######## block 1 ########
### Nets reached from selected ports, block 1

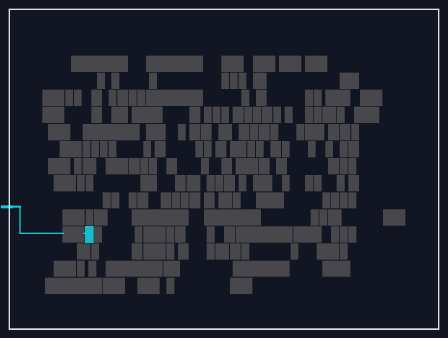

===== src/rtl/counter_pkg.sv =====
// Shared types and helpers for the up/down modulo counter family.
package counter_pkg;

  // Behaviour at the count limits: roll over, or clamp and keep flagging.
  typedef enum logic {
    CNT_WRAP,
    CNT_SATURATE
  } cnt_mode_t;

  // Width needed to hold 0..max_value; never less than one bit.
  function automatic int cnt_width(input int max_value);
    return (max_value < 1) ? 1 : $clog2(max_value + 1);
  endfunction

endpackage


===== src/rtl/tick_prescaler.sv =====
// Divides the enable stream: one tick every PRESCALE enabled cycles.
// With PRESCALE=1 the count register stays at 0 and the tick equals i_en.
module tick_prescaler #(
  parameter int PRESCALE = 1
) (
  input  logic i_clk,
  input  logic i_a_rst,
  input  logic i_en,
  input  logic i_clr,
  output logic o_tick
);

  localparam int PW = (PRESCALE > 1) ? $clog2(PRESCALE) : 1;
  localparam logic [PW-1:0] LAST = PW'(PRESCALE - 1);

  logic [PW-1:0] cnt;

  // Tick is combinational so the counter can act on it in the same cycle.
  always_comb begin
    o_tick = i_en && (cnt == LAST);
  end

  // Enabled-cycle counter; clear wins, disabled cycles freeze it.
  always_ff @(posedge i_clk or posedge i_a_rst) begin
    if (i_a_rst) begin
      cnt <= '0;
    end else if (i_clr) begin
      cnt <= '0;
    end else if (i_en) begin
      cnt <= o_tick ? '0 : cnt + 1'b1;
    end
  end

endmodule


===== src/rtl/updown_counter.sv =====
// Parametrised up/down modulo counter with step, parallel load, sync clear,
// wrap or saturate behaviour, optional prescaler and a terminal-count pulse.
module updown_counter
  import counter_pkg::*;
#(
  parameter int        MAX_VALUE = 255,
  parameter int        STEP      = 1,
  parameter cnt_mode_t MODE      = CNT_WRAP,
  parameter int        PRESCALE  = 1,
  localparam int       CW        = cnt_width(MAX_VALUE)
) (
  input  logic          i_clk,
  input  logic          i_a_rst,
  input  logic          i_en,
  input  logic          i_dir,
  input  logic          i_clr,
  input  logic          i_load,
  input  logic [CW-1:0] i_ld_val,
  output logic [CW-1:0] o_value,
  output logic          o_tc
);

  // One extra bit so v+STEP and v+MAX+1 never overflow before the limit test.
  localparam int CX = CW + 1;
  localparam logic [CX-1:0] STEP_X = CX'(STEP);
  localparam logic [CX-1:0] MAX_X  = CX'(MAX_VALUE);
  localparam logic [CX-1:0] MOD_X  = CX'(MAX_VALUE + 1);

  // Reject parameter sets that would make the arithmetic meaningless.
  if (MAX_VALUE < 1) begin : g_bad_max
    $fatal(1, "updown_counter: MAX_VALUE must be >= 1");
  end
  if (STEP < 1 || STEP > MAX_VALUE) begin : g_bad_step
    $fatal(1, "updown_counter: STEP must be in 1..MAX_VALUE");
  end
  if (PRESCALE < 1) begin : g_bad_prescale
    $fatal(1, "updown_counter: PRESCALE must be >= 1");
  end

  logic          tick;
  logic [CX-1:0] v_ext;
  logic [CX-1:0] up_sum;
  logic          up_over;
  logic          down_under;
  logic [CW-1:0] nxt_value;
  logic          nxt_tc;
  logic [CW-1:0] ld_value;

  // Clear and load both restart the prescaler phase.
  tick_prescaler #(
    .PRESCALE(PRESCALE)
  ) u_prescaler (
    .i_clk  (i_clk),
    .i_a_rst(i_a_rst),
    .i_en   (i_en),
    .i_clr  (i_clr | i_load),
    .o_tick (tick)
  );

  // Candidate next count and terminal-count flag for a count event.
  always_comb begin
    v_ext      = {1'b0, o_value};
    up_sum     = v_ext + STEP_X;
    up_over    = up_sum > MAX_X;
    down_under = v_ext < STEP_X;
    nxt_value  = o_value;
    nxt_tc     = 1'b0;
    if (MODE == CNT_SATURATE) begin
      if (i_dir) begin
        nxt_value = up_over ? CW'(MAX_X) : CW'(up_sum);
        nxt_tc    = up_sum >= MAX_X;
      end else begin
        nxt_value = down_under ? '0 : CW'(v_ext - STEP_X);
        nxt_tc    = v_ext <= STEP_X;
      end
    end else begin
      if (i_dir) begin
        nxt_value = up_over ? CW'(up_sum - MOD_X) : CW'(up_sum);
        nxt_tc    = up_over;
      end else begin
        nxt_value = down_under ? CW'(v_ext + MOD_X - STEP_X) : CW'(v_ext - STEP_X);
        nxt_tc    = down_under;
      end
    end
  end

  // Load value clamped to the legal range.
  always_comb begin
    ld_value = ({1'b0, i_ld_val} > MAX_X) ? CW'(MAX_X) : i_ld_val;
  end

  // Count register; priority is clear, load, count event, hold. o_tc is a pulse.
  always_ff @(posedge i_clk or posedge i_a_rst) begin
    if (i_a_rst) begin
      o_value <= '0;
      o_tc    <= 1'b0;
    end else if (i_clr) begin
      o_value <= '0;
      o_tc    <= 1'b0;
    end else if (i_load) begin
      o_value <= ld_value;
      o_tc    <= 1'b0;
    end else if (tick) begin
      o_value <= nxt_value;
      o_tc    <= nxt_tc;
    end else begin
      o_tc    <= 1'b0;
    end
  end

endmodule


===== config.mk =====
export PLATFORM = sky130hd
export DESIGN_NAME = updown_counter
export DESIGN_NICKNAME = d
export VERILOG_FILES = /design/src/rtl/counter_pkg.sv /design/src/rtl/tick_prescaler.sv /design/src/rtl/updown_counter.sv
export SDC_FILE = /design/constraint.sdc
export NUM_CORES = 1
export LEC_CHECK = 0
export ABC_AREA = 1
export CAP_MARGIN = 15
export CORE_ASPECT_RATIO = 0.7
export CORE_MARGIN = 5
export CORE_UTILIZATION = 40
export CTS_CLUSTER_SIZE = 40
export DETAILED_ROUTE_END_ITERATION = 8
export GPL_TIMING_DRIVEN = 1
export PLACE_DENSITY_LB_ADDON = 0.12
export SLEW_MARGIN = 15
export SYNTH_ARGS = -nofsm -noshare
export SYNTH_HDL_FRONTEND = slang
export SYNTH_HIERARCHICAL = 1
export SYNTH_SLANG_ARGS = --single-unit

===== constraint.sdc =====
create_clock -name i_clk -period 2.6 [get_ports i_clk]
set_input_delay 0.52 -clock i_clk [delete_from_list [all_inputs] [get_ports i_clk]]
set_output_delay 0.52 -clock i_clk [all_outputs]
set_load 0.005 [all_outputs]

######## block 2 ########
==> src/rtl/defines.sv <==
// Shared decode definitions for the ALU issue stage: ALU operation enum, RV32I
// opcode/funct constants and the issue-register payload.
package defines;

   typedef enum logic [3:0] {
      ALU_ADD,
      ALU_SUB,
      ALU_SLL,
      ALU_SLT,
      ALU_SLTU,
      ALU_XOR,
      ALU_SRL,
      ALU_SRA,
      ALU_OR,
      ALU_AND,
      ALU_COPY_1,
      ALU_COPY_2
   } alu_op_type;

   localparam logic [6:0] OPC_LUI    = 7'b0110111;
   localparam logic [6:0] OPC_AUIPC  = 7'b0010111;
   localparam logic [6:0] OPC_JAL    = 7'b1101111;
   localparam logic [6:0] OPC_JALR   = 7'b1100111;
   localparam logic [6:0] OPC_BRANCH = 7'b1100011;
   localparam logic [6:0] OPC_LOAD   = 7'b0000011;
   localparam logic [6:0] OPC_STORE  = 7'b0100011;
   localparam logic [6:0] OPC_OPIMM  = 7'b0010011;
   localparam logic [6:0] OPC_OP     = 7'b0110011;

   localparam logic [2:0] F3_ADD_SUB = 3'b000;
   localparam logic [2:0] F3_SLL     = 3'b001;
   localparam logic [2:0] F3_SLT     = 3'b010;
   localparam logic [2:0] F3_SLTU    = 3'b011;
   localparam logic [2:0] F3_XOR     = 3'b100;
   localparam logic [2:0] F3_SRL_SRA = 3'b101;
   localparam logic [2:0] F3_OR      = 3'b110;
   localparam logic [2:0] F3_AND     = 3'b111;

   localparam logic [6:0] F7_BASE = 7'h00;
   localparam logic [6:0] F7_ALT  = 7'h20;

   typedef struct packed {
      logic [31:0] op1;
      logic [31:0] op2;
      alu_op_type  alu_type;
      logic [4:0]  rd_addr;
      logic        rd_we;
      logic        illegal;
   } issue_t;

   localparam issue_t ISSUE_RESET = '{
      op1:      32'd0,
      op2:      32'd0,
      alu_type: ALU_COPY_1,
      rd_addr:  5'd0,
      rd_we:    1'b0,
      illegal:  1'b0
   };

   // alt is instr[30] where it is meaningful (SUB / SRA), 0 otherwise.
   function automatic alu_op_type f3_to_op(input logic [2:0] f3, input logic alt);
      alu_op_type op;
      case (f3)
         F3_ADD_SUB: op = alt ? ALU_SUB : ALU_ADD;
         F3_SLL:     op = ALU_SLL;
         F3_SLT:     op = ALU_SLT;
         F3_SLTU:    op = ALU_SLTU;
         F3_XOR:     op = ALU_XOR;
         F3_SRL_SRA: op = alt ? ALU_SRA : ALU_SRL;
         F3_OR:      op = ALU_OR;
         default:    op = ALU_AND;
      endcase
      return op;
   endfunction

endpackage

==> src/rtl/imm_gen.sv <==
// RV32I immediate extraction: sign-extended I/S immediates and the U immediate.
module imm_gen (
   input  logic [31:0] instr,
   output logic [31:0] imm_i,
   output logic [31:0] imm_s,
   output logic [31:0] imm_u
);

   logic unused_opcode;

   assign imm_i = {{20{instr[31]}}, instr[31:20]};
   assign imm_s = {{20{instr[31]}}, instr[31:25], instr[11:7]};
   assign imm_u = {instr[31:12], 12'd0};

   assign unused_opcode = ^instr[6:0];

endmodule

==> src/rtl/alu_issue_stage.sv <==
// Decode/issue stage: decodes an RV32I instruction into ALU operands/operation
// and holds it in a one-entry valid/ready register. Optional writeback bypass
// is enabled by defining ALU_ISSUE_BYPASS_EN.
module alu_issue_stage
   import defines::*;
#(
   parameter logic [31:0] RESET_PC_LINK = 32'd4
) (
   input  logic        clk,
   input  logic        rst,
   input  logic        flush,
   input  logic        in_valid,
   output logic        in_ready,
   input  logic [31:0] instr,
   input  logic [31:0] pc,
   input  logic [31:0] rs1_data,
   input  logic [31:0] rs2_data,
   input  logic        wb_valid,
   input  logic [4:0]  wb_rd,
   input  logic [31:0] wb_data,
   output logic        out_valid,
   input  logic        out_ready,
   output logic [31:0] op1,
   output logic [31:0] op2,
   output alu_op_type  alu_type,
   output logic [4:0]  rd_addr,
   output logic        rd_we,
   output logic        illegal
);

   logic [6:0]  opcode;
   logic [2:0]  funct3;
   logic [6:0]  funct7;
   logic [31:0] imm_i, imm_s, imm_u;
   logic [31:0] src1, src2;
   issue_t      dec, held;
   logic        wants_rd, is_illegal, load;

   assign opcode = instr[6:0];
   assign funct3 = instr[14:12];
   assign funct7 = instr[31:25];

   imm_gen u_imm_gen (
      .instr (instr),
      .imm_i (imm_i),
      .imm_s (imm_s),
      .imm_u (imm_u)
   );

`ifdef ALU_ISSUE_BYPASS_EN
   assign src1 = (wb_valid && wb_rd != 5'd0 && wb_rd == instr[19:15]) ? wb_data : rs1_data;
   assign src2 = (wb_valid && wb_rd != 5'd0 && wb_rd == instr[24:20]) ? wb_data : rs2_data;
`else
   logic unused_wb;
   assign unused_wb = ^{wb_valid, wb_rd, wb_data};
   assign src1 = rs1_data;
   assign src2 = rs2_data;
`endif

   // NOTE: every field gets a default before the case so no path leaves a latch.
   always_comb begin
      dec          = ISSUE_RESET;
      dec.rd_addr  = instr[11:7];
      wants_rd     = 1'b0;
      is_illegal   = 1'b0;
      case (opcode)
         OPC_LUI: begin
            dec.alu_type = ALU_COPY_2;
            dec.op2      = imm_u;
            wants_rd     = 1'b1;
         end
         OPC_AUIPC: begin
            dec.alu_type = ALU_ADD;
            dec.op1      = pc;
            dec.op2      = imm_u;
            wants_rd     = 1'b1;
         end
         OPC_JAL, OPC_JALR: begin
            dec.alu_type = ALU_ADD;
            dec.op1      = pc;
            dec.op2      = RESET_PC_LINK;
            wants_rd     = 1'b1;
         end
         OPC_LOAD: begin
            dec.alu_type = ALU_ADD;
            dec.op1      = src1;
            dec.op2      = imm_i;
            wants_rd     = 1'b1;
         end
         OPC_STORE: begin
            dec.alu_type = ALU_ADD;
            dec.op1      = src1;
            dec.op2      = imm_s;
         end
         OPC_BRANCH: begin
            dec.alu_type = ALU_SUB;
            dec.op1      = src1;
            dec.op2      = src2;
         end
         OPC_OPIMM: begin
            dec.op1      = src1;
            dec.alu_type = f3_to_op(funct3, instr[30] && funct3 == F3_SRL_SRA);
            wants_rd     = 1'b1;
            // Shift-immediates carry a shamt plus a funct7 that must be checked.
            if (funct3 == F3_SLL || funct3 == F3_SRL_SRA) begin
               dec.op2    = {27'd0, instr[24:20]};
               is_illegal = !(funct7 == F7_BASE || (funct7 == F7_ALT && funct3 == F3_SRL_SRA));
            end else begin
               dec.op2    = imm_i;
            end
         end
         OPC_OP: begin
            dec.op1      = src1;
            dec.op2      = src2;
            dec.alu_type = f3_to_op(funct3, instr[30]);
            wants_rd     = 1'b1;
            is_illegal   = !(funct7 == F7_BASE ||
                             (funct7 == F7_ALT && (funct3 == F3_ADD_SUB || funct3 == F3_SRL_SRA)));
         end
         default: is_illegal = 1'b1;
      endcase

      if (is_illegal) begin
         dec.alu_type = ALU_COPY_1;
         dec.op1      = 32'd0;
         dec.op2      = 32'd0;
      end
      dec.illegal = is_illegal;
      dec.rd_we   = wants_rd && !is_illegal && (dec.rd_addr != 5'd0);
   end

   assign in_ready = !out_valid || out_ready;
   assign load     = in_valid && in_ready;

   // NOTE: state is updated with non-blocking assignments; rst is sampled on the edge.
   always_ff @(posedge clk) begin
      if (rst) begin
         out_valid <= 1'b0;
         held      <= ISSUE_RESET;
      end else if (flush) begin
         out_valid <= 1'b0;
      end else if (load) begin
         out_valid <= 1'b1;
         held      <= dec;
      end else if (out_ready) begin
         out_valid <= 1'b0;
      end
   end

   assign op1      = held.op1;
   assign op2      = held.op2;
   assign alu_type = held.alu_type;
   assign rd_addr  = held.rd_addr;
   assign rd_we    = held.rd_we;
   assign illegal  = held.illegal;

endmodule

==> config.mk <==
export PLATFORM = sky130hd
export DESIGN_NAME = alu_issue_stage
export DESIGN_NICKNAME = d
export VERILOG_FILES = /design/src/rtl/defines.sv /design/src/rtl/imm_gen.sv /design/src/rtl/alu_issue_stage.sv
export SDC_FILE = /design/constraint.sdc
export NUM_CORES = 1
export LEC_CHECK = 0
export ABC_AREA = 1
export CAP_MARGIN = 25
export CELL_PAD_IN_SITES_DETAIL_PLACEMENT = 1
export CELL_PAD_IN_SITES_GLOBAL_PLACEMENT = 2
export CORE_MARGIN = 4
export CORE_UTILIZATION = 18
export CTS_BUF_LIST = sky130_fd_sc_hd__clkbuf_8
export DETAILED_ROUTE_END_ITERATION = 16
export MAX_ROUTING_LAYER = met4
export PLACE_DENSITY_LB_ADDON = 0.1
export SLEW_MARGIN = 15
export SYNTH_ARGS = -nofsm -noshare
export SYNTH_HDL_FRONTEND = slang
export SYNTH_SLANG_ARGS = --single-unit
export TNS_END_PERCENT = 30
==> constraint.sdc <==
create_clock -name clk -period 2 [get_ports clk]
set_input_delay 0.4 -clock clk [delete_from_list [all_inputs] [get_ports clk]]
set_output_delay 0.4 -clock clk [all_outputs]
set_load 0.02 [all_outputs]
######## block 3 ########
### src/rtl/fetch_if_id_stage_pkg.sv
// Shared constants, types and helpers for the fetch stage and IF/ID register.
// The pcsel encoding must stay in step with the main decoder.
package fetch_if_id_stage_pkg;

    typedef enum logic [1:0] {
        PCSEL_SEQ = 2'b00,
        PCSEL_REG = 2'b01,
        PCSEL_JMP = 2'b10,
        PCSEL_RSV = 2'b11
    } pcsel_e;

    localparam logic [31:0] NOP_INSTR = 32'h0000_0000;
    localparam logic [31:0] PC_INCR   = 32'h0000_0004;

    typedef struct packed {
        logic [31:0] instr;
        logic [31:0] pcplus4;
        logic        valid;
    } ifid_t;

    localparam ifid_t IFID_BUBBLE = '{instr: NOP_INSTR, pcplus4: 32'h0000_0000, valid: 1'b0};

    // J/JAL target: region bits of the delay-free PC+4, 26-bit word index.
    function automatic logic [31:0] jump_target(input logic [31:0] pcplus4,
                                                input logic [31:0] instr);
        return {pcplus4[31:28], instr[25:0], 2'b00};
    endfunction

endpackage

### src/rtl/fetch_if_id_stage_if.sv
// Instruction-memory bus: fetch address out, combinational read data back.
interface fetch_if_id_stage_if;
    logic [31:0] PCF;
    logic [31:0] InstrF;

    modport master (output PCF, input InstrF);
    modport slave  (input PCF, output InstrF);
endinterface

### src/rtl/fetch_if_id_stage_if_id_reg.sv
// IF/ID pipeline register: reset, then flush (bubble), then stall (hold), then load.
module if_id_reg
    import fetch_if_id_stage_pkg::*;
(
    input  logic        clk,
    input  logic        rst,
    input  logic        i_stall,
    input  logic        i_flush,
    input  logic [31:0] i_instr,
    input  logic [31:0] i_pcplus4,
    input  logic        i_valid,
    output logic [31:0] o_instr,
    output logic [31:0] o_pcplus4,
    output logic        o_valid
);

    ifid_t r_q;

    // Flush beats stall so a squashed instruction never survives a stall cycle.
    always_ff @(posedge clk) begin
        if (rst) begin
            r_q <= IFID_BUBBLE;
        end else if (i_flush) begin
            r_q <= IFID_BUBBLE;
        end else if (i_stall) begin
            r_q <= r_q;
        end else begin
            r_q <= '{instr: i_instr, pcplus4: i_pcplus4, valid: i_valid};
        end
    end

    assign o_instr   = r_q.instr;
    assign o_pcplus4 = r_q.pcplus4;
    assign o_valid   = r_q.valid;

endmodule

### src/rtl/fetch_if_id_stage.sv
// Instruction fetch: PC register, next-PC selection from decode redirects,
// sticky halt flag, and the IF/ID register feeding the decoder.
module fetch_if_id_stage
    import fetch_if_id_stage_pkg::*;
#(
    parameter logic [31:0] RESET_PC = 32'h0000_0000
) (
    input  logic                        clk,
    input  logic                        rst,
    input  logic                        i_StallF,
    input  logic                        i_StallD,
    input  logic                        i_FlushD,
    input  logic                        i_PCSrcD,
    input  logic [1:0]                  i_pcsel,
    input  logic                        i_load,
    input  logic [31:0]                 i_PCBranchD,
    input  logic [31:0]                 i_RsD,
    fetch_if_id_stage_if.master         imem,
    output logic [31:0]                 o_InstrD,
    output logic [31:0]                 o_PCPlus4D,
    output logic                        o_validD,
    output logic                        o_halted
);

    logic [31:0] r_pc;
    logic        r_halted;

    logic [31:0] w_pcplus4F;
    logic [31:0] w_next_pc;
    logic        w_redirect;
    logic        w_act;
    logic        w_halt_req;
    logic        w_pc_load;
    logic        w_bubble;

    assign w_pcplus4F = r_pc + PC_INCR;
    assign w_redirect = i_PCSrcD | (i_pcsel == PCSEL_REG) | (i_pcsel == PCSEL_JMP);
    // Decode outputs are stale while D is stalled, so neither redirects nor HALT act then.
    assign w_act      = w_redirect & ~i_StallD & ~r_halted;
    assign w_halt_req = ~i_load & ~i_StallD & ~r_halted;
    assign w_pc_load  = (~i_StallF & ~r_halted & ~w_halt_req) | w_act;
    assign w_bubble   = i_FlushD | w_act | w_halt_req | r_halted;

    // Next-PC mux: conditional branch outranks the pcsel-driven jumps.
    always_comb begin
        w_next_pc = w_pcplus4F;
        if (i_PCSrcD) begin
            w_next_pc = i_PCBranchD;
        end else begin
            case (pcsel_e'(i_pcsel))
                PCSEL_REG: w_next_pc = i_RsD;
                PCSEL_JMP: w_next_pc = jump_target(o_PCPlus4D, o_InstrD);
                PCSEL_SEQ: w_next_pc = w_pcplus4F;
                default:   w_next_pc = w_pcplus4F;
            endcase
        end
    end

    // PC register.
    always_ff @(posedge clk) begin
        if (rst) begin
            r_pc <= RESET_PC;
        end else if (w_pc_load) begin
            r_pc <= w_next_pc;
        end else begin
            r_pc <= r_pc;
        end
    end

    // Halt is remembered here because the decoder sees only NOPs afterwards.
    always_ff @(posedge clk) begin
        if (rst) begin
            r_halted <= 1'b0;
        end else if (w_halt_req) begin
            r_halted <= 1'b1;
        end else begin
            r_halted <= r_halted;
        end
    end

    if_id_reg u_if_id_reg (
        .clk       (clk),
        .rst       (rst),
        .i_stall   (i_StallD),
        .i_flush   (w_bubble),
        .i_instr   (imem.InstrF),
        .i_pcplus4 (w_pcplus4F),
        .i_valid   (1'b1),
        .o_instr   (o_InstrD),
        .o_pcplus4 (o_PCPlus4D),
        .o_valid   (o_validD)
    );

    assign imem.PCF = r_pc;
    assign o_halted = r_halted;

endmodule
### src/flat_wrapper.sv
// flat-port wrapper written by rule: the top's interface ports become plain ports
module fetch_if_id_stage_flat import fetch_if_id_stage_pkg::*;
#(
    parameter logic [31:0] RESET_PC = 32'h0000_0000
)
  (clk, rst, i_StallF, i_StallD, i_FlushD, i_PCSrcD, i_pcsel, i_load, i_PCBranchD, i_RsD, o_InstrD, o_PCPlus4D, o_validD, o_halted, imem_PCF, imem_InstrF);
  fetch_if_id_stage_if imem_i ();
  input  logic clk;
  input  logic rst;
  input  logic i_StallF;
  input  logic i_StallD;
  input  logic i_FlushD;
  input  logic i_PCSrcD;
  input  logic [1:0] i_pcsel;
  input  logic i_load;
  input  logic [31:0] i_PCBranchD;
  input  logic [31:0] i_RsD;
  output logic [31:0] o_InstrD;
  output logic [31:0] o_PCPlus4D;
  output logic o_validD;
  output logic o_halted;
  output wire logic [$bits(imem_i.PCF)-1:0] imem_PCF;
  input wire logic [$bits(imem_i.InstrF)-1:0] imem_InstrF;
  assign imem_PCF = imem_i.PCF;
  assign imem_i.InstrF = imem_InstrF;
  fetch_if_id_stage #(.RESET_PC(RESET_PC)) u_core (.clk(clk), .rst(rst), .i_StallF(i_StallF), .i_StallD(i_StallD), .i_FlushD(i_FlushD), .i_PCSrcD(i_PCSrcD), .i_pcsel(i_pcsel), .i_load(i_load), .i_PCBranchD(i_PCBranchD), .i_RsD(i_RsD), .imem(imem_i), .o_InstrD(o_InstrD), .o_PCPlus4D(o_PCPlus4D), .o_validD(o_validD), .o_halted(o_halted));
endmodule
### config.mk
export PLATFORM = sky130hd
export DESIGN_NAME = fetch_if_id_stage_flat
export DESIGN_NICKNAME = d
export VERILOG_FILES = /design/src/rtl/fetch_if_id_stage_pkg.sv /design/src/rtl/fetch_if_id_stage_if.sv /design/src/rtl/fetch_if_id_stage_if_id_reg.sv /design/src/rtl/fetch_if_id_stage.sv /design/src/flat_wrapper.sv
export SDC_FILE = /design/constraint.sdc
export NUM_CORES = 1
export LEC_CHECK = 0
export ABC_AREA = 1
export ABC_CLOCK_PERIOD_IN_PS = 2100
export CAP_MARGIN = 10
export CORE_MARGIN = 2
export CORE_UTILIZATION = 26
export DETAILED_ROUTE_END_ITERATION = 12
export PLACE_DENSITY_LB_ADDON = 0.2
export SLEW_MARGIN = 20
export SYNTH_ARGS = -nofsm -noshare
export SYNTH_HDL_FRONTEND = slang
export SYNTH_HIERARCHICAL = 1
export SYNTH_SLANG_ARGS = --single-unit
### constraint.sdc
create_clock -name clk -period 2.1 [get_ports clk]
set_input_delay 0.315 -clock clk [delete_from_list [all_inputs] [get_ports clk]]
set_output_delay 0.315 -clock clk [all_outputs]
set_load 0.03 [all_outputs]
######## block 4 ########
--- src/rtl/seg7_scan_ctrl.sv ---
// ----------------------------------------------------------------------------
// seg7_scan_ctrl
//   Time-multiplexed scan controller for a 4-digit common-anode 7-segment
//   display. One segment bus (and one external seg7Decode) is shared by the
//   four digits. Each digit owns a slot of REFRESH_DIV cycles: a blanking
//   part with every anode off, followed by a show part. Digit values, decimal
//   points and the leading-zero flag are snapshotted once per frame, so a
//   value that changes mid-frame never tears the displayed number.
//
// Parameters
//   REFRESH_DIV   clk cycles per digit slot (blank + show), >= 2
//   BLANK_CYCLES  all-anodes-off cycles at slot start, 0..REFRESH_DIV-1
//
// Ports
//   i_clk          system clock
//   i_rst          asynchronous reset, active-high
//   i_enable       1 = scanning, 0 = display dark
//   i_digits       four nibbles, [3:0] = digit 0 (rightmost)
//   i_dp_in        decimal point request per digit, active-high
//   i_blank_lz     1 = suppress leading zeros (digit 0 never suppressed)
//   o_an           anode enables, active-low, one-hot-low or all ones
//   o_nibble       value for the external seg7Decode
//   o_dp_n         decimal point, active-low
//   o_digit_idx    digit currently owning the segment bus
//   o_frame_done   one-cycle pulse when the digit 3 slot completes
//
// State table
//   state   | meaning
//   S_IDLE  | display dark, waiting for i_enable
//   S_BLANK | slot start, anodes off, nibble/dp already driven
//   S_SHOW  | anode of o_digit_idx on (unless suppressed)
// ----------------------------------------------------------------------------
module seg7_scan_ctrl #(
   parameter int REFRESH_DIV  = 50000,
   parameter int BLANK_CYCLES = 1000
) (
   input  logic        i_clk,
   input  logic        i_rst,
   input  logic        i_enable,
   input  logic [15:0] i_digits,
   input  logic [3:0]  i_dp_in,
   input  logic        i_blank_lz,
   output logic [3:0]  o_an,
   output logic [3:0]  o_nibble,
   output logic        o_dp_n,
   output logic [1:0]  o_digit_idx,
   output logic        o_frame_done
);

   localparam int CW = (REFRESH_DIV > 1) ? $clog2(REFRESH_DIV) : 1;
   localparam logic [CW-1:0] SLOT_LAST  = CW'(REFRESH_DIV - 1);
   localparam logic [CW-1:0] BLANK_LAST = CW'((BLANK_CYCLES > 0) ? BLANK_CYCLES - 1 : 0);
   localparam bit HAS_BLANK = (BLANK_CYCLES > 0);

   typedef enum logic [1:0] {
      S_IDLE  = 2'd0,
      S_BLANK = 2'd1,
      S_SHOW  = 2'd2
   } state_t;

   state_t          r_state;
   logic [CW-1:0]   r_cnt;
   logic [1:0]      r_idx;
   logic [15:0]     r_snap_digits;
   logic [3:0]      r_snap_dp;
   logic            r_snap_lz;
   logic [3:0]      r_an;
   logic [3:0]      r_nibble;
   logic            r_dp_n;
   logic            r_frame_done;

   logic [1:0]      w_idx_next;
   state_t          w_slot_start;

   assign w_idx_next   = r_idx + 2'd1;
   // With no blanking a slot starts directly in the show state.
   assign w_slot_start = HAS_BLANK ? S_BLANK : S_SHOW;

   // Digit k>=1 is a leading zero when it and every digit above it are 0.
   function automatic logic f_supp(input logic [1:0]  idx,
                                   input logic [15:0] d,
                                   input logic        lz);
      logic [15:0] w_above;
      w_above = d >> {idx, 2'b00};
      return lz && (idx != 2'd0) && (w_above == 16'd0);
   endfunction

   function automatic logic [3:0] f_an(input logic        show,
                                       input logic [1:0]  idx,
                                       input logic [15:0] d,
                                       input logic        lz);
      if (show && !f_supp(idx, d, lz))
         return ~(4'b0001 << idx);
      return 4'b1111;
   endfunction

   function automatic logic [3:0] f_nib(input logic [1:0]  idx,
                                        input logic [15:0] d);
      return d[{idx, 2'b00} +: 4];
   endfunction

   function automatic logic f_dpn(input logic [1:0]  idx,
                                  input logic [3:0]  dp,
                                  input logic [15:0] d,
                                  input logic        lz);
      if (f_supp(idx, d, lz))
         return 1'b1;
      return ~dp[idx];
   endfunction

   // Outputs are computed from the values the state registers take on the
   // same edge, so they always match the state they are registered with.
   always_ff @(posedge i_clk or posedge i_rst) begin
      if (i_rst) begin
         r_state       <= S_IDLE;
         r_cnt         <= '0;
         r_idx         <= 2'd0;
         r_snap_digits <= 16'd0;
         r_snap_dp     <= 4'd0;
         r_snap_lz     <= 1'b0;
         r_an          <= 4'b1111;
         r_nibble      <= 4'd0;
         r_dp_n        <= 1'b1;
         r_frame_done  <= 1'b0;
      end else begin
         r_frame_done <= 1'b0;
         if (!i_enable) begin
            // Partial frame is discarded; no frame_done is issued.
            r_state  <= S_IDLE;
            r_cnt    <= '0;
            r_idx    <= 2'd0;
            r_an     <= 4'b1111;
            r_nibble <= 4'd0;
            r_dp_n   <= 1'b1;
         end else begin
            case (r_state)
               S_IDLE: begin
                  r_snap_digits <= i_digits;
                  r_snap_dp     <= i_dp_in;
                  r_snap_lz     <= i_blank_lz;
                  r_idx         <= 2'd0;
                  r_cnt         <= '0;
                  r_state       <= w_slot_start;
                  r_an          <= f_an(!HAS_BLANK, 2'd0, i_digits, i_blank_lz);
                  r_nibble      <= f_nib(2'd0, i_digits);
                  r_dp_n        <= f_dpn(2'd0, i_dp_in, i_digits, i_blank_lz);
               end

               S_BLANK: begin
                  r_cnt <= r_cnt + 1'b1;
                  if (r_cnt == BLANK_LAST) begin
                     r_state <= S_SHOW;
                     r_an    <= f_an(1'b1, r_idx, r_snap_digits, r_snap_lz);
                  end
               end

               S_SHOW: begin
                  if (r_cnt == SLOT_LAST) begin
                     r_cnt   <= '0;
                     r_idx   <= w_idx_next;
                     r_state <= w_slot_start;
                     if (r_idx == 2'd3) begin
                        // Frame boundary: fresh snapshot feeds digit 0 now.
                        r_frame_done  <= 1'b1;
                        r_snap_digits <= i_digits;
                        r_snap_dp     <= i_dp_in;
                        r_snap_lz     <= i_blank_lz;
                        r_an          <= f_an(!HAS_BLANK, 2'd0, i_digits, i_blank_lz);
                        r_nibble      <= f_nib(2'd0, i_digits);
                        r_dp_n        <= f_dpn(2'd0, i_dp_in, i_digits, i_blank_lz);
                     end else begin
                        r_an     <= f_an(!HAS_BLANK, w_idx_next, r_snap_digits, r_snap_lz);
                        r_nibble <= f_nib(w_idx_next, r_snap_digits);
                        r_dp_n   <= f_dpn(w_idx_next, r_snap_dp, r_snap_digits, r_snap_lz);
                     end
                  end else begin
                     r_cnt <= r_cnt + 1'b1;
                  end
               end

               default: begin
                  r_state  <= S_IDLE;
                  r_cnt    <= '0;
                  r_idx    <= 2'd0;
                  r_an     <= 4'b1111;
                  r_nibble <= 4'd0;
                  r_dp_n   <= 1'b1;
               end
            endcase
         end
      end
   end

   assign o_an         = r_an;
   assign o_nibble     = r_nibble;
   assign o_dp_n       = r_dp_n;
   assign o_digit_idx  = r_idx;
   assign o_frame_done = r_frame_done;

endmodule

--- config.mk ---
export PLATFORM = sky130hd
export DESIGN_NAME = seg7_scan_ctrl
export DESIGN_NICKNAME = d
export VERILOG_FILES = /design/src/rtl/seg7_scan_ctrl.sv
export SDC_FILE = /design/constraint.sdc
export NUM_CORES = 1
export LEC_CHECK = 0
export ABC_AREA = 1
export CAP_MARGIN = 10
export CORE_ASPECT_RATIO = 0.5
export CORE_MARGIN = 2
export CORE_UTILIZATION = 35
export CTS_CLUSTER_DIAMETER = 50
export CTS_CLUSTER_SIZE = 8
export DETAILED_ROUTE_END_ITERATION = 7
export GPL_TIMING_DRIVEN = 0
export PLACE_DENSITY = 0.57
export SETUP_SLACK_MARGIN = 0.1
export SKIP_CTS_REPAIR_TIMING = 1
export SLEW_MARGIN = 40
export SYNTH_ARGS = -nofsm -noshare
export SYNTH_HDL_FRONTEND = slang
export SYNTH_SLANG_ARGS = --single-unit
--- constraint.sdc ---
create_clock -name i_clk -period 1.6 [get_ports i_clk]
set_input_delay 0.24 -clock i_clk [delete_from_list [all_inputs] [get_ports i_clk]]
set_output_delay 0.24 -clock i_clk [all_outputs]
set_load 0.02 [all_outputs]
### Cell placement, block 1

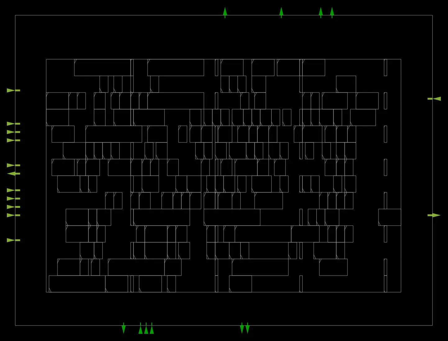
tap cell count: 32
final non-filler cell total: 211
register share of the cell area: 20.4%
number of rows in the core area: 14

### Cell classes on the final placement, block 1

Fill, decap, tap and diode cells in gray.
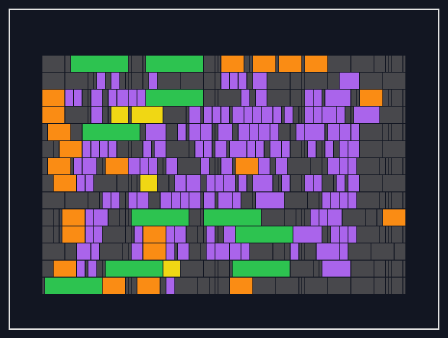
[green] flip-flops | cells: 10 | share of their area: 21%
[purple] all other logic | cells: 143 | share of their area: 57%
[yellow] clock drivers and dummy loads | cells: 4 | share of their area: 3.1%
[orange] other buffers and delay cells | cells: 22 | share of their area: 19%
post-route cell area: 1220 um2
placeable core region: 2210 um2
Post-Route Utilization: 55.4%

Notes on 'Nets reached from selected ports' of block 1 above:
[cyan] i_en | bits: 1 | direction: input | end cells: 1 | buffers: 1 | wire: 12.8 um
count of boundary I/O pins: 23
port bufs: 22

==> qor.yml, block 1 <==
outcome:
  run_status: "completed"
final_layout:
  comb_area_share_pct: 46.7
  layout-drive-gt1-share_pct: 7.82
  clock_cell_area_share_pct: 2.97
  num-nonclk-inverters: 28
  layout.cells.most_common: "sky130_fd_sc_hd__nand2_1"
  dominant-cell-class: "logic gates"
  num-nets-final: 197
  register_area_um2: 250
floorplanning:
  floorplan.initialDensity_pct: 42.9
setup_path:
  crit_arrival_ps: 1400
  crit_family: "buffers and inverters"
  critical_path.startpoint: "o_value[2]"
  critical_path_buf_inv_count: 1
  timing.critical_path.slowest_stage_cell: "sky130_fd_sc_hd__clkdlybuf4s50_1"
synthesis:
  synth.mux.area_fraction_pct: 0
  synth.largest_area_cell: "sky130_fd_sc_hd__dfrtp_1"
  synth_simple_gate_area_share_pct: 39.8
  netlist_area_um2: 947
  post_synth_fa_ha_maj_area_fraction_pct: 3.96
  ys_sh_aoi_pct: 14.8
  ys_sh_xor_pct: 1.85
grt:
  grt_pass1_wl_um: 4370
  number_of_antenna_violations_at_the_first_check_in_global_routing: 0
  globalRouteMet1Util_pct: 23.7
drt:
  met1_length_um: 1230
  avgViaCountPerCell: 4.87
  postRouteWirelength_um: 2520
  drt-pass1-iter-count: 4
placed_design:
  dp_hpwl_um: 2090
  dp_cells: 207
pwr:
  static-leakage-power_nw: 0.602
  total_power_divided_by_cell_area_nw_per_um2: 414
clock_network:
  htree_levels: 1
  cts-root-to-sink-buffers: 2
final_timing:
  finalClockPeriodUsage_pct: 73.8
  setup_slack_ps: 681
  layout_min_cycle_time_ps: 1920
### Metal 2, block 2

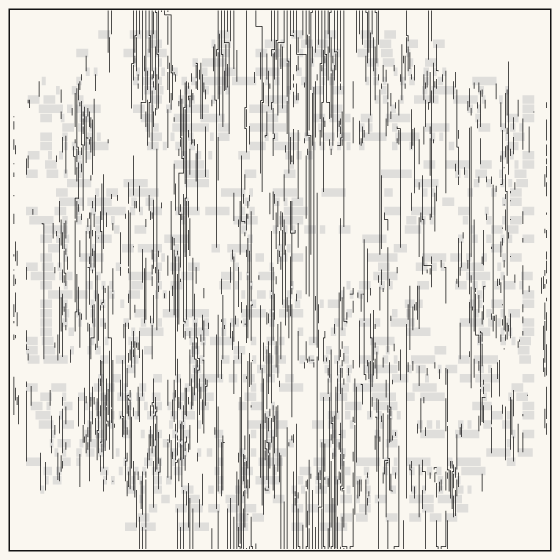
main direction: vertical
wire length on this layer: 9860 um
nets with wire on the layer: 853
share of all routed wire: 48%
via total after detailed routing: 5176
met2 Resource Use GR: 26.2%
detailed-route wire length: 20400 um

### Cell classes on the final placement, block 2

Fill, decap, tap and diode cells in gray.
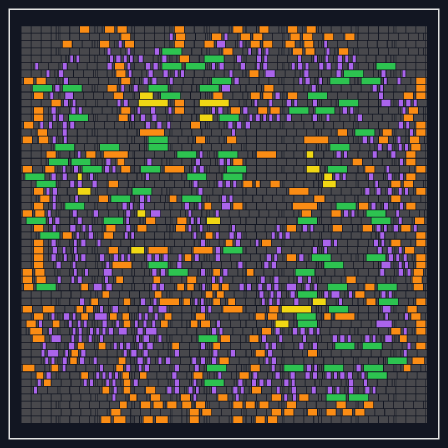
[purple] all other logic | cells: 519 | share of their area: 34%
[orange] other buffers and delay cells | cells: 279 | share of their area: 40%
[yellow] clock drivers and dummy loads | cells: 16 | share of their area: 3.5%
[green] flip-flops | cells: 76 | share of their area: 22%
number of rows in the core area: 54
placeable core region: 22000 um2
post-route cell area: 7340 um2
register share of the cell area: 20.7%
Post-Route Utilization: 33.3%

==> qor.yml, block 2 <==
outcome:
  run_status: "completed"
setup_path:
  timing_worst_setup_path_type: "primary input to flop"
  startpoint_type: "primary input"
  crit_family: "buffers and inverters"
  reg2reg_depth: 8
synthesis:
  yosys_register_bits: 76
  synth_simple_gate_area_share_pct: 36.6
  ys.flop_type: "sky130_fd_sc_hd__dfxtp_1"
  ys_seq_share_pct: 37.5
  async_reset_ff_share_pct: 0
  ys_chip_area_um2: 4060
  ys_sh_xor_pct: 0
  yosysWarnings: 0
  ys_sh_aoi_pct: 15.5
  synthesis.nets: 813
  post_synth_fa_ha_maj_area_fraction_pct: 0
  avgSynthCellArea_um2: 6.32
  synth.largest_area_cell: "sky130_fd_sc_hd__dfxtp_1"
  synth.mux.area_fraction_pct: 0
  logic_family: "simple AND/OR/NAND/NOR gates"
final_layout:
  clock_cell_area_share_pct: 3.33
  num-nonclk-inverters: 53
  layout-drive-gt1-share_pct: 13.3
  final_cells: 1172
  layout_top_cells_excl_fill_tap: "sky130_fd_sc_hd__clkdlybuf4s50_1, sky130_fd_sc_hd__nand2_1, sky130_fd_sc_hd__nand3_1, sky130_fd_sc_hd__dfxtp_1, sky130_fd_sc_hd__a21oi_1"
  nNonClkBuffers: 279
  num-nets-final: 1056
  register_area_um2: 1520
  nFillCells: 2718
  comb.multi_input.count: 466
  antenna_cells_inserted: 2
  area.combinational_um2: 2200
pwr:
  power.clock.fraction_pct: 40.1
  pwr.group.combinational_mw: 0.685
  p_switching_mw: 0.966
  seqPwrFrac_pct: 41.4
  cell_internal_pwr_mw: 2.74
  power.group.top: "sequential cells"
final_timing:
  finalClockPeriodUsage_pct: 94.4
  layout_min_cycle_time_ps: 1890
  max-slew-margin-rel_pct: 71.5
  tightest_slew_ps: 428
  setup_slack_ps: 112
grt:
  number_of_antenna_violations_at_the_first_check_in_global_routing: 2
  grt_overflow_total: 0
  grt_pass1_wl_um: 29700
  first_global_vias: 5417
clock_network:
  htree_levels: 3
  cts_made_buffers: 9
  cts-root-to-sink-buffers: 2
  sink_count_of_the_clock_tree: 76
placed_design:
  dp_cells: 1148
drt:
  routed_wire_length_per_instance_um: 17.4
  drtAntennaViolNets: 0
floorplanning:
  io_pins: 248
  tap-cell-count: 280
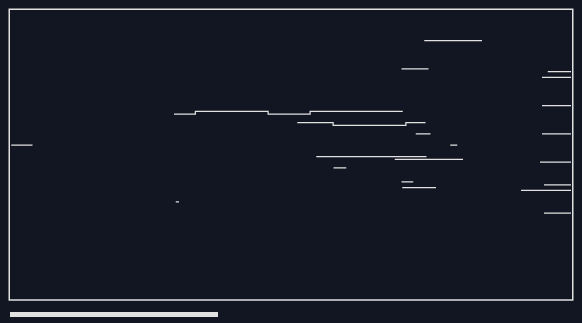
*M3 wires, block 4*
Bar = 50 um.
main direction: horizontal
wire length on this layer: 230 um
share of all routed wire: 3.2%
longest straight run: 26.2 um
nets with wire on the layer: 17
detailed-route wire length: 7250 um
met3 Use GR: 3.58%
via total after detailed routing: 2550

### Cell placement, block 4

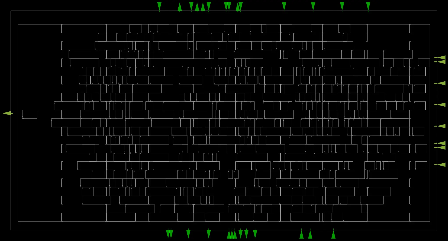
register share of the cell area: 29.1%
Post-Route Utilization: 54.1%
number of filler instances in the final layout: 751

==> qor.yml, block 4 <==
synthesis:
  synth.largest_area_cell: "sky130_fd_sc_hd__dfrtp_1"
  ys_sh_aoi_pct: 12.7
  synth_simple_gate_area_share_pct: 29.1
  synthTopCellsByArea: "sky130_fd_sc_hd__dfrtp_1, sky130_fd_sc_hd__nand2_1, sky130_fd_sc_hd__inv_1"
  synthDistinctLibCells: 37
  ys_sh_xor_pct: 2.33
  post_synth_fa_ha_maj_area_fraction_pct: 3.74
  ys_chip_area_um2: 3010
  logic_family: "simple AND/OR/NAND/NOR gates"
final_layout:
  comb.multi_input.count: 255
  dominant-cell-class: "logic gates"
  register_area_um2: 1290
  seq_cell_count: 51
  final_design_area_no_fill_um2: 4430
  antenna_cells_inserted: 0
  clock_cell_area_share_pct: 3.53
  layout-drive-gt1-share_pct: 37.7
pwr:
  p_switching_mw: 2.59
  share_of_total_power_consumed_by_net_switching_pct: 38.9
  total_power_divided_by_cell_area_nw_per_um2: 1500
  seq_power_mw: 2.00
  clk-power_mw: 1.13
floorplanning:
  io_pins: 36
  die_w_um: 135
  fp.dieH_um: 69.6
  chip_area_um2: 9410
  tap-cell-count: 112
setup_path:
  worstReg2RegStart: "r_cnt[0]"
  timing.rr.end: "r_snap_dp[0]"
  critPathRequiredTime_ps: 1790
  timing.critical_path.slowest_stage_cell: "sky130_fd_sc_hd__dfrtp_1"
  end_kind: "flop"
  crit_end: "r_snap_dp[0]"
  reg2reg_depth: 10
  timing.critical_path.cells: "ha_4, nand2_4, nor2_4, nand3b_4, nand2_4, o211ai_4, buf_12, buf_12, nor2_2, a21oi_2"
final_timing:
  max_freq_mhz: 586
  setup_violations: 29
  finalClockPeriodUsage_pct: 107
  slew_viol_final: 0
  layout_min_cycle_time_ps: 1710
  setup_slack_ps: -107
  final_tally_of_hold_violations: 0
  grt_setup_unrepaired: "yes"
placed_design:
  detailedPlace.worstSlack_ps: -149
  io_buffers: 34
  dpl_cell_area_um2: 3560
  dp_cells: 518
drt:
  met1_length_um: 3480
  avgViaCountPerCell: 4.57
  met2RoutedLength_um: 3470
clock_network:
  cts_tree: "built"
  sink_count_of_the_clock_tree: 51
outcome:
  run_status: "finished, violations left"
  failing_checks: "setup timing"
grt:
  grt_max_degree: 40
  grt_pass1_wl_um: 10800
  grt_util_met2_pct: 23.2
### Cell classes on the final placement, block 3

Fill, decap, tap and diode cells in gray.
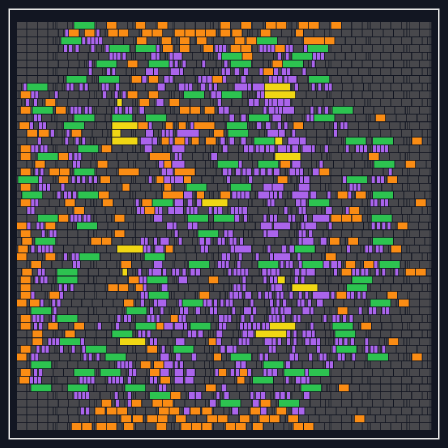
[purple] all other logic | cells: 738 | share of their area: 43%
[green] flip-flops | cells: 98 | share of their area: 25%
[yellow] clock drivers and dummy loads | cells: 16 | share of their area: 4.0%
[orange] other buffers and delay cells | cells: 227 | share of their area: 29%
Post-Route Utilization: 39.3%
number of rows in the core area: 53

==> qor.yml, block 3 <==
final_timing:
  setup_slack_ps: 206
  layout_min_cycle_time_ps: 1890
  clock_skew_ps: 6.06
grt:
  first_global_vias: 5354
  gr-usage-all-layers_pct: 17.2
  grt_pass1_wl_um: 29800
  grt_most_used_layer: "met2"
drt:
  met3_wirelength_um: 1470
  met2RoutedLength_um: 8250
floorplanning:
  floorplan.initialDensity_pct: 26.6
  chip_area_um2: 22800
  tap-cell-count: 275
clock_network:
  post_cts.repair.setup_buffers: 0
  cts-root-buf: "sky130_fd_sc_hd__clkbuf_16"
  cts-root-to-sink-buffers: 2
pwr:
  share_of_total_power_consumed_by_net_switching_pct: 31.2
  power.group.top: "sequential cells"
synthesis:
  ys_chip_area_um2: 5610
  ys_sh_aoi_pct: 11.1
  avgSynthCellArea_um2: 6.35
  yosys_register_bits: 98
setup_path:
  worst_path_largest_cell_delay_ps: 750
  timing.critical_path.cells: "clkdlybuf4s50_1"
outcome:
  run_status: "completed"
hold_path:
  hold_path_depth: 4
  min-delay-start: "i_StallD"
final_layout:
  dominant-cell-class: "logic gates"
  layout.nonclk_buf_share_pct: 27.5

==> screenshots <==
Nets reached from selected ports.
shot_01.png
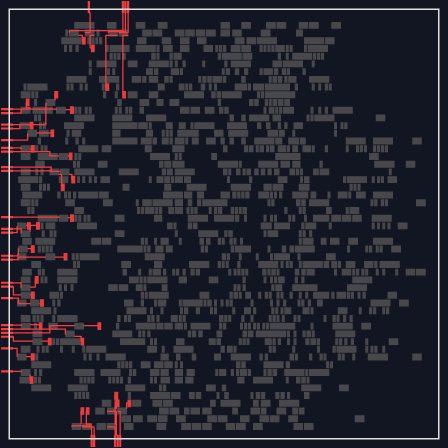
shot_02.png
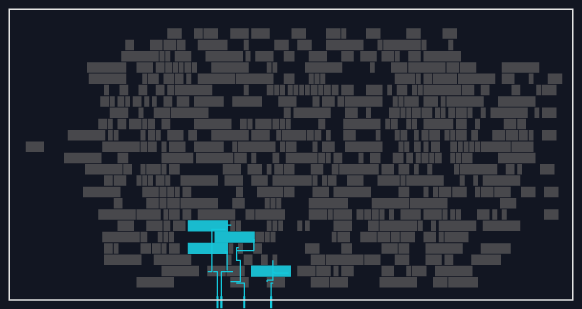
shot_03.png
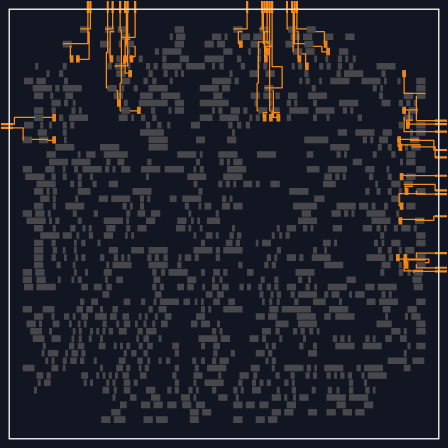
block 4: shot_02.png
block 3: shot_01.png
block 2: shot_03.png
The one with the fewest cells is shot_02.png.

Key to shot_01.png:
[red] imem_InstrF | bits: 32 | direction: input | end cells: 32 | buffers: 32 | wire: 486 um


######## block 5 ########
### M3 wires, block 5

Bar = 50 um.
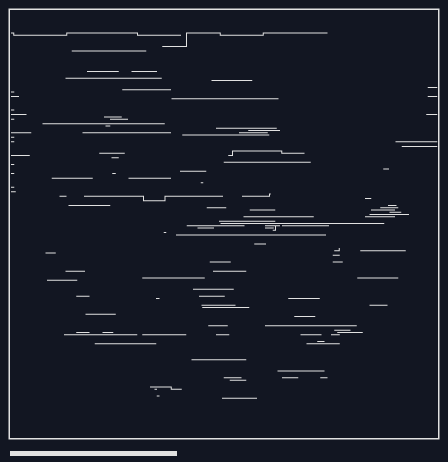

File: src/rtl/prime_scan_ctrl.sv
// Prime-search sequencer: scans 2..numMax by trial division and streams each prime out.
// Optional macro PRIME_SQRT_BOUND_EN selects the d*d > n prime bound instead of d >= n.
module prime_scan_ctrl #(
  parameter int unsigned WIDTH = 11
) (
  input  logic             clk,
  input  logic             rst,
  input  logic             start,
  input  logic [WIDTH-1:0] numMax,
  output logic             busy,
  output logic             done,
  output logic [WIDTH-1:0] prime,
  output logic             prime_valid,
  input  logic             prime_ready,
  output logic [WIDTH-1:0] numberChecked,
  output logic [WIDTH-1:0] numberOfPrimes
);

  localparam int unsigned WIDTH2 = 2 * WIDTH;

  typedef enum logic [1:0] {
    S_IDLE = 2'd0,
    S_TEST = 2'd1,
    S_EMIT = 2'd2,
    S_DONE = 2'd3
  } state_t;

  state_t           state, state_next;
  logic [WIDTH-1:0] n, n_next;
  logic [WIDTH-1:0] d, d_next;
  logic [WIDTH-1:0] limit, limit_next;
  logic [WIDTH-1:0] checked_next, primes_next, prime_next;
  logic             advance;
  logic             bound_hit;
  logic             divides;

  // Prime bound: either the square-root test or the plain linear test.
`ifdef PRIME_SQRT_BOUND_EN
  assign bound_hit = (WIDTH2'(d) * WIDTH2'(d)) > WIDTH2'(n);
`else
  assign bound_hit = (d >= n);
`endif

  assign divides = ((n % d) == '0);

  always_comb begin
    state_next   = state;
    n_next       = n;
    d_next       = d;
    limit_next   = limit;
    checked_next = numberChecked;
    primes_next  = numberOfPrimes;
    prime_next   = prime;
    advance      = 1'b0;

    case (state)
      S_IDLE: begin
        if (start) begin
          limit_next   = numMax;
          n_next       = WIDTH'(2);
          d_next       = WIDTH'(2);
          checked_next = '0;
          primes_next  = '0;
          state_next   = (numMax < WIDTH'(2)) ? S_DONE : S_TEST;
        end
      end
      S_TEST: begin
        if (bound_hit) begin
          prime_next = n;
          state_next = S_EMIT;
        end else if (divides) begin
          checked_next = n;
          advance      = 1'b1;
        end else begin
          d_next = d + WIDTH'(1);
        end
      end
      S_EMIT: begin
        if (prime_ready) begin
          primes_next  = numberOfPrimes + WIDTH'(1);
          checked_next = n;
          advance      = 1'b1;
        end
      end
      S_DONE:  state_next = S_IDLE;
      default: state_next = S_IDLE;
    endcase

    // Limit compare precedes the increment so n never wraps at the top of the range.
    if (advance) begin
      if (n == limit) begin
        state_next = S_DONE;
      end else begin
        n_next     = n + WIDTH'(1);
        d_next     = WIDTH'(2);
        state_next = S_TEST;
      end
    end
  end

  always_ff @(posedge clk) begin
    if (rst) begin
      state          <= S_IDLE;
      n              <= '0;
      d              <= '0;
      limit          <= '0;
      busy           <= 1'b0;
      done           <= 1'b0;
      prime          <= '0;
      prime_valid    <= 1'b0;
      numberChecked  <= '0;
      numberOfPrimes <= '0;
    end else begin
      state          <= state_next;
      n              <= n_next;
      d              <= d_next;
      limit          <= limit_next;
      busy           <= (state_next == S_TEST) || (state_next == S_EMIT);
      done           <= (state_next == S_DONE);
      prime          <= prime_next;
      prime_valid    <= (state_next == S_EMIT);
      numberChecked  <= checked_next;
      numberOfPrimes <= primes_next;
    end
  end

endmodule

File: config.mk
export PLATFORM = sky130hd
export DESIGN_NAME = prime_scan_ctrl
export DESIGN_NICKNAME = d
export VERILOG_FILES = /design/src/rtl/prime_scan_ctrl.sv
export SDC_FILE = /design/constraint.sdc
export NUM_CORES = 1
export LEC_CHECK = 0
export CAP_MARGIN = 20
export CORE_UTILIZATION = 47
export CTS_CLUSTER_DIAMETER = 50
export DETAILED_ROUTE_END_ITERATION = 6
export GPL_TIMING_DRIVEN = 0
export PLACE_DENSITY = 0.64
export RECOVER_POWER = 25
export SLEW_MARGIN = 20
export SYNTH_ARGS = -nofsm -noshare
export SYNTH_HDL_FRONTEND = slang
export SYNTH_SLANG_ARGS = --single-unit
File: constraint.sdc
create_clock -name clk -period 40.3 [get_ports clk]
set_clock_uncertainty 0.15 [all_clocks]
set_input_delay 6.045 -clock clk [delete_from_list [all_inputs] [get_ports clk]]
set_output_delay 6.045 -clock clk [all_outputs]
set_load 0.03 [all_outputs]
######## block 6 ########
==> config.mk <==
export PLATFORM = sky130hd
export DESIGN_NAME = mem_lsu
export DESIGN_NICKNAME = d
export VERILOG_FILES = /design/src/rtl/mem_lsu.sv
export SDC_FILE = /design/constraint.sdc
export NUM_CORES = 1
export LEC_CHECK = 0
export CELL_PAD_IN_SITES_DETAIL_PLACEMENT = 0
export CELL_PAD_IN_SITES_GLOBAL_PLACEMENT = 2
export CORE_MARGIN = 8
export CORE_UTILIZATION = 27
export DETAILED_ROUTE_END_ITERATION = 8
export GPL_TIMING_DRIVEN = 0
export PLACE_DENSITY = 0.95
export SYNTH_ARGS = -nofsm -noshare
export SYNTH_HDL_FRONTEND = slang
export SYNTH_SLANG_ARGS = --single-unit
==> constraint.sdc <==
create_clock -name clk -period 3.9 [get_ports clk]
set_input_delay 1.17 -clock clk [delete_from_list [all_inputs] [get_ports clk]]
set_output_delay 1.17 -clock clk [all_outputs]
set_load 0.01 [all_outputs]
==> src/rtl/mem_lsu.sv <==
// Memory-access stage: turns RISC-V loads/stores into aligned bus word transactions and registers WB fields.
// Optional feature macro MISALIGN_TRAP_EN: trap misaligned half/word accesses instead of aligning them down.
module mem_lsu (
    input  logic        clk,
    input  logic        arst_n,
    input  logic [31:0] inst_i,
    input  logic        mem_r_ena_i,
    input  logic [31:0] mem_r_addr_i,
    input  logic        mem_w_ena_i,
    input  logic [31:0] mem_w_addr_i,
    input  logic [31:0] mem_w_data_i,
    input  logic        reg_w_ena_i,
    input  logic [4:0]  reg_w_addr_i,
    input  logic [31:0] reg_w_data_i,
    output logic        bus_req_o,
    output logic        bus_we_o,
    output logic [31:0] bus_addr_o,
    output logic [3:0]  bus_be_o,
    output logic [31:0] bus_wdata_o,
    input  logic        bus_gnt_i,
    input  logic        bus_rvalid_i,
    input  logic [31:0] bus_rdata_i,
    output logic        hold_o,
    output logic        reg_w_ena_o,
    output logic [4:0]  reg_w_addr_o,
    output logic [31:0] reg_w_data_o,
    output logic        misalign_o
);

    typedef enum logic [1:0] {IDLE, REQ, WAIT, DONE} state_t;

    localparam logic [1:0] SZ_B = 2'd0;
    localparam logic [1:0] SZ_H = 2'd1;
    localparam logic [1:0] SZ_W = 2'd2;

    state_t      state;

    logic [2:0]  funct3;
    logic        access;
    logic [31:0] addr;
    logic [1:0]  size;
    logic        misaligned;
    logic        unused_bits;

    logic        st_store;
    logic        st_misalign;
    logic [1:0]  st_a;
    logic [1:0]  st_size;
    logic        st_uns;
    logic        st_rd_ena;
    logic [4:0]  st_rd;
    logic [31:0] load_data;

    function automatic logic [3:0] lane_be(input logic [1:0] sz, input logic [1:0] a);
        case (sz)
            SZ_B:    lane_be = 4'b0001 << a;
            SZ_H:    lane_be = a[1] ? 4'b1100 : 4'b0011;
            default: lane_be = 4'b1111;
        endcase
    endfunction

    function automatic logic [31:0] lane_wdata(input logic [1:0] sz, input logic [31:0] d);
        case (sz)
            SZ_B:    lane_wdata = {4{d[7:0]}};
            SZ_H:    lane_wdata = {2{d[15:0]}};
            default: lane_wdata = d;
        endcase
    endfunction

    function automatic logic [31:0] extend_load(input logic [31:0] d, input logic [1:0] a,
                                                input logic [1:0] sz, input logic uns);
        logic [7:0]  b;
        logic [15:0] h;
        case (a)
            2'd0:    b = d[7:0];
            2'd1:    b = d[15:8];
            2'd2:    b = d[23:16];
            default: b = d[31:24];
        endcase
        h = a[1] ? d[31:16] : d[15:0];
        case (sz)
            SZ_B:    extend_load = uns ? {24'h0, b} : {{24{b[7]}}, b};
            SZ_H:    extend_load = uns ? {16'h0, h} : {{16{h[15]}}, h};
            default: extend_load = d;
        endcase
    endfunction

    assign funct3 = inst_i[14:12];
    assign access = mem_r_ena_i | mem_w_ena_i;
    // A simultaneous read and write request is treated as the store.
    assign addr   = mem_w_ena_i ? mem_w_addr_i : mem_r_addr_i;
    assign size   = (funct3[1:0] == 2'b00) ? SZ_B :
                    (funct3[1:0] == 2'b01) ? SZ_H : SZ_W;
    assign unused_bits = ^{inst_i[31:15], inst_i[11:0]};

`ifdef MISALIGN_TRAP_EN
    assign misaligned = ((size == SZ_H) && addr[0]) || ((size == SZ_W) && (addr[1:0] != 2'b00));

    always_ff @(posedge clk or negedge arst_n) begin
        if (!arst_n) begin
            misalign_o <= 1'b0;
        end else begin
            misalign_o <= (state == IDLE) && access && misaligned;
        end
    end
`else
    assign misaligned = 1'b0;
    assign misalign_o = 1'b0;
`endif

    // The stall is combinational so the pipeline freezes in the same cycle the access is seen.
    always_comb begin
        hold_o = 1'b0;
        case (state)
            IDLE:      hold_o = access;
            REQ, WAIT: hold_o = 1'b1;
            default:   hold_o = 1'b0;
        endcase
        if (!arst_n) hold_o = 1'b0;
    end

    always_ff @(posedge clk or negedge arst_n) begin
        if (!arst_n) begin
            state        <= IDLE;
            bus_req_o    <= 1'b0;
            bus_we_o     <= 1'b0;
            bus_addr_o   <= 32'h0;
            bus_be_o     <= 4'h0;
            bus_wdata_o  <= 32'h0;
            reg_w_ena_o  <= 1'b0;
            reg_w_addr_o <= 5'h0;
            reg_w_data_o <= 32'h0;
            st_store     <= 1'b0;
            st_misalign  <= 1'b0;
            st_a         <= 2'h0;
            st_size      <= 2'h0;
            st_uns       <= 1'b0;
            st_rd_ena    <= 1'b0;
            st_rd        <= 5'h0;
            load_data    <= 32'h0;
        end else begin
            case (state)
                IDLE: begin
                    if (access) begin
                        st_store    <= mem_w_ena_i;
                        st_misalign <= misaligned;
                        st_a        <= addr[1:0];
                        st_size     <= size;
                        st_uns      <= funct3[2];
                        st_rd_ena   <= reg_w_ena_i;
                        st_rd       <= reg_w_addr_i;
                        reg_w_ena_o <= 1'b0;
                        if (misaligned) begin
                            state <= DONE;
                        end else begin
                            bus_req_o   <= 1'b1;
                            bus_we_o    <= mem_w_ena_i;
                            bus_addr_o  <= {addr[31:2], 2'b00};
                            bus_be_o    <= lane_be(size, addr[1:0]);
                            bus_wdata_o <= lane_wdata(size, mem_w_data_i);
                            state       <= REQ;
                        end
                    end else begin
                        reg_w_ena_o  <= reg_w_ena_i && (reg_w_addr_i != 5'd0);
                        reg_w_addr_o <= reg_w_addr_i;
                        reg_w_data_o <= reg_w_data_i;
                    end
                end
                REQ: begin
                    reg_w_ena_o <= 1'b0;
                    if (bus_gnt_i) begin
                        bus_req_o <= 1'b0;
                        if (st_store) begin
                            state <= DONE;
                        end else if (bus_rvalid_i) begin
                            load_data <= extend_load(bus_rdata_i, st_a, st_size, st_uns);
                            state     <= DONE;
                        end else begin
                            state <= WAIT;
                        end
                    end
                end
                WAIT: begin
                    reg_w_ena_o <= 1'b0;
                    if (bus_rvalid_i) begin
                        load_data <= extend_load(bus_rdata_i, st_a, st_size, st_uns);
                        state     <= DONE;
                    end
                end
                default: begin
                    reg_w_ena_o  <= !st_store && !st_misalign && st_rd_ena && (st_rd != 5'd0);
                    reg_w_addr_o <= st_rd;
                    reg_w_data_o <= load_data;
                    state        <= IDLE;
                end
            endcase
        end
    end

endmodule
######## block 7 ########
`config.mk`:
```
export PLATFORM = sky130hd
export DESIGN_NAME = semafor_intersectie
export DESIGN_NICKNAME = d
export VERILOG_FILES = /design/src/rtl/semafor_pkg.sv /design/src/rtl/semafor_prescaler.sv /design/src/rtl/semafor_intersectie.sv
export SDC_FILE = /design/constraint.sdc
export NUM_CORES = 1
export LEC_CHECK = 0
export ABC_CLOCK_PERIOD_IN_PS = 5300
export CORE_MARGIN = 2
export CORE_UTILIZATION = 30
export CTS_BUF_LIST = sky130_fd_sc_hd__clkbuf_8 sky130_fd_sc_hd__clkbuf_16
export CTS_CLUSTER_DIAMETER = 200
export DETAILED_ROUTE_END_ITERATION = 7
export GPL_ROUTABILITY_DRIVEN = 0
export SETUP_SLACK_MARGIN = 0.2
export SYNTH_ARGS = -nofsm -noshare
export SYNTH_HDL_FRONTEND = slang
export SYNTH_SLANG_ARGS = --single-unit
```
`constraint.sdc`:
```
create_clock -name clk -period 5.3 [get_ports clk]
set_input_delay 1.06 -clock clk [delete_from_list [all_inputs] [get_ports clk]]
set_output_delay 1.06 -clock clk [all_outputs]
set_load 0.05 [all_outputs]
```
`src/rtl/semafor_pkg.sv`:
```
// Shared definitions for the two-road intersection controller: phase
// codes, LED bit positions, default timings and the lamp decode.
package semafor_pkg;

  // Phase codes; the numeric values are shown directly on led[2:0].
  typedef enum logic [2:0] {
    A_VERDE  = 3'd0,
    A_GALBEN = 3'd1,
    ROSU_1   = 3'd2,
    B_VERDE  = 3'd3,
    B_GALBEN = 3'd4,
    ROSU_2   = 3'd5,
    PIETON   = 3'd6,
    NOAPTE   = 3'd7
  } state_t;

  localparam int LED_STATE_LSB = 0;
  localparam int LED_NOAPTE    = 6;
  localparam int LED_CERERE    = 7;

  localparam int DEF_COUNT_TO = 25_000_000;
  localparam int DEF_CNT_W    = 24;
  localparam int DEF_T_VERDE  = 30;
  localparam int DEF_T_GALBEN = 3;
  localparam int DEF_T_ROSU   = 2;
  localparam int DEF_T_PIETON = 15;
  localparam int DEF_T_SCURT  = 5;

  typedef struct packed {
    logic rosu_a;
    logic galben_a;
    logic verde_a;
    logic rosu_b;
    logic galben_b;
    logic verde_b;
    logic rosu_pieton;
    logic verde_pieton;
  } lamps_t;

  // Normal phase order; ROSU_2 inserts the pedestrian phase when requested.
  function automatic state_t next_phase(input state_t s, input logic req);
    case (s)
      A_VERDE:  next_phase = A_GALBEN;
      A_GALBEN: next_phase = ROSU_1;
      ROSU_1:   next_phase = B_VERDE;
      B_VERDE:  next_phase = B_GALBEN;
      B_GALBEN: next_phase = ROSU_2;
      ROSU_2:   next_phase = req ? PIETON : A_VERDE;
      PIETON:   next_phase = A_VERDE;
      default:  next_phase = ROSU_2;
    endcase
  endfunction

  // Lamp pattern for a phase. In night mode only the two yellows blink.
  function automatic lamps_t lamps_for(input state_t s, input logic blink);
    lamps_t l;
    l              = '0;
    l.verde_a      = (s == A_VERDE);
    l.galben_a     = (s == A_GALBEN) || ((s == NOAPTE) && blink);
    l.rosu_a       = !((s == A_VERDE) || (s == A_GALBEN) || (s == NOAPTE));
    l.verde_b      = (s == B_VERDE);
    l.galben_b     = (s == B_GALBEN) || ((s == NOAPTE) && blink);
    l.rosu_b       = !((s == B_VERDE) || (s == B_GALBEN) || (s == NOAPTE));
    l.verde_pieton = (s == PIETON);
    l.rosu_pieton  = !((s == PIETON) || (s == NOAPTE));
    return l;
  endfunction

endpackage

```
`src/rtl/semafor_prescaler.sv`:
```
// Free-running prescaler producing a one-cycle tick every COUNT_TO clocks.
// The counter widens itself when COUNT_TO does not fit in CNT_W bits.
module semafor_prescaler #(
  parameter int COUNT_TO = 25_000_000,
  parameter int CNT_W    = 24
) (
  input  logic clk,
  input  logic rst,
  output logic pulse
);

  localparam int NEED_W = (COUNT_TO > 1) ? $clog2(COUNT_TO) : 1;
  localparam int PW     = (NEED_W > CNT_W) ? NEED_W : CNT_W;
  localparam logic [PW-1:0] LAST = PW'(COUNT_TO - 1);

  logic [PW-1:0] cnt;

  // Count 0..COUNT_TO-1 and wrap.
  always_ff @(posedge clk or posedge rst) begin
    if (rst) begin
      cnt <= '0;
    end else if (cnt == LAST) begin
      cnt <= '0;
    end else begin
      cnt <= cnt + PW'(1);
    end
  end

  assign pulse = (cnt == LAST);

endmodule

```
`src/rtl/semafor_intersectie.sv`:
```
// Two-road intersection controller with pedestrian phase and night mode.
// Phase state is visible on led[2:0]; all lamps are registered.
module semafor_intersectie
  import semafor_pkg::*;
#(
  parameter int COUNT_TO = DEF_COUNT_TO,
  parameter int CNT_W    = DEF_CNT_W,
  parameter int T_VERDE  = DEF_T_VERDE,
  parameter int T_GALBEN = DEF_T_GALBEN,
  parameter int T_ROSU   = DEF_T_ROSU,
  parameter int T_PIETON = DEF_T_PIETON,
  parameter int T_SCURT  = DEF_T_SCURT
) (
  input  logic             clk,
  input  logic             rst,
  input  logic             buton,
  input  logic             noapte,
  output logic             pulse,
  output logic [CNT_W-1:0] count_semafor,
  output logic             rosu_a,
  output logic             galben_a,
  output logic             verde_a,
  output logic             rosu_b,
  output logic             galben_b,
  output logic             verde_b,
  output logic             rosu_pieton,
  output logic             verde_pieton,
  output logic [7:0]       led
);

  function automatic bit fits(input int v);
    return (v >= 1) && ((longint'(v) >> CNT_W) == 0);
  endfunction

  localparam bit PARAMS_OK = (T_SCURT < T_VERDE) && fits(T_VERDE) && fits(T_GALBEN) &&
                             fits(T_ROSU) && fits(T_PIETON) && fits(T_SCURT) &&
                             (COUNT_TO >= 1);

  if (!PARAMS_OK) begin : g_param_check
    $fatal(1, "semafor_intersectie: invalid timing parameters");
  end

  localparam logic [CNT_W-1:0] T_SCURT_C = CNT_W'(T_SCURT);

  function automatic logic [CNT_W-1:0] dur(input state_t s);
    case (s)
      A_VERDE, B_VERDE:   dur = CNT_W'(T_VERDE);
      A_GALBEN, B_GALBEN: dur = CNT_W'(T_GALBEN);
      ROSU_1, ROSU_2:     dur = CNT_W'(T_ROSU);
      PIETON:             dur = CNT_W'(T_PIETON);
      default:            dur = '0;
    endcase
  endfunction

  semafor_prescaler #(
    .COUNT_TO (COUNT_TO),
    .CNT_W    (CNT_W)
  ) u_prescaler (
    .clk   (clk),
    .rst   (rst),
    .pulse (pulse)
  );

  logic buton_s1, buton_s2, buton_prev;
  logic noapte_s1, noapte_s2;
  logic buton_fall;

  // Two-flop synchronisers plus the previous synchronised button level.
  always_ff @(posedge clk or posedge rst) begin
    if (rst) begin
      buton_s1   <= 1'b1;
      buton_s2   <= 1'b1;
      buton_prev <= 1'b1;
      noapte_s1  <= 1'b0;
      noapte_s2  <= 1'b0;
    end else begin
      buton_s1   <= buton;
      buton_s2   <= buton_s1;
      buton_prev <= buton_s2;
      noapte_s1  <= noapte;
      noapte_s2  <= noapte_s1;
    end
  end

  assign buton_fall = buton_prev & ~buton_s2;

  state_t           state, state_n;
  logic [CNT_W-1:0] count, count_n;
  logic             cerere, cerere_n;
  logic             blink, blink_n;
  lamps_t           lamps;

  // Next phase/count: night entry and exit take priority, then the
  // pedestrian shortening load (which swallows a coincident tick), then
  // normal per-tick countdown.
  always_comb begin
    state_n = state;
    count_n = count;
    blink_n = blink;
    if (pulse && noapte_s2) begin
      state_n = NOAPTE;
      count_n = '0;
      blink_n = (state == NOAPTE) ? ~blink : 1'b1;
    end else if (pulse && (state == NOAPTE)) begin
      state_n = ROSU_2;
      count_n = dur(ROSU_2);
    end else if ((state == A_VERDE) && cerere && (count > T_SCURT_C)) begin
      count_n = T_SCURT_C;
    end else if (pulse) begin
      if (count == CNT_W'(1)) begin
        state_n = next_phase(state, cerere);
        count_n = dur(state_n);
      end else begin
        count_n = count - CNT_W'(1);
      end
    end
  end

  // Request latch: held clear in night mode, cleared on PIETON entry,
  // otherwise set by a synchronised button press.
  always_comb begin
    cerere_n = cerere;
    if (state_n == NOAPTE) begin
      cerere_n = 1'b0;
    end else if ((state_n == PIETON) && (state != PIETON)) begin
      cerere_n = 1'b0;
    end else if (buton_fall) begin
      cerere_n = 1'b1;
    end
  end

  // Phase FSM registers with registered lamp outputs.
  always_ff @(posedge clk or posedge rst) begin
    if (rst) begin
      state  <= ROSU_2;
      count  <= CNT_W'(T_ROSU);
      cerere <= 1'b0;
      blink  <= 1'b1;
      lamps  <= lamps_for(ROSU_2, 1'b0);
    end else begin
      state  <= state_n;
      count  <= count_n;
      cerere <= cerere_n;
      blink  <= blink_n;
      lamps  <= lamps_for(state_n, blink_n);
    end
  end

  // Status LEDs: phase code, synchronised night request, pending request.
  always_comb begin
    led                             = '0;
    led[LED_STATE_LSB +: 3]         = state;
    led[LED_NOAPTE]                 = noapte_s2;
    led[LED_CERERE]                 = cerere;
  end

  assign count_semafor = count;
  assign rosu_a        = lamps.rosu_a;
  assign galben_a      = lamps.galben_a;
  assign verde_a       = lamps.verde_a;
  assign rosu_b        = lamps.rosu_b;
  assign galben_b      = lamps.galben_b;
  assign verde_b       = lamps.verde_b;
  assign rosu_pieton   = lamps.rosu_pieton;
  assign verde_pieton  = lamps.verde_pieton;

endmodule

```
######## block 8 ########
$ cat config.mk
export PLATFORM = sky130hd
export DESIGN_NAME = uart_xmit
export DESIGN_NICKNAME = d
export VERILOG_FILES = /design/src/rtl/uart_pkg.sv /design/src/rtl/uart_bit_timer.sv /design/src/rtl/uart_xmit.sv
export SDC_FILE = /design/constraint.sdc
export NUM_CORES = 1
export LEC_CHECK = 0
export ABC_AREA = 1
export CORE_MARGIN = 2
export CORE_UTILIZATION = 50
export DETAILED_ROUTE_END_ITERATION = 8
export GPL_TIMING_DRIVEN = 1
export PLACE_DENSITY = 0.82
export SLEW_MARGIN = 10
export SYNTH_ARGS = -nofsm -noshare
export SYNTH_HDL_FRONTEND = slang
export SYNTH_SLANG_ARGS = --single-unit
$ cat constraint.sdc
create_clock -name clk -period 2.5 [get_ports clk]
set_clock_uncertainty 0.15 [all_clocks]
set_input_delay 0.625 -clock clk [delete_from_list [all_inputs] [get_ports clk]]
set_output_delay 0.625 -clock clk [all_outputs]
set_load 0.02 [all_outputs]
$ cat src/rtl/uart_pkg.sv
// Shared UART definitions: oversample ratio, character-format encodings and
// the frame-size / parity helpers used by both the transmitter and receiver.
package uart_pkg;

    localparam int unsigned OVERSAMPLE_COUNT = 31;

    typedef enum logic [1:0] {
        FRAME_5 = 2'b00,
        FRAME_6 = 2'b01,
        FRAME_7 = 2'b10,
        FRAME_8 = 2'b11
    } frame_type_e;

    typedef enum logic [1:0] {
        PARITY_NONE  = 2'b00,
        PARITY_EVEN  = 2'b01,
        PARITY_ODD   = 2'b10,
        PARITY_NONE3 = 2'b11
    } parity_type_e;

    function automatic logic [3:0] frame_size(input frame_type_e ft);
        return 4'd5 + {2'b00, ft};
    endfunction

    function automatic logic parity_enabled(input parity_type_e pt);
        return (pt == PARITY_EVEN) || (pt == PARITY_ODD);
    endfunction

    // Bits above the character width are masked so they never influence parity.
    function automatic logic parity_bit(input logic [7:0] data, input parity_type_e pt,
                                        input logic [3:0] fsize);
        logic [7:0] masked;
        masked = data & ~(8'hFF << fsize);
        case (pt)
            PARITY_EVEN: return ^masked;
            PARITY_ODD:  return ~^masked;
            default:     return 1'b0;
        endcase
    endfunction

endpackage

$ cat src/rtl/uart_bit_timer.sv
// Oversample counter: counts clk_en ticks while run is high and strobes
// bit_end on the tick that completes one bit period (COUNT_MAX+1 ticks).
module uart_bit_timer #(
    parameter int unsigned COUNT_MAX = 31,
    parameter int unsigned CNT_W     = $clog2(COUNT_MAX + 1)
) (
    input  logic clk,
    input  logic arst_n,
    input  logic run,
    input  logic clk_en,
    output logic bit_end
);

    logic [CNT_W-1:0] ovsample_cnt_q, ovsample_cnt_d;
    logic             at_max;

    assign at_max  = (ovsample_cnt_q == CNT_W'(COUNT_MAX));
    assign bit_end = run && clk_en && at_max;

    // NOTE: every always_comb output gets a default first, so no path can infer a latch.
    always_comb begin
        ovsample_cnt_d = ovsample_cnt_q;
        if (!run) begin
            ovsample_cnt_d = '0;
        end else if (clk_en) begin
            ovsample_cnt_d = at_max ? '0 : ovsample_cnt_q + 1'b1;
        end
    end

    // NOTE: sequential state uses <= so every flop samples pre-edge values.
    always_ff @(posedge clk or negedge arst_n) begin
        if (!arst_n) ovsample_cnt_q <= '0;
        else         ovsample_cnt_q <= ovsample_cnt_d;
    end

endmodule

$ cat src/rtl/uart_xmit.sv
// UART transmitter: start bit, 5-8 data bits LSB first, optional parity, 1-2 stop bits.
// Define UART_XMIT_BREAK_EN to add the break_req input and the BREAK line condition.
module uart_xmit #(
    parameter int unsigned OVERSAMPLE_COUNT = 31
) (
    input  logic       clk,
    input  logic       arst_n,
    input  logic       active,
    input  logic       send,
    input  logic [7:0] data,
    input  logic [1:0] frame_type,
    input  logic [1:0] parity_type,
    input  logic       stop_type,
`ifdef UART_XMIT_BREAK_EN
    input  logic       break_req,
`endif
    input  logic       xmit_clk_en,
    output logic       tx,
    output logic       ready,
    output logic       busy,
    output logic       done
);
    import uart_pkg::*;

    typedef enum logic [2:0] {
        ST_IDLE,
        ST_START,
        ST_DATA,
        ST_PARITY,
        ST_STOP1,
        ST_STOP2
`ifdef UART_XMIT_BREAK_EN
        , ST_BREAK
`endif
    } state_e;

    state_e       state_q, state_d;
    logic         tx_q, tx_d;
    logic         done_q, done_d;
    logic [7:0]   shift_q, shift_d;
    logic [3:0]   bitcnt_q, bitcnt_d;
    frame_type_e  frame_q, frame_d;
    parity_type_e parity_q, parity_d;
    logic         stop2_q, stop2_d;
    logic         par_bit_q, par_bit_d;

    logic         bit_end, accept, stop_two, frame_done;
    logic [3:0]   fsize;

    uart_bit_timer #(.COUNT_MAX(OVERSAMPLE_COUNT)) u_bit_timer (
        .clk     (clk),
        .arst_n  (arst_n),
        .run     (state_q != ST_IDLE),
        .clk_en  (xmit_clk_en),
        .bit_end (bit_end)
    );

    assign fsize  = frame_size(frame_q);
    assign accept = send && ready;

`ifdef UART_XMIT_BREAK_EN
    logic       quiet_q, quiet_d;
    logic [3:0] frame_bits;
    logic       bits_done;

    // A break borrows STOP1 as its one-bit mark: single stop bit, no done pulse.
    assign frame_bits = 4'd1 + fsize + {3'b000, parity_enabled(parity_q)} + (stop2_q ? 4'd2 : 4'd1);
    assign bits_done  = (bitcnt_q >= frame_bits - 4'd1);
    assign stop_two   = stop2_q && !quiet_q;
    assign frame_done = !quiet_q;
    assign ready      = (state_q == ST_IDLE) && active && !break_req;
`else
    assign stop_two   = stop2_q;
    assign frame_done = 1'b1;
    assign ready      = (state_q == ST_IDLE) && active;
`endif

    always_comb begin
        state_d   = state_q;
        tx_d      = tx_q;
        done_d    = 1'b0;
        shift_d   = shift_q;
        bitcnt_d  = bitcnt_q;
        frame_d   = frame_q;
        parity_d  = parity_q;
        stop2_d   = stop2_q;
        par_bit_d = par_bit_q;
`ifdef UART_XMIT_BREAK_EN
        quiet_d   = quiet_q;
`endif
        case (state_q)
            ST_IDLE: begin
                tx_d = 1'b1;
`ifdef UART_XMIT_BREAK_EN
                quiet_d = 1'b0;
                if (break_req) begin
                    state_d  = ST_BREAK;
                    tx_d     = 1'b0;
                    bitcnt_d = '0;
                    frame_d  = frame_type_e'(frame_type);
                    parity_d = parity_type_e'(parity_type);
                    stop2_d  = stop_type;
                    quiet_d  = 1'b1;
                end else
`endif
                if (accept) begin
                    state_d   = ST_START;
                    tx_d      = 1'b0;
                    bitcnt_d  = '0;
                    shift_d   = data;
                    frame_d   = frame_type_e'(frame_type);
                    parity_d  = parity_type_e'(parity_type);
                    stop2_d   = stop_type;
                    par_bit_d = parity_bit(data, parity_type_e'(parity_type),
                                           frame_size(frame_type_e'(frame_type)));
                end
            end
            ST_START: if (bit_end) begin
                state_d  = ST_DATA;
                tx_d     = shift_q[0];
                bitcnt_d = 4'd1;
            end
            ST_DATA: if (bit_end) begin
                if (bitcnt_q == fsize) begin
                    if (parity_enabled(parity_q)) begin
                        state_d = ST_PARITY;
                        tx_d    = par_bit_q;
                    end else begin
                        state_d = ST_STOP1;
                        tx_d    = 1'b1;
                    end
                end else begin
                    shift_d  = {1'b0, shift_q[7:1]};
                    tx_d     = shift_q[1];
                    bitcnt_d = bitcnt_q + 4'd1;
                end
            end
            ST_PARITY: if (bit_end) begin
                state_d = ST_STOP1;
                tx_d    = 1'b1;
            end
            ST_STOP1: if (bit_end) begin
                if (stop_two) begin
                    state_d = ST_STOP2;
                end else begin
                    state_d = ST_IDLE;
                    done_d  = frame_done;
                end
            end
            ST_STOP2: if (bit_end) begin
                state_d = ST_IDLE;
                done_d  = 1'b1;
            end
`ifdef UART_XMIT_BREAK_EN
            // Leave only on a bit boundary so the following mark is one full bit.
            ST_BREAK: if (bit_end) begin
                if (bits_done && !break_req) begin
                    state_d = ST_STOP1;
                    tx_d    = 1'b1;
                end else if (!bits_done) begin
                    bitcnt_d = bitcnt_q + 4'd1;
                end
            end
`endif
            default: begin
                state_d = ST_IDLE;
                tx_d    = 1'b1;
            end
        endcase
    end

    // NOTE: the shadow and shift registers are reset too, so nothing on the line is X after reset.
    always_ff @(posedge clk or negedge arst_n) begin
        if (!arst_n) begin
            state_q   <= ST_IDLE;
            tx_q      <= 1'b1;
            done_q    <= 1'b0;
            shift_q   <= '0;
            bitcnt_q  <= '0;
            frame_q   <= FRAME_5;
            parity_q  <= PARITY_NONE;
            stop2_q   <= 1'b0;
            par_bit_q <= 1'b0;
`ifdef UART_XMIT_BREAK_EN
            quiet_q   <= 1'b0;
`endif
        end else begin
            state_q   <= state_d;
            tx_q      <= tx_d;
            done_q    <= done_d;
            shift_q   <= shift_d;
            bitcnt_q  <= bitcnt_d;
            frame_q   <= frame_d;
            parity_q  <= parity_d;
            stop2_q   <= stop2_d;
            par_bit_q <= par_bit_d;
`ifdef UART_XMIT_BREAK_EN
            quiet_q   <= quiet_d;
`endif
        end
    end

    assign tx   = tx_q;
    assign done = done_q;
    assign busy = (state_q != ST_IDLE);

endmodule

### Cell classes on the final placement, block 8

Fill, decap, tap and diode cells in gray.
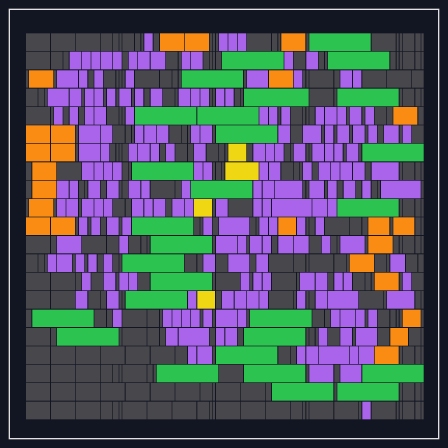
[yellow] clock drivers and dummy loads | cells: 4 | share of their area: 1.8%
[orange] other buffers and delay cells | cells: 24 | share of their area: 12%
[green] flip-flops | cells: 28 | share of their area: 35%
[purple] all other logic | cells: 206 | share of their area: 52%
Post-Route Utilization: 61.2%
register share of the cell area: 34.1%
post-route cell area: 2060 um2

==> qor.yml, block 8 <==
final_timing:
  grt_setup_unrepaired: "no"
  finalClockPeriodUsage_pct: 95.3
drt:
  drtAntennaViolNets: 0
  detail_route.drc_violations: 0
placed_design:
  dpl_cell_area_um2: 2020
  dp_cells: 304
  dp_hpwl_um: 2590
synthesis:
  yosys_register_bits: 28
  ys_sh_xor_pct: 4.99
  synth_simple_gate_area_share_pct: 30.7
  netlist.area_leader.share_pct: 38.5
  enable_flop_cells: 0
final_layout:
  clock_cell_area_share_pct: 1.76
  nFillCells: 323
  final_cells: 308
  largest-register: "shift_q"
  antenna_cells_inserted: 0
clock_network:
  post_cts.repair.setup_buffers: 0
  ctsResizeCount: 2
setup_path:
  timing.critical_path.cells: "nor2_2, nand2_4, nor2_4, dlygate4sd2_1"
  crit_end: "ready"
  startpoint_type: "flop"
  critical_path.startpoint: "state_q[0]"
  timing_worst_setup_path_type: "flop to output pin"
grt:
  groute.layer.met3.usage_pct: 2.68
hold_path:
  min-delay-start: "shift_q[7]"
  hold_critical_path_endpoint: "shift_q[7]"
outcome:
  run_status: "completed"
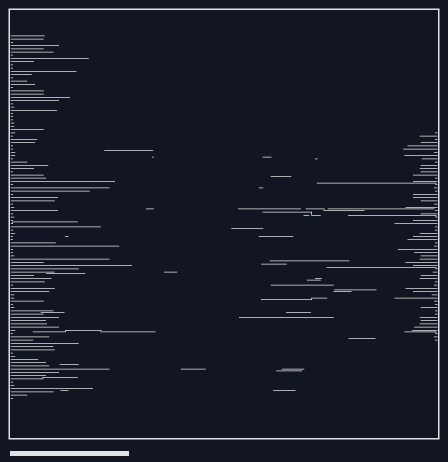
*M3 wires, block 6*
Bar = 50 um.
longest straight run: 50.6 um
share of all routed wire: 8.8%
via total after detailed routing: 6451
met3 Use GR: 6.45%
detailed-route wire length: 27100 um

### Cell placement, block 6

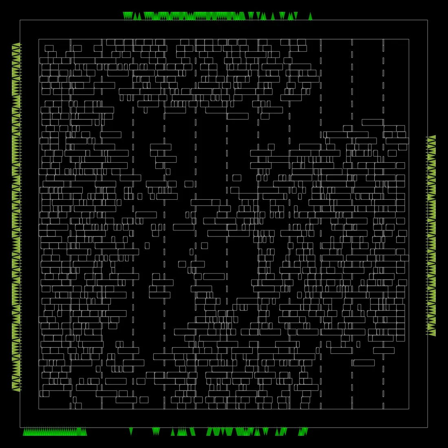
Post-Route Utilization: 41.8%
register share of the cell area: 33.9%
final non-filler cell total: 1378
tap cell count: 341
number of rows in the core area: 60

==> qor.yml, block 6 <==
outcome:
  run_status: "completed"
final_timing:
  tightest_slew_ps: 922
  hold_ws_ps: 478
  slew_viol_final: 0
drt:
  maxUsedRoutingLayer: "met5"
  detail_route.drc_violations: 0
  met3_wirelength_um: 2400
  avgViaCountPerCell: 4.68
setup_path:
  crit_cells: 6
  worst_path_largest_cell_delay_ps: 480
  critical_path.max_fanout: 10
  worstReg2RegStart: "state[0]"
synthesis:
  async_reset_ff_share_pct: 100
  enable_flop_cells: 0
  ys_chip_area_um2: 7250
  synth.mux.area_fraction_pct: 17.1
  post_synth_fa_ha_maj_area_fraction_pct: 0.691
  synthTopCellsByArea: "sky130_fd_sc_hd__dfrtp_1, sky130_fd_sc_hd__mux2i_1, sky130_fd_sc_hd__o21ai_0"
  synthesis.instances: 721
final_layout:
  final_design_area_no_fill_um2: 11100
  register_area_um2: 3780
placed_design:
  dpl_cell_area_um2: 10500
hold_path:
  min-delay-start: "bus_wdata_o[14]"
grt:
  first_global_vias: 7027
  number_of_antenna_violations_at_the_first_check_in_global_routing: 2
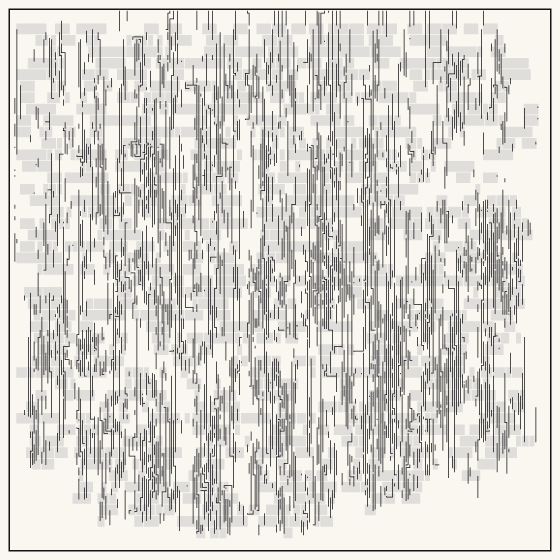
*Metal 2, block 5*
main direction: vertical
wire length on this layer: 9790 um
longest straight run: 50.3 um
detailed-route wire length: 22600 um
via total after detailed routing: 7704
met2 Resource Use GR: 43.6%

Notes on 'M3 wires' of block 5 above:
main direction: horizontal
nets with wire on the layer: 93
share of all routed wire: 5.2%
longest straight run: 48.8 um
met3 Use GR: 4.72%

==> qor.yml, block 5 <==
synthesis:
  avgSynthCellArea_um2: 7.51
  synth.largest_area_cell: "sky130_fd_sc_hd__dfxtp_1"
  logic_family: "AND-OR/OR-AND gates"
final_layout:
  area.combinational_um2: 5710
  num-nonclk-inverters: 47
  layout-area-overhead-vs-synth_pct: 13.9
  dominant-cell-class: "logic gates"
final_timing:
  final.setup.tns_ps: 0
floorplanning:
  chip_area_um2: 16400
outcome:
  run_status: "completed"
setup_path:
  crit_family: "AND-OR/OR-AND gates"
  startpoint_type: "flop"
  critical_path.max_fanout: 12
drt:
  routed_wire_length_per_instance_um: 17.7
clock_network:
  cts-root-to-sink-buffers: 2
hold_path:
  holdCritPathClass: "flop to flop"
### M3 wires, block 7

Bar = 20 um.
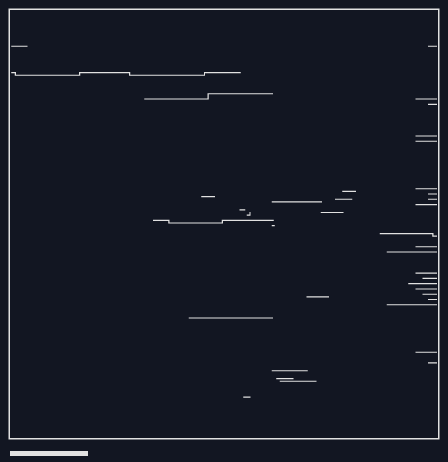
main direction: horizontal
longest straight run: 21.4 um
share of all routed wire: 4.4%
nets with wire on the layer: 31
detailed-route wire length: 7490 um
met3 Use GR: 4.64%
via total after detailed routing: 2675

==> qor.yml, block 7 <==
placed_design:
  dpl_cell_area_um2: 3910
  dp_cells: 524
  io_buffers: 41
setup_path:
  timing.critical_path.cells: "or4_1, or2_0, or4_1, inv_2, clkdlybuf4s50_1"
  timing_worst_setup_path_type: "flop to output pin"
  critical_path.max_fanout: 13
  startpoint_type: "flop"
  crit_arrival_ps: 3240
  register_to_register_setup_slack_ps: 2100
clock_network:
  cts_tree: "built"
  hold_buffers: 0
  sink_count_of_the_clock_tree: 67
  ctsResizeCount: 0
  cts-root-buf: "sky130_fd_sc_hd__clkbuf_16"
hold_path:
  holdCritPathClass: "flop to flop"
  hold_critical_path_endpoint: "noapte_s2"
final_layout:
  layout.nonclk_buf_share_pct: 10.0
  register_area_um2: 1690
  nNonClkBuffers: 43
  comb_area_share_pct: 37.3
  antenna_cells_inserted: 0
  layout_top_cells_excl_fill_tap: "sky130_fd_sc_hd__dfrtp_1, sky130_fd_sc_hd__nor2_1, sky130_fd_sc_hd__clkdlybuf4s50_1, sky130_fd_sc_hd__nand2_1, sky130_fd_sc_hd__a21oi_1"
  area.combinational_um2: 1580
  layout-area-overhead-vs-synth_pct: 25.2
  clkbuf_count: 11
synthesis:
  ys_chip_area_um2: 3390
  synth_simple_gate_area_share_pct: 25.7
  synth.largest_area_cell: "sky130_fd_sc_hd__dfrtp_1"
  ys_sh_aoi_pct: 10.6
  synthMostInstantiatedCell: "sky130_fd_sc_hd__dfrtp_1"
  ys_sh_xor_pct: 8.52
  post_synth_fa_ha_maj_area_fraction_pct: 1.11
  synth.mux.area_fraction_pct: 0.295
  synthesis.instances: 357
grt:
  grt_util_met2_pct: 21.0
  grt_pass1_wl_um: 12600
  gr-usage-all-layers_pct: 13.5
final_timing:
  max-slew-margin-rel_pct: 38.7
  setup_violations: 0
  hold_ws_ps: 348
  layout_min_cycle_time_ps: 4300
  grt_setup_unrepaired: "no"
  finalClockPeriodUsage_pct: 81.1
run:
  max-cap-violations: 0
floorplanning:
  fp.dieH_um: 110
  floorplan.initialDensity_pct: 31.0
  tap-cell-count: 140
  core-area_um2: 10900
outcome:
  run_status: "completed"
drt:
  avgViaCountPerCell: 4.95
  routed_wire_length_per_instance_um: 13.9
  met3_wirelength_um: 328

######## block 9 ########
### Metal 2, block 9

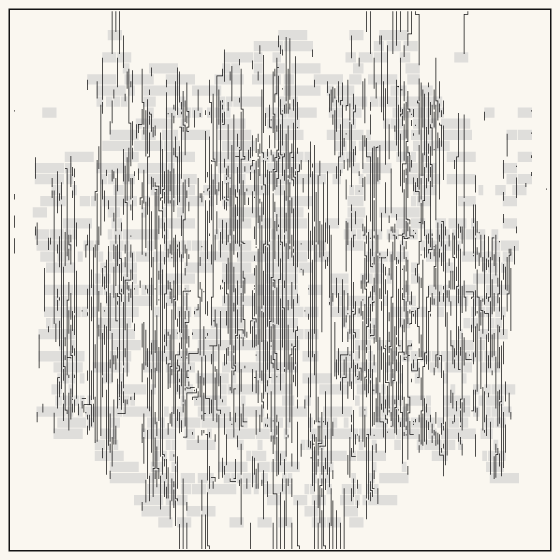

--- src/rtl/cpu_core_param_if.sv ---
// cpu_core_param_if: instruction-memory request/acknowledge port
interface cpu_core_param_if #(parameter int PC_W = 8);
   logic            req;
   logic [PC_W-1:0] addr;
   logic            ack;
   logic [15:0]     rdata;
   modport master (output req, addr, input ack, rdata);
   modport slave (input req, addr, output ack, rdata);
endinterface

--- src/rtl/cpu_core_param.sv ---
// cpu_core_param: parametrised fetch/execute core with req/ack instruction port, branches and halt
module cpu_core_param #(
   parameter int DATA_W = 8,
   parameter int NREG   = 8,
   parameter int PC_W   = 8
) (
   input  logic                    clk,
   input  logic                    rst_n,
   input  logic                    ena,
   cpu_core_param_if.master        imem,
   output logic [PC_W-1:0]         pc,
   output logic [DATA_W-1:0]       alu_out,
   output logic                    reg_write,
   output logic [$clog2(NREG)-1:0] dbg_rd,
   output logic                    carry,
   output logic                    halted
);
   localparam int RW = $clog2(NREG);
   typedef enum logic [1:0] {FETCH, EXEC, HALT} state_t;
   state_t            state_q, state_d;
   logic [15:0]       ir_q, ir_d;
   logic [PC_W-1:0]   pc_q, pc_d;
   logic [DATA_W-1:0] alu_q, alu_d;
   logic              carry_q, carry_d;
   logic [DATA_W-1:0] rf_q [NREG];
   logic [DATA_W-1:0] rf_d [NREG];
   logic [3:0]        op;
   logic [RW-1:0]     rd, rs, rt;
   logic [DATA_W-1:0] a, b, d, imm;
   logic [PC_W-1:0]   target, pc_inc;
   logic [DATA_W:0]   res;
   logic              take, exec, wr;
   assign op     = ir_q[15:12];
   assign rd     = ir_q[8 +: RW];
   assign rs     = ir_q[4 +: RW];
   assign rt     = ir_q[0 +: RW];
   assign a      = rf_q[rs];
   assign b      = rf_q[rt];
   assign d      = rf_q[rd];
   assign imm    = DATA_W'(ir_q[7:0]);
   assign target = PC_W'(ir_q[7:0]);
   assign pc_inc = pc_q + PC_W'(1);
   assign take   = ena && state_q == FETCH && imem.ack;
   assign exec   = ena && state_q == EXEC;
   assign wr     = exec && op <= 4'd6;
   always_ff @(posedge clk)
      if (!rst_n) state_q <= FETCH;
      else state_q <= state_d;
   always_comb begin
      state_d = !ena ? state_q
              : state_q == FETCH ? (imem.ack ? EXEC : FETCH)
              : state_q == EXEC ? (op == 4'hF ? HALT : FETCH)
              : HALT;
   end
   // the top result bit is the new carry; ops that keep carry feed carry_q back through it
   always_comb begin
      res = op == 4'd0 ? {1'b0, a} + {1'b0, b}
          : op == 4'd1 ? {1'b0, a} - {1'b0, b}
          : op == 4'd2 ? {carry_q, a & b}
          : op == 4'd3 ? {carry_q, a | b}
          : op == 4'd4 ? {carry_q, a ^ b}
          : op == 4'd5 ? {a, 1'b0}
          : {carry_q, imm};
      ir_d    = take ? imem.rdata : ir_q;
      alu_d   = wr ? res[DATA_W-1:0] : alu_q;
      carry_d = wr ? res[DATA_W] : carry_q;
      pc_d    = !exec ? pc_q
              : op == 4'd7 ? (d == '0 ? target : pc_inc)
              : op == 4'd8 ? target
              : op == 4'hF ? pc_q
              : pc_inc;
      rf_d = rf_q;
      if (wr && rd != '0) rf_d[rd] = res[DATA_W-1:0];
   end
   always_ff @(posedge clk)
      if (!rst_n) begin
         ir_q    <= '0;
         pc_q    <= '0;
         alu_q   <= '0;
         carry_q <= 1'b0;
         for (int i = 0; i < NREG; i++) rf_q[i] <= '0;
      end else begin
         ir_q    <= ir_d;
         pc_q    <= pc_d;
         alu_q   <= alu_d;
         carry_q <= carry_d;
         rf_q    <= rf_d;
      end
   always_comb begin
      imem.req  = state_q == FETCH;
      imem.addr = pc_q;
      reg_write = wr;
      halted    = state_q == HALT;
      dbg_rd    = rd;
      pc        = pc_q;
      alu_out   = alu_q;
      carry     = carry_q;
   end
endmodule

--- src/flat_wrapper.sv ---
// flat-port wrapper written by rule: the top's interface ports become plain ports
module cpu_core_param_flat 
#(
   parameter int DATA_W = 8,
   parameter int NREG   = 8,
   parameter int PC_W   = 8
)
  (clk, rst_n, ena, pc, alu_out, reg_write, dbg_rd, carry, halted, imem_req, imem_addr, imem_ack, imem_rdata);
  cpu_core_param_if #(.PC_W(PC_W)) imem_i ();
  input  logic clk;
  input  logic rst_n;
  input  logic ena;
  output logic [PC_W-1:0] pc;
  output logic [DATA_W-1:0] alu_out;
  output logic reg_write;
  output logic [$clog2(NREG)-1:0] dbg_rd;
  output logic carry;
  output logic halted;
  output wire logic [$bits(imem_i.req)-1:0] imem_req;
  output wire logic [$bits(imem_i.addr)-1:0] imem_addr;
  input wire logic [$bits(imem_i.ack)-1:0] imem_ack;
  input wire logic [$bits(imem_i.rdata)-1:0] imem_rdata;
  assign imem_req = imem_i.req;
  assign imem_addr = imem_i.addr;
  assign imem_i.ack = imem_ack;
  assign imem_i.rdata = imem_rdata;
  cpu_core_param #(.DATA_W(DATA_W), .NREG(NREG), .PC_W(PC_W)) u_core (.clk(clk), .rst_n(rst_n), .ena(ena), .imem(imem_i), .pc(pc), .alu_out(alu_out), .reg_write(reg_write), .dbg_rd(dbg_rd), .carry(carry), .halted(halted));
endmodule
--- config.mk ---
export PLATFORM = sky130hd
export DESIGN_NAME = cpu_core_param_flat
export DESIGN_NICKNAME = d
export VERILOG_FILES = /design/src/rtl/cpu_core_param_if.sv /design/src/rtl/cpu_core_param.sv /design/src/flat_wrapper.sv
export SDC_FILE = /design/constraint.sdc
export NUM_CORES = 1
export LEC_CHECK = 0
export CAP_MARGIN = 0
export CORE_MARGIN = 4
export CORE_UTILIZATION = 40
export DETAILED_ROUTE_END_ITERATION = 8
export GPL_TIMING_DRIVEN = 0
export SLEW_MARGIN = 30
export SYNTH_ARGS = -nofsm -noshare
export SYNTH_HDL_FRONTEND = slang
export SYNTH_SLANG_ARGS = --single-unit
--- constraint.sdc ---
create_clock -name clk -period 7.2 [get_ports clk]
set_input_delay 1.44 -clock clk [delete_from_list [all_inputs] [get_ports clk]]
set_output_delay 1.44 -clock clk [all_outputs]
set_load 0.1 [all_outputs]
######## block 10 ########
`config.mk`:
```
export PLATFORM = sky130hd
export DESIGN_NAME = pulse_sel_n
export DESIGN_NICKNAME = d
export VERILOG_FILES = /design/src/rtl/pulse_sel_n.sv
export SDC_FILE = /design/constraint.sdc
export NUM_CORES = 1
export LEC_CHECK = 0
export ABC_CLOCK_PERIOD_IN_PS = 2170
export CORE_ASPECT_RATIO = 0.5
export CORE_MARGIN = 5
export CORE_UTILIZATION = 45
export CTS_CLUSTER_DIAMETER = 200
export DETAILED_ROUTE_END_ITERATION = 8
export GPL_TIMING_DRIVEN = 0
export PLACE_DENSITY = 0.76
export REMOVE_ABC_BUFFERS = 1
export SLEW_MARGIN = 20
export SYNTH_ARGS = -nofsm -noshare
export SYNTH_HDL_FRONTEND = slang
export SYNTH_SLANG_ARGS = --single-unit
```
`constraint.sdc`:
```
create_clock -name clock -period 2.17 [get_ports clock]
set_clock_uncertainty 0.1 [all_clocks]
set_input_delay 0.434 -clock clock [delete_from_list [all_inputs] [get_ports clock]]
set_output_delay 0.434 -clock clock [all_outputs]
set_load 0.02 [all_outputs]
```
`src/rtl/pulse_sel_n.sv`:
```
// pulse_sel_n: N-channel max/min selector that emits an out pulse as long as the winning operand.
module pulse_sel_n #(
  parameter int N = 2,
  parameter int W = 8
) (
  input  logic                   clock,
  input  logic                   reset,
  input  logic [N-1:0]           dav_,
  input  logic [N*W-1:0]         data,
  input  logic                   mode,
  output logic                   rfd,
  output logic                   out,
  output logic [$clog2(N)-1:0]   sel,
  output logic [W-1:0]           val
);
  localparam int S = $clog2(N);
  localparam int P = 1 << S;
  typedef enum logic [1:0] {IDLE, ACK, PULSE} state_t;
  state_t state_q, state_d;
  logic [W-1:0] cnt_q, cnt_d, val_q, val_d;
  logic [S-1:0] sel_q, sel_d;
  logic [W-1:0] nv [1:2*P-1];
  logic [S-1:0] ni [1:2*P-1];
  logic [W-1:0] pad;
  logic pick;
  // Padding leaves hold a value that can never strictly beat a real operand, and their
  // higher index makes them lose ties, so a non-power-of-two N needs no valid bits.
  assign pad = {W{mode}};
  always_comb begin
    pick = 1'b0;
    for (int k = 0; k < P; k++) begin
      nv[P+k] = pad;
      ni[P+k] = S'(k);
    end
    for (int k = 0; k < N; k++) nv[P+k] = data[k*W +: W];
    for (int k = P - 1; k >= 1; k--) begin
      pick  = mode ? (nv[2*k+1] < nv[2*k]) : (nv[2*k+1] > nv[2*k]);
      nv[k] = pick ? nv[2*k+1] : nv[2*k];
      ni[k] = pick ? ni[2*k+1] : ni[2*k];
    end
  end
  always_comb begin
    state_d = state_q;
    cnt_d   = cnt_q;
    val_d   = val_q;
    sel_d   = sel_q;
    case (state_q)
      IDLE: if (dav_ == '0) begin
        state_d = ACK;
        cnt_d   = nv[1];
        val_d   = nv[1];
        sel_d   = ni[1];
      end
      ACK: if (dav_ == '1) state_d = (cnt_q == '0) ? IDLE : PULSE;
      PULSE: begin
        cnt_d   = cnt_q - 1'b1;
        state_d = (cnt_q == W'(1)) ? IDLE : PULSE;
      end
      default: state_d = IDLE;
    endcase
  end
  always_ff @(posedge clock) begin
    if (reset) begin
      state_q <= IDLE;
      cnt_q   <= '0;
      val_q   <= '0;
      sel_q   <= '0;
    end else begin
      state_q <= state_d;
      cnt_q   <= cnt_d;
      val_q   <= val_d;
      sel_q   <= sel_d;
    end
  end
  assign rfd = (state_q == IDLE);
  assign out = (state_q == PULSE);
  assign sel = sel_q;
  assign val = val_q;
endmodule

```
######## block 11 ########
$ cat src/rtl/vga_pkg.sv
// vga_pkg: 640x480@60 timing constants, RGB332 field widths, test-pattern codes, counter widths
package vga_pkg;
   localparam int H_ACTIVE_640 = 640;
   localparam int H_FP_640     = 16;
   localparam int H_SYNC_640   = 96;
   localparam int H_BP_640     = 48;
   localparam int V_ACTIVE_480 = 480;
   localparam int V_FP_480     = 10;
   localparam int V_SYNC_480   = 2;
   localparam int V_BP_480     = 33;
   localparam int H_CNT_W      = 11;
   localparam int V_CNT_W      = 10;
   localparam int RED_W        = 3;
   localparam int GREEN_W      = 3;
   localparam int BLUE_W       = 2;
   typedef enum logic [1:0] {
      PAT_BARS  = 2'b00,
      PAT_CHECK = 2'b01,
      PAT_WHITE = 2'b10,
      PAT_EXT   = 2'b11
   } pat_sel_e;
endpackage

$ cat src/rtl/vga_axis_counter.sv
// vga_axis_counter: one timing axis giving position, active window, sync level and wrap strobe
module vga_axis_counter
   import vga_pkg::*;
#(
   parameter int   W      = H_CNT_W,
   parameter int   ACTIVE = H_ACTIVE_640,
   parameter int   FP     = H_FP_640,
   parameter int   SYNC   = H_SYNC_640,
   parameter int   BP     = H_BP_640,
   parameter logic POL    = 1'b0
) (
   input  logic         clk,
   input  logic         rst_n,
   input  logic         en,
   output logic [W-1:0] count,
   output logic         active,
   output logic         sync,
   output logic         wrap
);
   localparam int TOTAL = ACTIVE + FP + SYNC + BP;
   logic [31:0] c;
   assign c      = 32'(count);
   assign active = c < ACTIVE;
   assign sync   = (c >= ACTIVE + FP && c < ACTIVE + FP + SYNC) ? POL : ~POL;
   assign wrap   = en && c == TOTAL - 1;
   // advance on enable, returning to 0 after the last position of the axis
   always_ff @(posedge clk)
      if (!rst_n) count <= '0;
      else if (en) count <= wrap ? '0 : count + W'(1);
endmodule

$ cat src/rtl/vga_timing_gen.sv
// vga_timing_gen: VGA timing and RGB332 output; define VGA_TEST_PATTERN_EN for built-in patterns
module vga_timing_gen
   import vga_pkg::*;
#(
   parameter int   CLK_DIV  = 4,
   parameter int   H_ACTIVE = H_ACTIVE_640,
   parameter int   H_FP     = H_FP_640,
   parameter int   H_SYNC   = H_SYNC_640,
   parameter int   H_BP     = H_BP_640,
   parameter int   V_ACTIVE = V_ACTIVE_480,
   parameter int   V_FP     = V_FP_480,
   parameter int   V_SYNC   = V_SYNC_480,
   parameter int   V_BP     = V_BP_480,
   parameter logic H_POL    = 1'b0,
   parameter logic V_POL    = 1'b0
) (
   input  logic        CLK_100MHz,
   input  logic        RST_n,
   input  logic [7:0]  DPSwitch,
   input  logic [7:0]  PixelIn,
   output logic [10:0] PixelX,
   output logic [9:0]  PixelY,
   output logic        PixelReq,
   output logic        FrameStart,
   output logic        HSync,
   output logic        VSync,
   output logic [2:0]  Red,
   output logic [2:0]  Green,
   output logic [1:0]  Blue,
   output logic [7:0]  LED
);
   localparam int H_TOTAL = H_ACTIVE + H_FP + H_SYNC + H_BP;
   localparam int V_TOTAL = V_ACTIVE + V_FP + V_SYNC + V_BP;
   localparam int DW      = CLK_DIV > 1 ? $clog2(CLK_DIV) : 1;
   if (CLK_DIV < 1) $error("CLK_DIV must be at least 1");
   if (H_TOTAL > 2048) $error("H_TOTAL does not fit the 11-bit horizontal counter");
   if (V_TOTAL > 1024) $error("V_TOTAL does not fit the 10-bit vertical counter");
   logic [DW-1:0] div_cnt;
   logic          pix_ce, h_act, v_act, h_sync, v_sync, h_wrap, v_wrap, run, led0;
   logic [7:0]    src, rgb, frame_cnt;
   logic          unused_bits;
   assign pix_ce = div_cnt == DW'(CLK_DIV - 1);
   // clock-enable divider: one pix_ce every CLK_DIV clocks, permanently high when CLK_DIV is 1
   always_ff @(posedge CLK_100MHz)
      div_cnt <= (!RST_n || pix_ce) ? '0 : div_cnt + DW'(1);
   vga_axis_counter #(
      .W(H_CNT_W), .ACTIVE(H_ACTIVE), .FP(H_FP), .SYNC(H_SYNC), .BP(H_BP), .POL(H_POL)
   ) u_h (
      .clk(CLK_100MHz), .rst_n(RST_n), .en(pix_ce),
      .count(PixelX), .active(h_act), .sync(h_sync), .wrap(h_wrap)
   );
   vga_axis_counter #(
      .W(V_CNT_W), .ACTIVE(V_ACTIVE), .FP(V_FP), .SYNC(V_SYNC), .BP(V_BP), .POL(V_POL)
   ) u_v (
      .clk(CLK_100MHz), .rst_n(RST_n), .en(h_wrap),
      .count(PixelY), .active(v_act), .sync(v_sync), .wrap(v_wrap)
   );
`ifdef VGA_TEST_PATTERN_EN
   logic [2:0] bar;
   assign bar = 3'(PixelX / 11'(H_ACTIVE / 8));
   assign src = DPSwitch[2:1] == PAT_BARS  ? {{3{bar[2]}}, {3{bar[1]}}, {2{bar[0]}}} :
                DPSwitch[2:1] == PAT_CHECK ? {8{PixelX[5] ^ PixelY[5]}} :
                DPSwitch[2:1] == PAT_WHITE ? 8'hFF : PixelIn;
`else
   assign src = PixelIn;
`endif
   assign unused_bits = ^{DPSwitch[6:1], frame_cnt[7]};
   assign PixelReq    = run && h_act && v_act;
   assign {Red, Green, Blue} = rgb;
   assign LED         = {frame_cnt[6:0], led0};
   // pixel-rate outputs: syncs and blanked RGB lag the requested coordinate by one pixel
   always_ff @(posedge CLK_100MHz)
      if (!RST_n) begin
         HSync <= ~H_POL;
         VSync <= ~V_POL;
         rgb   <= '0;
      end else if (pix_ce) begin
         HSync <= h_sync;
         VSync <= v_sync;
         rgb   <= (h_act && v_act && !DPSwitch[7]) ? src : '0;
      end
   // per-clock status: request gate, frame pulse on (0,0) entry, frame counter, switch echo
   always_ff @(posedge CLK_100MHz)
      if (!RST_n) begin
         run        <= 1'b0;
         FrameStart <= 1'b0;
         frame_cnt  <= '0;
         led0       <= 1'b0;
      end else begin
         run        <= 1'b1;
         FrameStart <= v_wrap;
         frame_cnt  <= frame_cnt + 8'(FrameStart);
         led0       <= DPSwitch[0];
      end
endmodule
$ cat config.mk
export PLATFORM = sky130hd
export DESIGN_NAME = vga_timing_gen
export DESIGN_NICKNAME = d
export VERILOG_FILES = /design/src/rtl/vga_pkg.sv /design/src/rtl/vga_axis_counter.sv /design/src/rtl/vga_timing_gen.sv
export SDC_FILE = /design/constraint.sdc
export NUM_CORES = 1
export LEC_CHECK = 0
export ABC_AREA = 1
export CORE_ASPECT_RATIO = 1.75
export CORE_MARGIN = 2
export CORE_UTILIZATION = 35
export DETAILED_ROUTE_END_ITERATION = 8
export GPL_TIMING_DRIVEN = 0
export SYNTH_ARGS = -nofsm -noshare
export SYNTH_HDL_FRONTEND = slang
export SYNTH_SLANG_ARGS = --single-unit
$ cat constraint.sdc
create_clock -name CLK_100MHz -period 3.5 [get_ports CLK_100MHz]
set_clock_uncertainty 0.05 [all_clocks]
set_input_delay 0.525 -clock CLK_100MHz [delete_from_list [all_inputs] [get_ports CLK_100MHz]]
set_output_delay 0.525 -clock CLK_100MHz [all_outputs]
set_load 0.02 [all_outputs]
### Cell classes on the final placement, block 10

Fill, decap, tap and diode cells in gray.
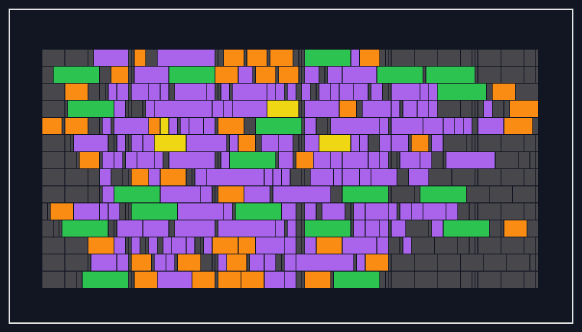
[yellow] clock drivers and dummy loads | cells: 4 | share of their area: 2.2%
[green] flip-flops | cells: 19 | share of their area: 19%
[purple] all other logic | cells: 157 | share of their area: 60%
[orange] other buffers and delay cells | cells: 40 | share of their area: 19%
Post-Route Utilization: 68.2%
post-route cell area: 2060 um2

==> qor.yml, block 10 <==
final_layout:
  final_cells: 260
  clkbuf_count: 4
setup_path:
  crit_arrival_ps: 2210
drt:
  routed_wire_length_per_instance_um: 17.3
clock_network:
  cts_tree: "built"
  hold_buffers: 0
  worst_setup_hold_path_clk_slew_ps: 80
hold_path:
  holdCritPathClass: "flop to flop"
floorplanning:
  number_of_rows_in_the_core_area: 14
pwr:
  p_switching_mw: 0.371
grt:
  grt_overflow_total: 0
synthesis:
  yosysWarnings: 0
  synth.mux.area_fraction_pct: 12.4
  ys_seq_share_pct: 26.7
outcome:
  run_status: "completed"
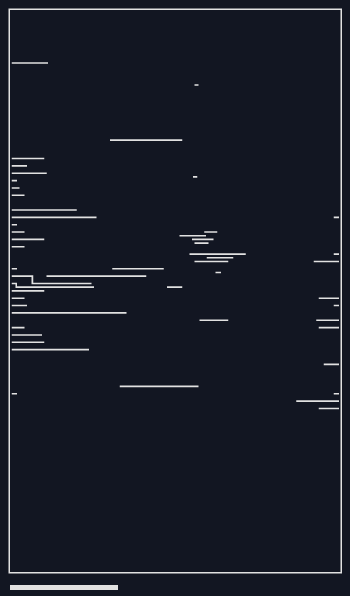
*M3 wires, block 11*
Bar = 20 um.
wire length on this layer: 282 um
nets with wire on the layer: 45
share of all routed wire: 5.7%
longest straight run: 20.9 um
via total after detailed routing: 1970
met3 Use GR: 4.10%
detailed-route wire length: 4990 um

==> qor.yml, block 11 <==
outcome:
  run_status: "completed"
final_layout:
  final_design_area_no_fill_um2: 2710
  final_core_utilization_pct: 48.9
  area.combinational_um2: 980
  nNonClkBuffers: 57
  layout.nonclk_buf_share_pct: 20.2
  comb_area_share_pct: 36.2
  nFillCells: 557
drt:
  detail_route.drc_violations: 0
grt:
  grt_most_used_layer: "met2"
synthesis:
  logic_family: "simple AND/OR/NAND/NOR gates"
  synthTopCellsByArea: "sky130_fd_sc_hd__dfxtp_1, sky130_fd_sc_hd__nand2_1, sky130_fd_sc_hd__nor2_1"
placed_design:
  routability_congestion_estimate_from_global_placement: 0.809
clock_network:
  post_cts.repair.setup_buffers: 0
  cts-root-buf: "sky130_fd_sc_hd__clkbuf_8"
setup_path:
  critPathRequiredTime_ps: 2920
  crit_cells: 5
  crit_end: "PixelReq"
hold_path:
  hold_path_depth: 1
final_timing:
  hold_ws_ps: 380
floorplanning:
  number_of_rows_in_the_core_area: 36
### Cell classes on the final placement, block 9

Fill, decap, tap and diode cells in gray.
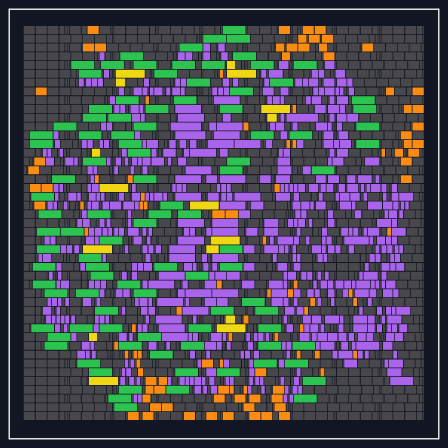
[yellow] clock drivers and dummy loads | cells: 16 | share of their area: 4.1%
[green] flip-flops | cells: 98 | share of their area: 28%
[orange] other buffers and delay cells | cells: 105 | share of their area: 11%
[purple] all other logic | cells: 578 | share of their area: 57%
placeable core region: 15200 um2
post-route cell area: 7250 um2
number of rows in the core area: 45

## Picture notes: 'Metal 2' of block 9
main direction: vertical
wire length on this layer: 9410 um
share of all routed wire: 46%
nets with wire on the layer: 697
longest straight run: 60.9 um
detailed-route wire length: 20400 um
met2 Resource Use GR: 37.4%
via total after detailed routing: 6005

==> qor.yml, block 9 <==
outcome:
  run_status: "completed"
final_layout:
  area.combinational_um2: 3890
  register_area_um2: 1960
  layout-drive-gt1-share_pct: 11.9
  antenna_cells_inserted: 0
  dominant-cell-class: "logic gates"
  nNonClkBuffers: 105
  layout-area-overhead-vs-synth_pct: 16.7
  largest-register: "u_core.rf_q"
  layout.cells.most_common: "sky130_fd_sc_hd__dfxtp_1"
  largest_register_ffs: 64
  final_cells: 985
synthesis:
  netlist_area_um2: 6220
  ys_seq_share_pct: 31.6
  synth_simple_gate_area_share_pct: 18.6
  synthesis.nets: 779
  yosysWarnings: 0
  ys_chip_area_um2: 6220
  synthDistinctLibCells: 66
  synth.largest_area_cell: "sky130_fd_sc_hd__dfxtp_1"
  yosys_register_bits: 98
  netlist_top_cells_count: "sky130_fd_sc_hd__dfxtp_1, sky130_fd_sc_hd__nand2_1, sky130_fd_sc_hd__a21oi_1"
  synthesis.instances: 732
setup_path:
  critical_path.max_fanout: 10
  timing.rr.end: "u_core.rf_q[39]"
  timing.critical_path.slowest_stage_cell: "sky130_fd_sc_hd__clkdlybuf4s50_1"
  crit_end: "reg_write"
  crit_family: "buffers and inverters"
  crit_arrival_ps: 4510
clock_network:
  cts_tree: "built"
  cts_made_buffers: 9
  ctsResizeCount: 0
  htree_levels: 3
  cts-root-buf: "sky130_fd_sc_hd__clkbuf_16"
pwr:
  total_power_divided_by_cell_area_nw_per_um2: 169
  fin_total_pwr_mw: 1.22
floorplanning:
  fp.dieH_um: 133
  chip_area_um2: 17600
  tap-cell-count: 188
run:
  max-cap-violations: 0
grt:
  number_of_antenna_violations_at_the_first_check_in_global_routing: 0
  grt_max_degree: 19
final_timing:
  setup_violations: 0
  layout_min_cycle_time_ps: 5950
  setup_slack_ps: 1250
  tightest_slew_ps: 982
  max_freq_mhz: 168
drt:
  met3_wirelength_um: 1740
  dr.first_iter.drc_count: 819
placed_design:
  routability_congestion_estimate_from_global_placement: 0.969
  io_buffers: 48

==> notes/layouts.md <==
Pictures saved along the way, in no particular order.

Nets reached from selected ports.
(a)
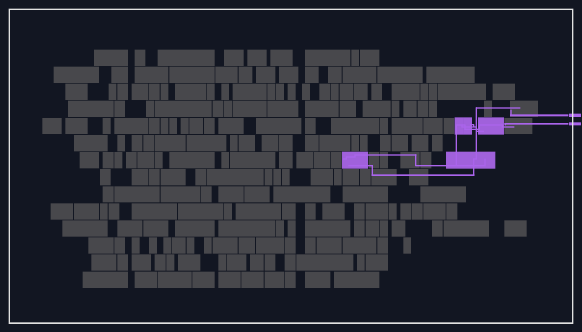
(b)
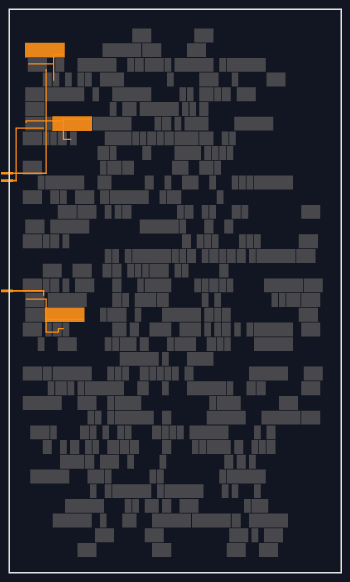
(c)
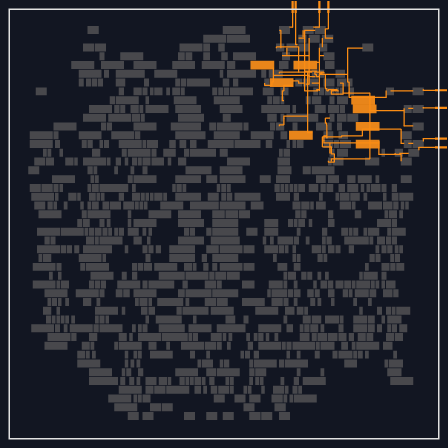
| picture | from |
|---|---|
| (b) | block 11 |
| (c) | block 9 |
| (a) | block 10 |


######## block 12 ########
==> src/rtl/calc_result_tx.sv <==
// Bit-serial transmitter for the calculator result word: start bit, DATA_W data bits LSB-first,
// optional even parity bit (CALC_TX_PARITY_EN), STOP_BITS stop bits; the serial line idles high.
//
// state    | meaning
// ---------+---------------------------------------------------------------
// S_IDLE   | line high, tx_ready high once out of reset, waiting for accept
// S_START  | start bit (low) for CLKS_PER_BIT cycles
// S_DATA   | data bits LSB first, CLKS_PER_BIT cycles each
// S_PARITY | even parity bit (CALC_TX_PARITY_EN builds only)
// S_STOP   | STOP_BITS high bits; last cycle returns to S_IDLE with tx_done
module calc_result_tx #(
   parameter int DATA_W       = 8,
   parameter int CLKS_PER_BIT = 868,
   parameter int STOP_BITS    = 1
) (
   input  logic              clck,
   input  logic              reste,
   input  logic [DATA_W-1:0] tx_data,
   input  logic              tx_valid,
   output logic              tx_ready,
   output logic              tx_out,
   output logic              tx_busy,
   output logic              tx_done
);

   localparam int CNT_W = $clog2(CLKS_PER_BIT);
   localparam int BIT_W = $clog2(DATA_W + 1);
   localparam logic [CNT_W-1:0] CNT_MAX  = CNT_W'(CLKS_PER_BIT - 1);
   localparam logic [BIT_W-1:0] DATA_MAX = BIT_W'(DATA_W - 1);
   localparam logic [BIT_W-1:0] STOP_MAX = BIT_W'(STOP_BITS - 1);

`ifdef CALC_TX_PARITY_EN
   typedef enum logic [2:0] {S_IDLE, S_START, S_DATA, S_PARITY, S_STOP} state_t;
`else
   typedef enum logic [2:0] {S_IDLE, S_START, S_DATA, S_STOP} state_t;
`endif

   state_t            state_q, state_d;
   logic [CNT_W-1:0]  cnt_q, cnt_d;
   logic [BIT_W-1:0]  bit_q, bit_d;
   logic [DATA_W-1:0] sh_q, sh_d;
   logic              out_q, out_d;
   logic              ready_q, ready_d;
   logic              done_q, done_d;
   logic              baud_end;
`ifdef CALC_TX_PARITY_EN
   logic              par_q, par_d;
`endif

   always_ff @(posedge clck or negedge reste) begin
      if (!reste) begin
         state_q <= S_IDLE;
         cnt_q   <= '0;
         bit_q   <= '0;
         sh_q    <= '0;
         out_q   <= 1'b1;
         ready_q <= 1'b0;
         done_q  <= 1'b0;
`ifdef CALC_TX_PARITY_EN
         par_q   <= 1'b0;
`endif
      end else begin
         state_q <= state_d;
         cnt_q   <= cnt_d;
         bit_q   <= bit_d;
         sh_q    <= sh_d;
         out_q   <= out_d;
         ready_q <= ready_d;
         done_q  <= done_d;
`ifdef CALC_TX_PARITY_EN
         par_q   <= par_d;
`endif
      end
   end

   assign baud_end = (cnt_q == CNT_MAX);

   // out_d is the line level for the bit of the current state; registering it
   // puts the start bit on the line one edge after the accept edge.
   always_comb begin
      state_d = state_q;
      cnt_d   = cnt_q;
      bit_d   = bit_q;
      sh_d    = sh_q;
      ready_d = ready_q;
      done_d  = 1'b0;
      out_d   = 1'b1;
`ifdef CALC_TX_PARITY_EN
      par_d   = par_q;
`endif
      case (state_q)
         S_IDLE: begin
            ready_d = 1'b1;
            cnt_d   = '0;
            bit_d   = '0;
            if (ready_q && tx_valid) begin
               sh_d    = tx_data;
               ready_d = 1'b0;
               state_d = S_START;
`ifdef CALC_TX_PARITY_EN
               par_d   = ^tx_data;
`endif
            end
         end
         S_START: begin
            out_d = 1'b0;
            if (baud_end) begin
               cnt_d   = '0;
               state_d = S_DATA;
            end else begin
               cnt_d = cnt_q + CNT_W'(1);
            end
         end
         S_DATA: begin
            out_d = sh_q[0];
            if (baud_end) begin
               cnt_d = '0;
               sh_d  = sh_q >> 1;
               if (bit_q == DATA_MAX) begin
                  bit_d = '0;
`ifdef CALC_TX_PARITY_EN
                  state_d = S_PARITY;
`else
                  state_d = S_STOP;
`endif
               end else begin
                  bit_d = bit_q + BIT_W'(1);
               end
            end else begin
               cnt_d = cnt_q + CNT_W'(1);
            end
         end
`ifdef CALC_TX_PARITY_EN
         S_PARITY: begin
            out_d = par_q;
            if (baud_end) begin
               cnt_d   = '0;
               state_d = S_STOP;
            end else begin
               cnt_d = cnt_q + CNT_W'(1);
            end
         end
`endif
         S_STOP: begin
            out_d = 1'b1;
            if (baud_end) begin
               cnt_d = '0;
               if (bit_q == STOP_MAX) begin
                  bit_d   = '0;
                  state_d = S_IDLE;
                  done_d  = 1'b1;
                  ready_d = 1'b1;
               end else begin
                  bit_d = bit_q + BIT_W'(1);
               end
            end else begin
               cnt_d = cnt_q + CNT_W'(1);
            end
         end
         default: begin
            state_d = S_IDLE;
         end
      endcase
   end

   assign tx_ready = ready_q;
   assign tx_out   = out_q;
   assign tx_busy  = (state_q != S_IDLE);
   assign tx_done  = done_q;

endmodule
==> config.mk <==
export PLATFORM = sky130hd
export DESIGN_NAME = calc_result_tx
export DESIGN_NICKNAME = d
export VERILOG_FILES = /design/src/rtl/calc_result_tx.sv
export SDC_FILE = /design/constraint.sdc
export NUM_CORES = 1
export LEC_CHECK = 0
export CAP_MARGIN = 20
export CORE_UTILIZATION = 45
export CTS_BUF_LIST = sky130_fd_sc_hd__clkbuf_8
export DETAILED_ROUTE_END_ITERATION = 10
export GPL_TIMING_DRIVEN = 0
export HOLD_SLACK_MARGIN = 0.03
export PLACE_DENSITY_LB_ADDON = 0.15
export SLEW_MARGIN = 20
export SYNTH_ARGS = -nofsm -noshare
export SYNTH_HDL_FRONTEND = slang
export SYNTH_SLANG_ARGS = --single-unit
==> constraint.sdc <==
create_clock -name clck -period 2.15 [get_ports clck]
set_input_delay 0.645 -clock clck [delete_from_list [all_inputs] [get_ports clck]]
set_output_delay 0.645 -clock clck [all_outputs]
set_load 0.01 [all_outputs]
### Cell classes on the final placement, block 12

Fill, decap, tap and diode cells in gray.
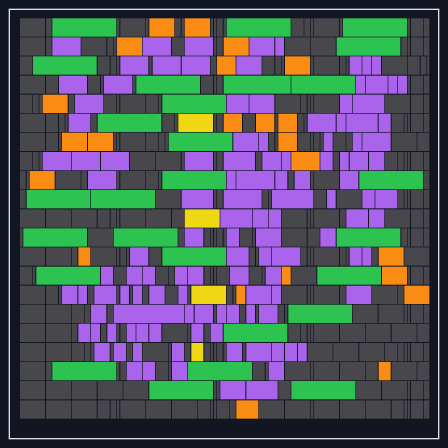
[yellow] clock drivers and dummy loads | cells: 4 | share of their area: 2.6%
[purple] all other logic | cells: 119 | share of their area: 49%
[orange] other buffers and delay cells | cells: 23 | share of their area: 11%
[green] flip-flops | cells: 27 | share of their area: 38%
register share of the cell area: 36.5%
Post-Route Utilization: 55.5%
number of rows in the core area: 21
post-route cell area: 1850 um2

### M3 wires, block 12

Bar = 20 um.
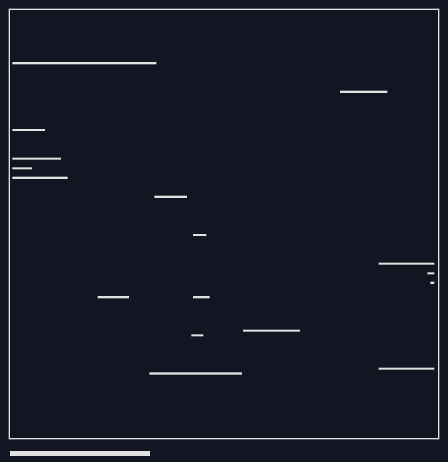
share of all routed wire: 3.3%
wire length on this layer: 98.2 um
nets with wire on the layer: 15
via total after detailed routing: 1227
detailed-route wire length: 3010 um
met3 Use GR: 2.99%

==> qor.yml <==
outcome:
  run_status: "completed"
setup_path:
  timing.rr.end: "state_q[1]"
  worstReg2RegStart: "state_q[0]"
  crit_top_cell: "sky130_fd_sc_hd__o211ai_1"
  critical_path.startpoint: "state_q[0]"
  reg2reg_depth: 6
  critical_path_buf_inv_count: 1
  crit_end: "state_q[1]"
  worst_path_largest_cell_delay_ps: 530
synthesis:
  netlist.area_leader.share_pct: 41.6
  async_reset_ff_share_pct: 100
  synthesis.nets: 168
  yosysWarnings: 0
  ys_seq_share_pct: 43.3
  netlist_area_um2: 1560
  post_synth_fa_ha_maj_area_fraction_pct: 6.40
floorplanning:
  fp.dieH_um: 61.0
  core-area_um2: 3340
  chip_area_um2: 3720
pwr:
  pwr.group.combinational_mw: 1.34
  power.clock.fraction_pct: 11.9
  seqPwrFrac_pct: 33.9
  cell_internal_pwr_mw: 1.53
  clk-power_mw: 0.294
  share_of_total_power_consumed_by_net_switching_pct: 38.2
  static-leakage-power_nw: 0.785
drt:
  routed_wire_length_per_instance_um: 13.8
  avgViaCountPerCell: 5.60
  met1_length_um: 1410
  drtAntennaViolNets: 0
final_layout:
  top_flop_regs: "cnt_q (10), sh_q (8), bit_q (4)"
  nNonClkBuffers: 23
  nFillCells: 306
  layout.nonclk_buf_share_pct: 10.5
  num-nonclk-inverters: 9
placed_design:
  dp_hpwl_um: 2110
  io_buffers: 14
  routability_congestion_estimate_from_global_placement: 0.835
grt:
  number_of_antenna_violations_at_the_first_check_in_global_routing: 0
clock_network:
  worst_skew_late_latency_ps: 270
  worst_setup_hold_path_clk_slew_ps: 100
  cts-root-buf: "sky130_fd_sc_hd__clkbuf_8"
final_timing:
  grt_setup_unrepaired: "no"
  max-slew-margin-rel_pct: 57.8
  setup_violations: 0
run:
  stage_log_warnings: 31


## Gallery

Metal 2.
picture 1
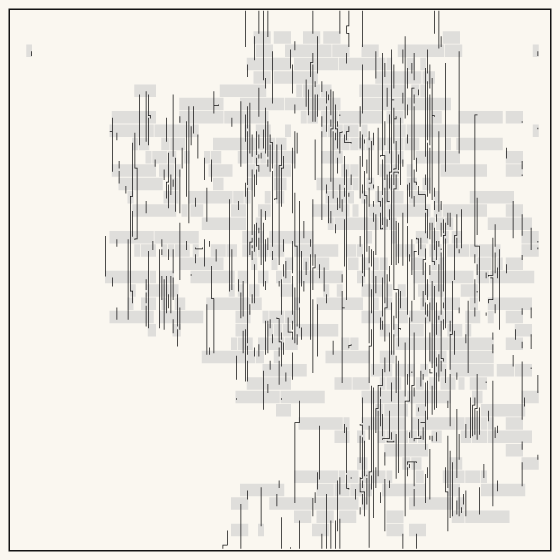
picture 2
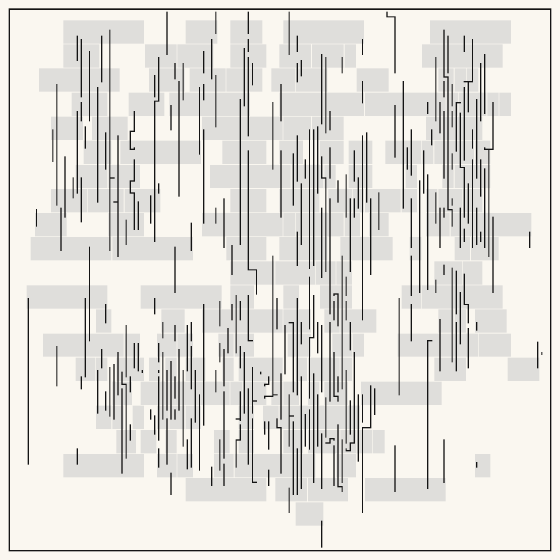
picture 3
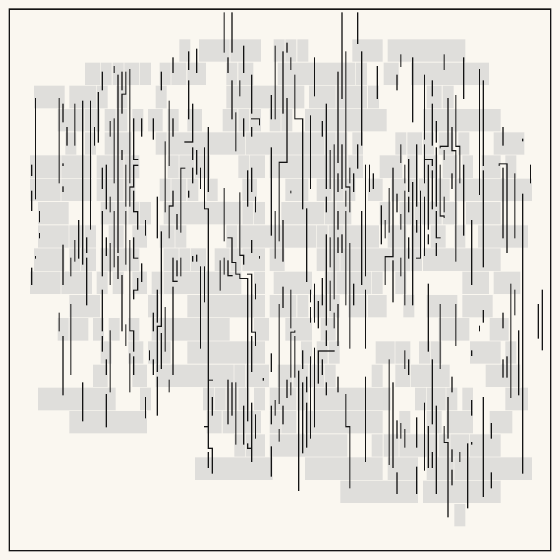
picture 4
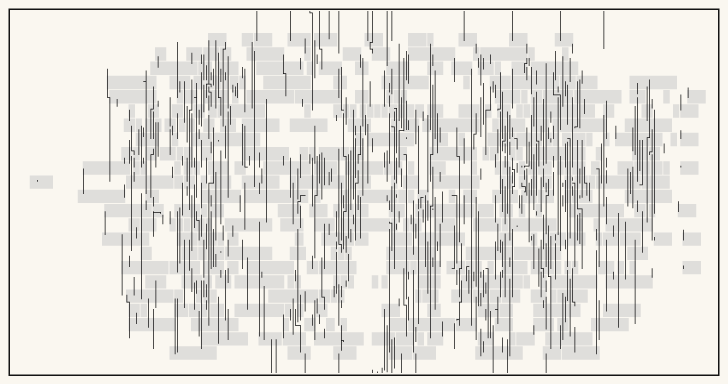
picture 5
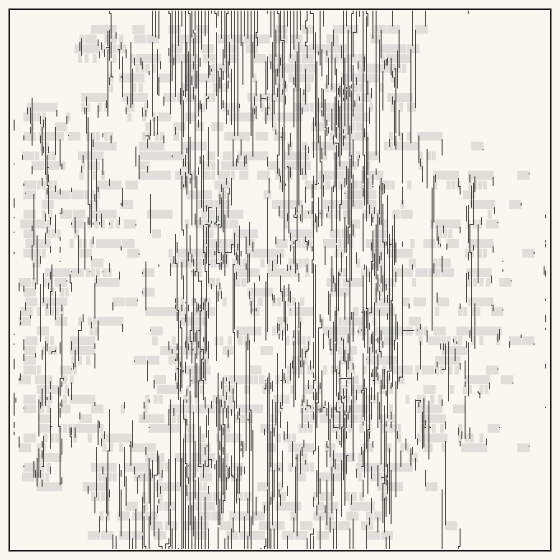
picture 6
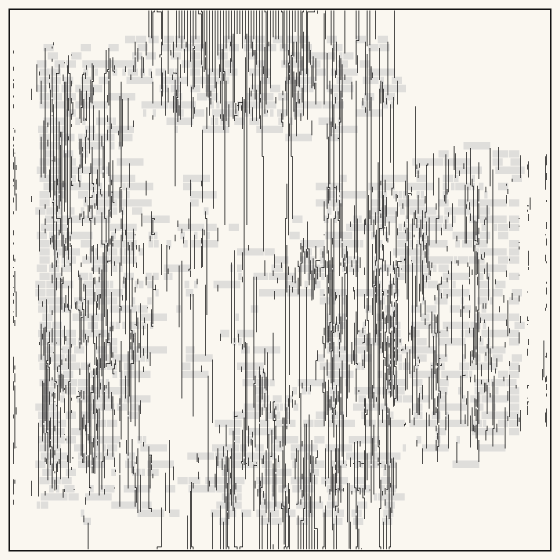
- block 8 = picture 3
- block 12 = picture 2
- block 6 = picture 6
- block 7 = picture 1
- block 3 = picture 5
- block 4 = picture 4

Key to picture 2:
nets with wire on the layer: 165
longest straight run: 24.8 um
main direction: vertical


==> layout pictures side by side <==
Nets reached from selected ports.
Plate I
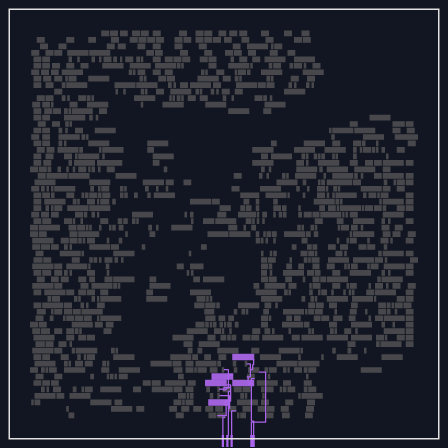
Plate II
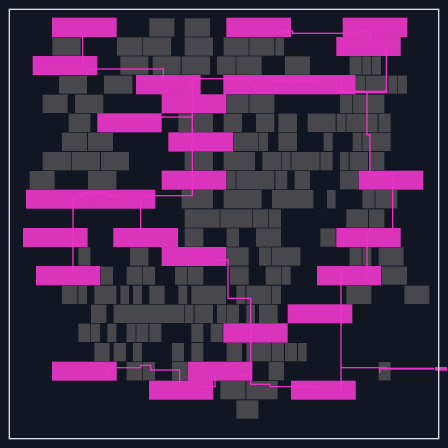
Plate III
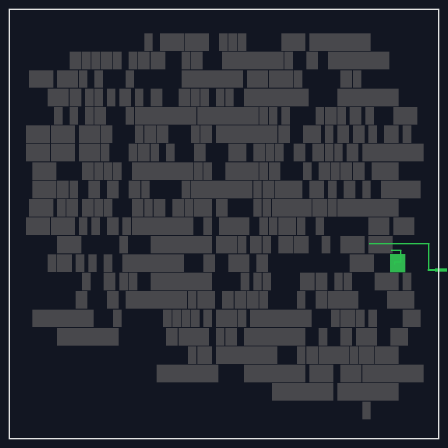
Plate IV
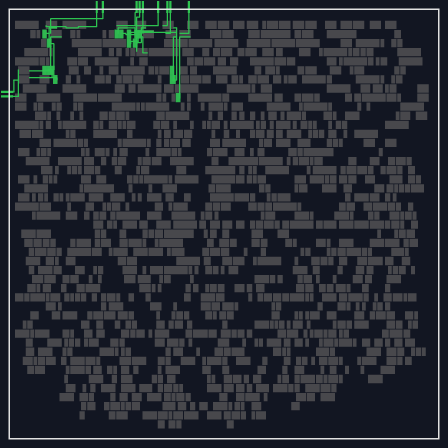
Plate V
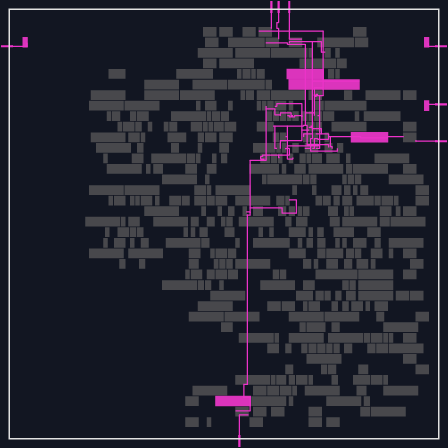
Block 12 is Plate II.
Block 7 is Plate V.
Block 6 is Plate I.
Block 8 is Plate III.
Block 5 is Plate IV.
Of these, fewest cells: Plate II

No activity file was given, so power comes from the tool's default toggle rates.
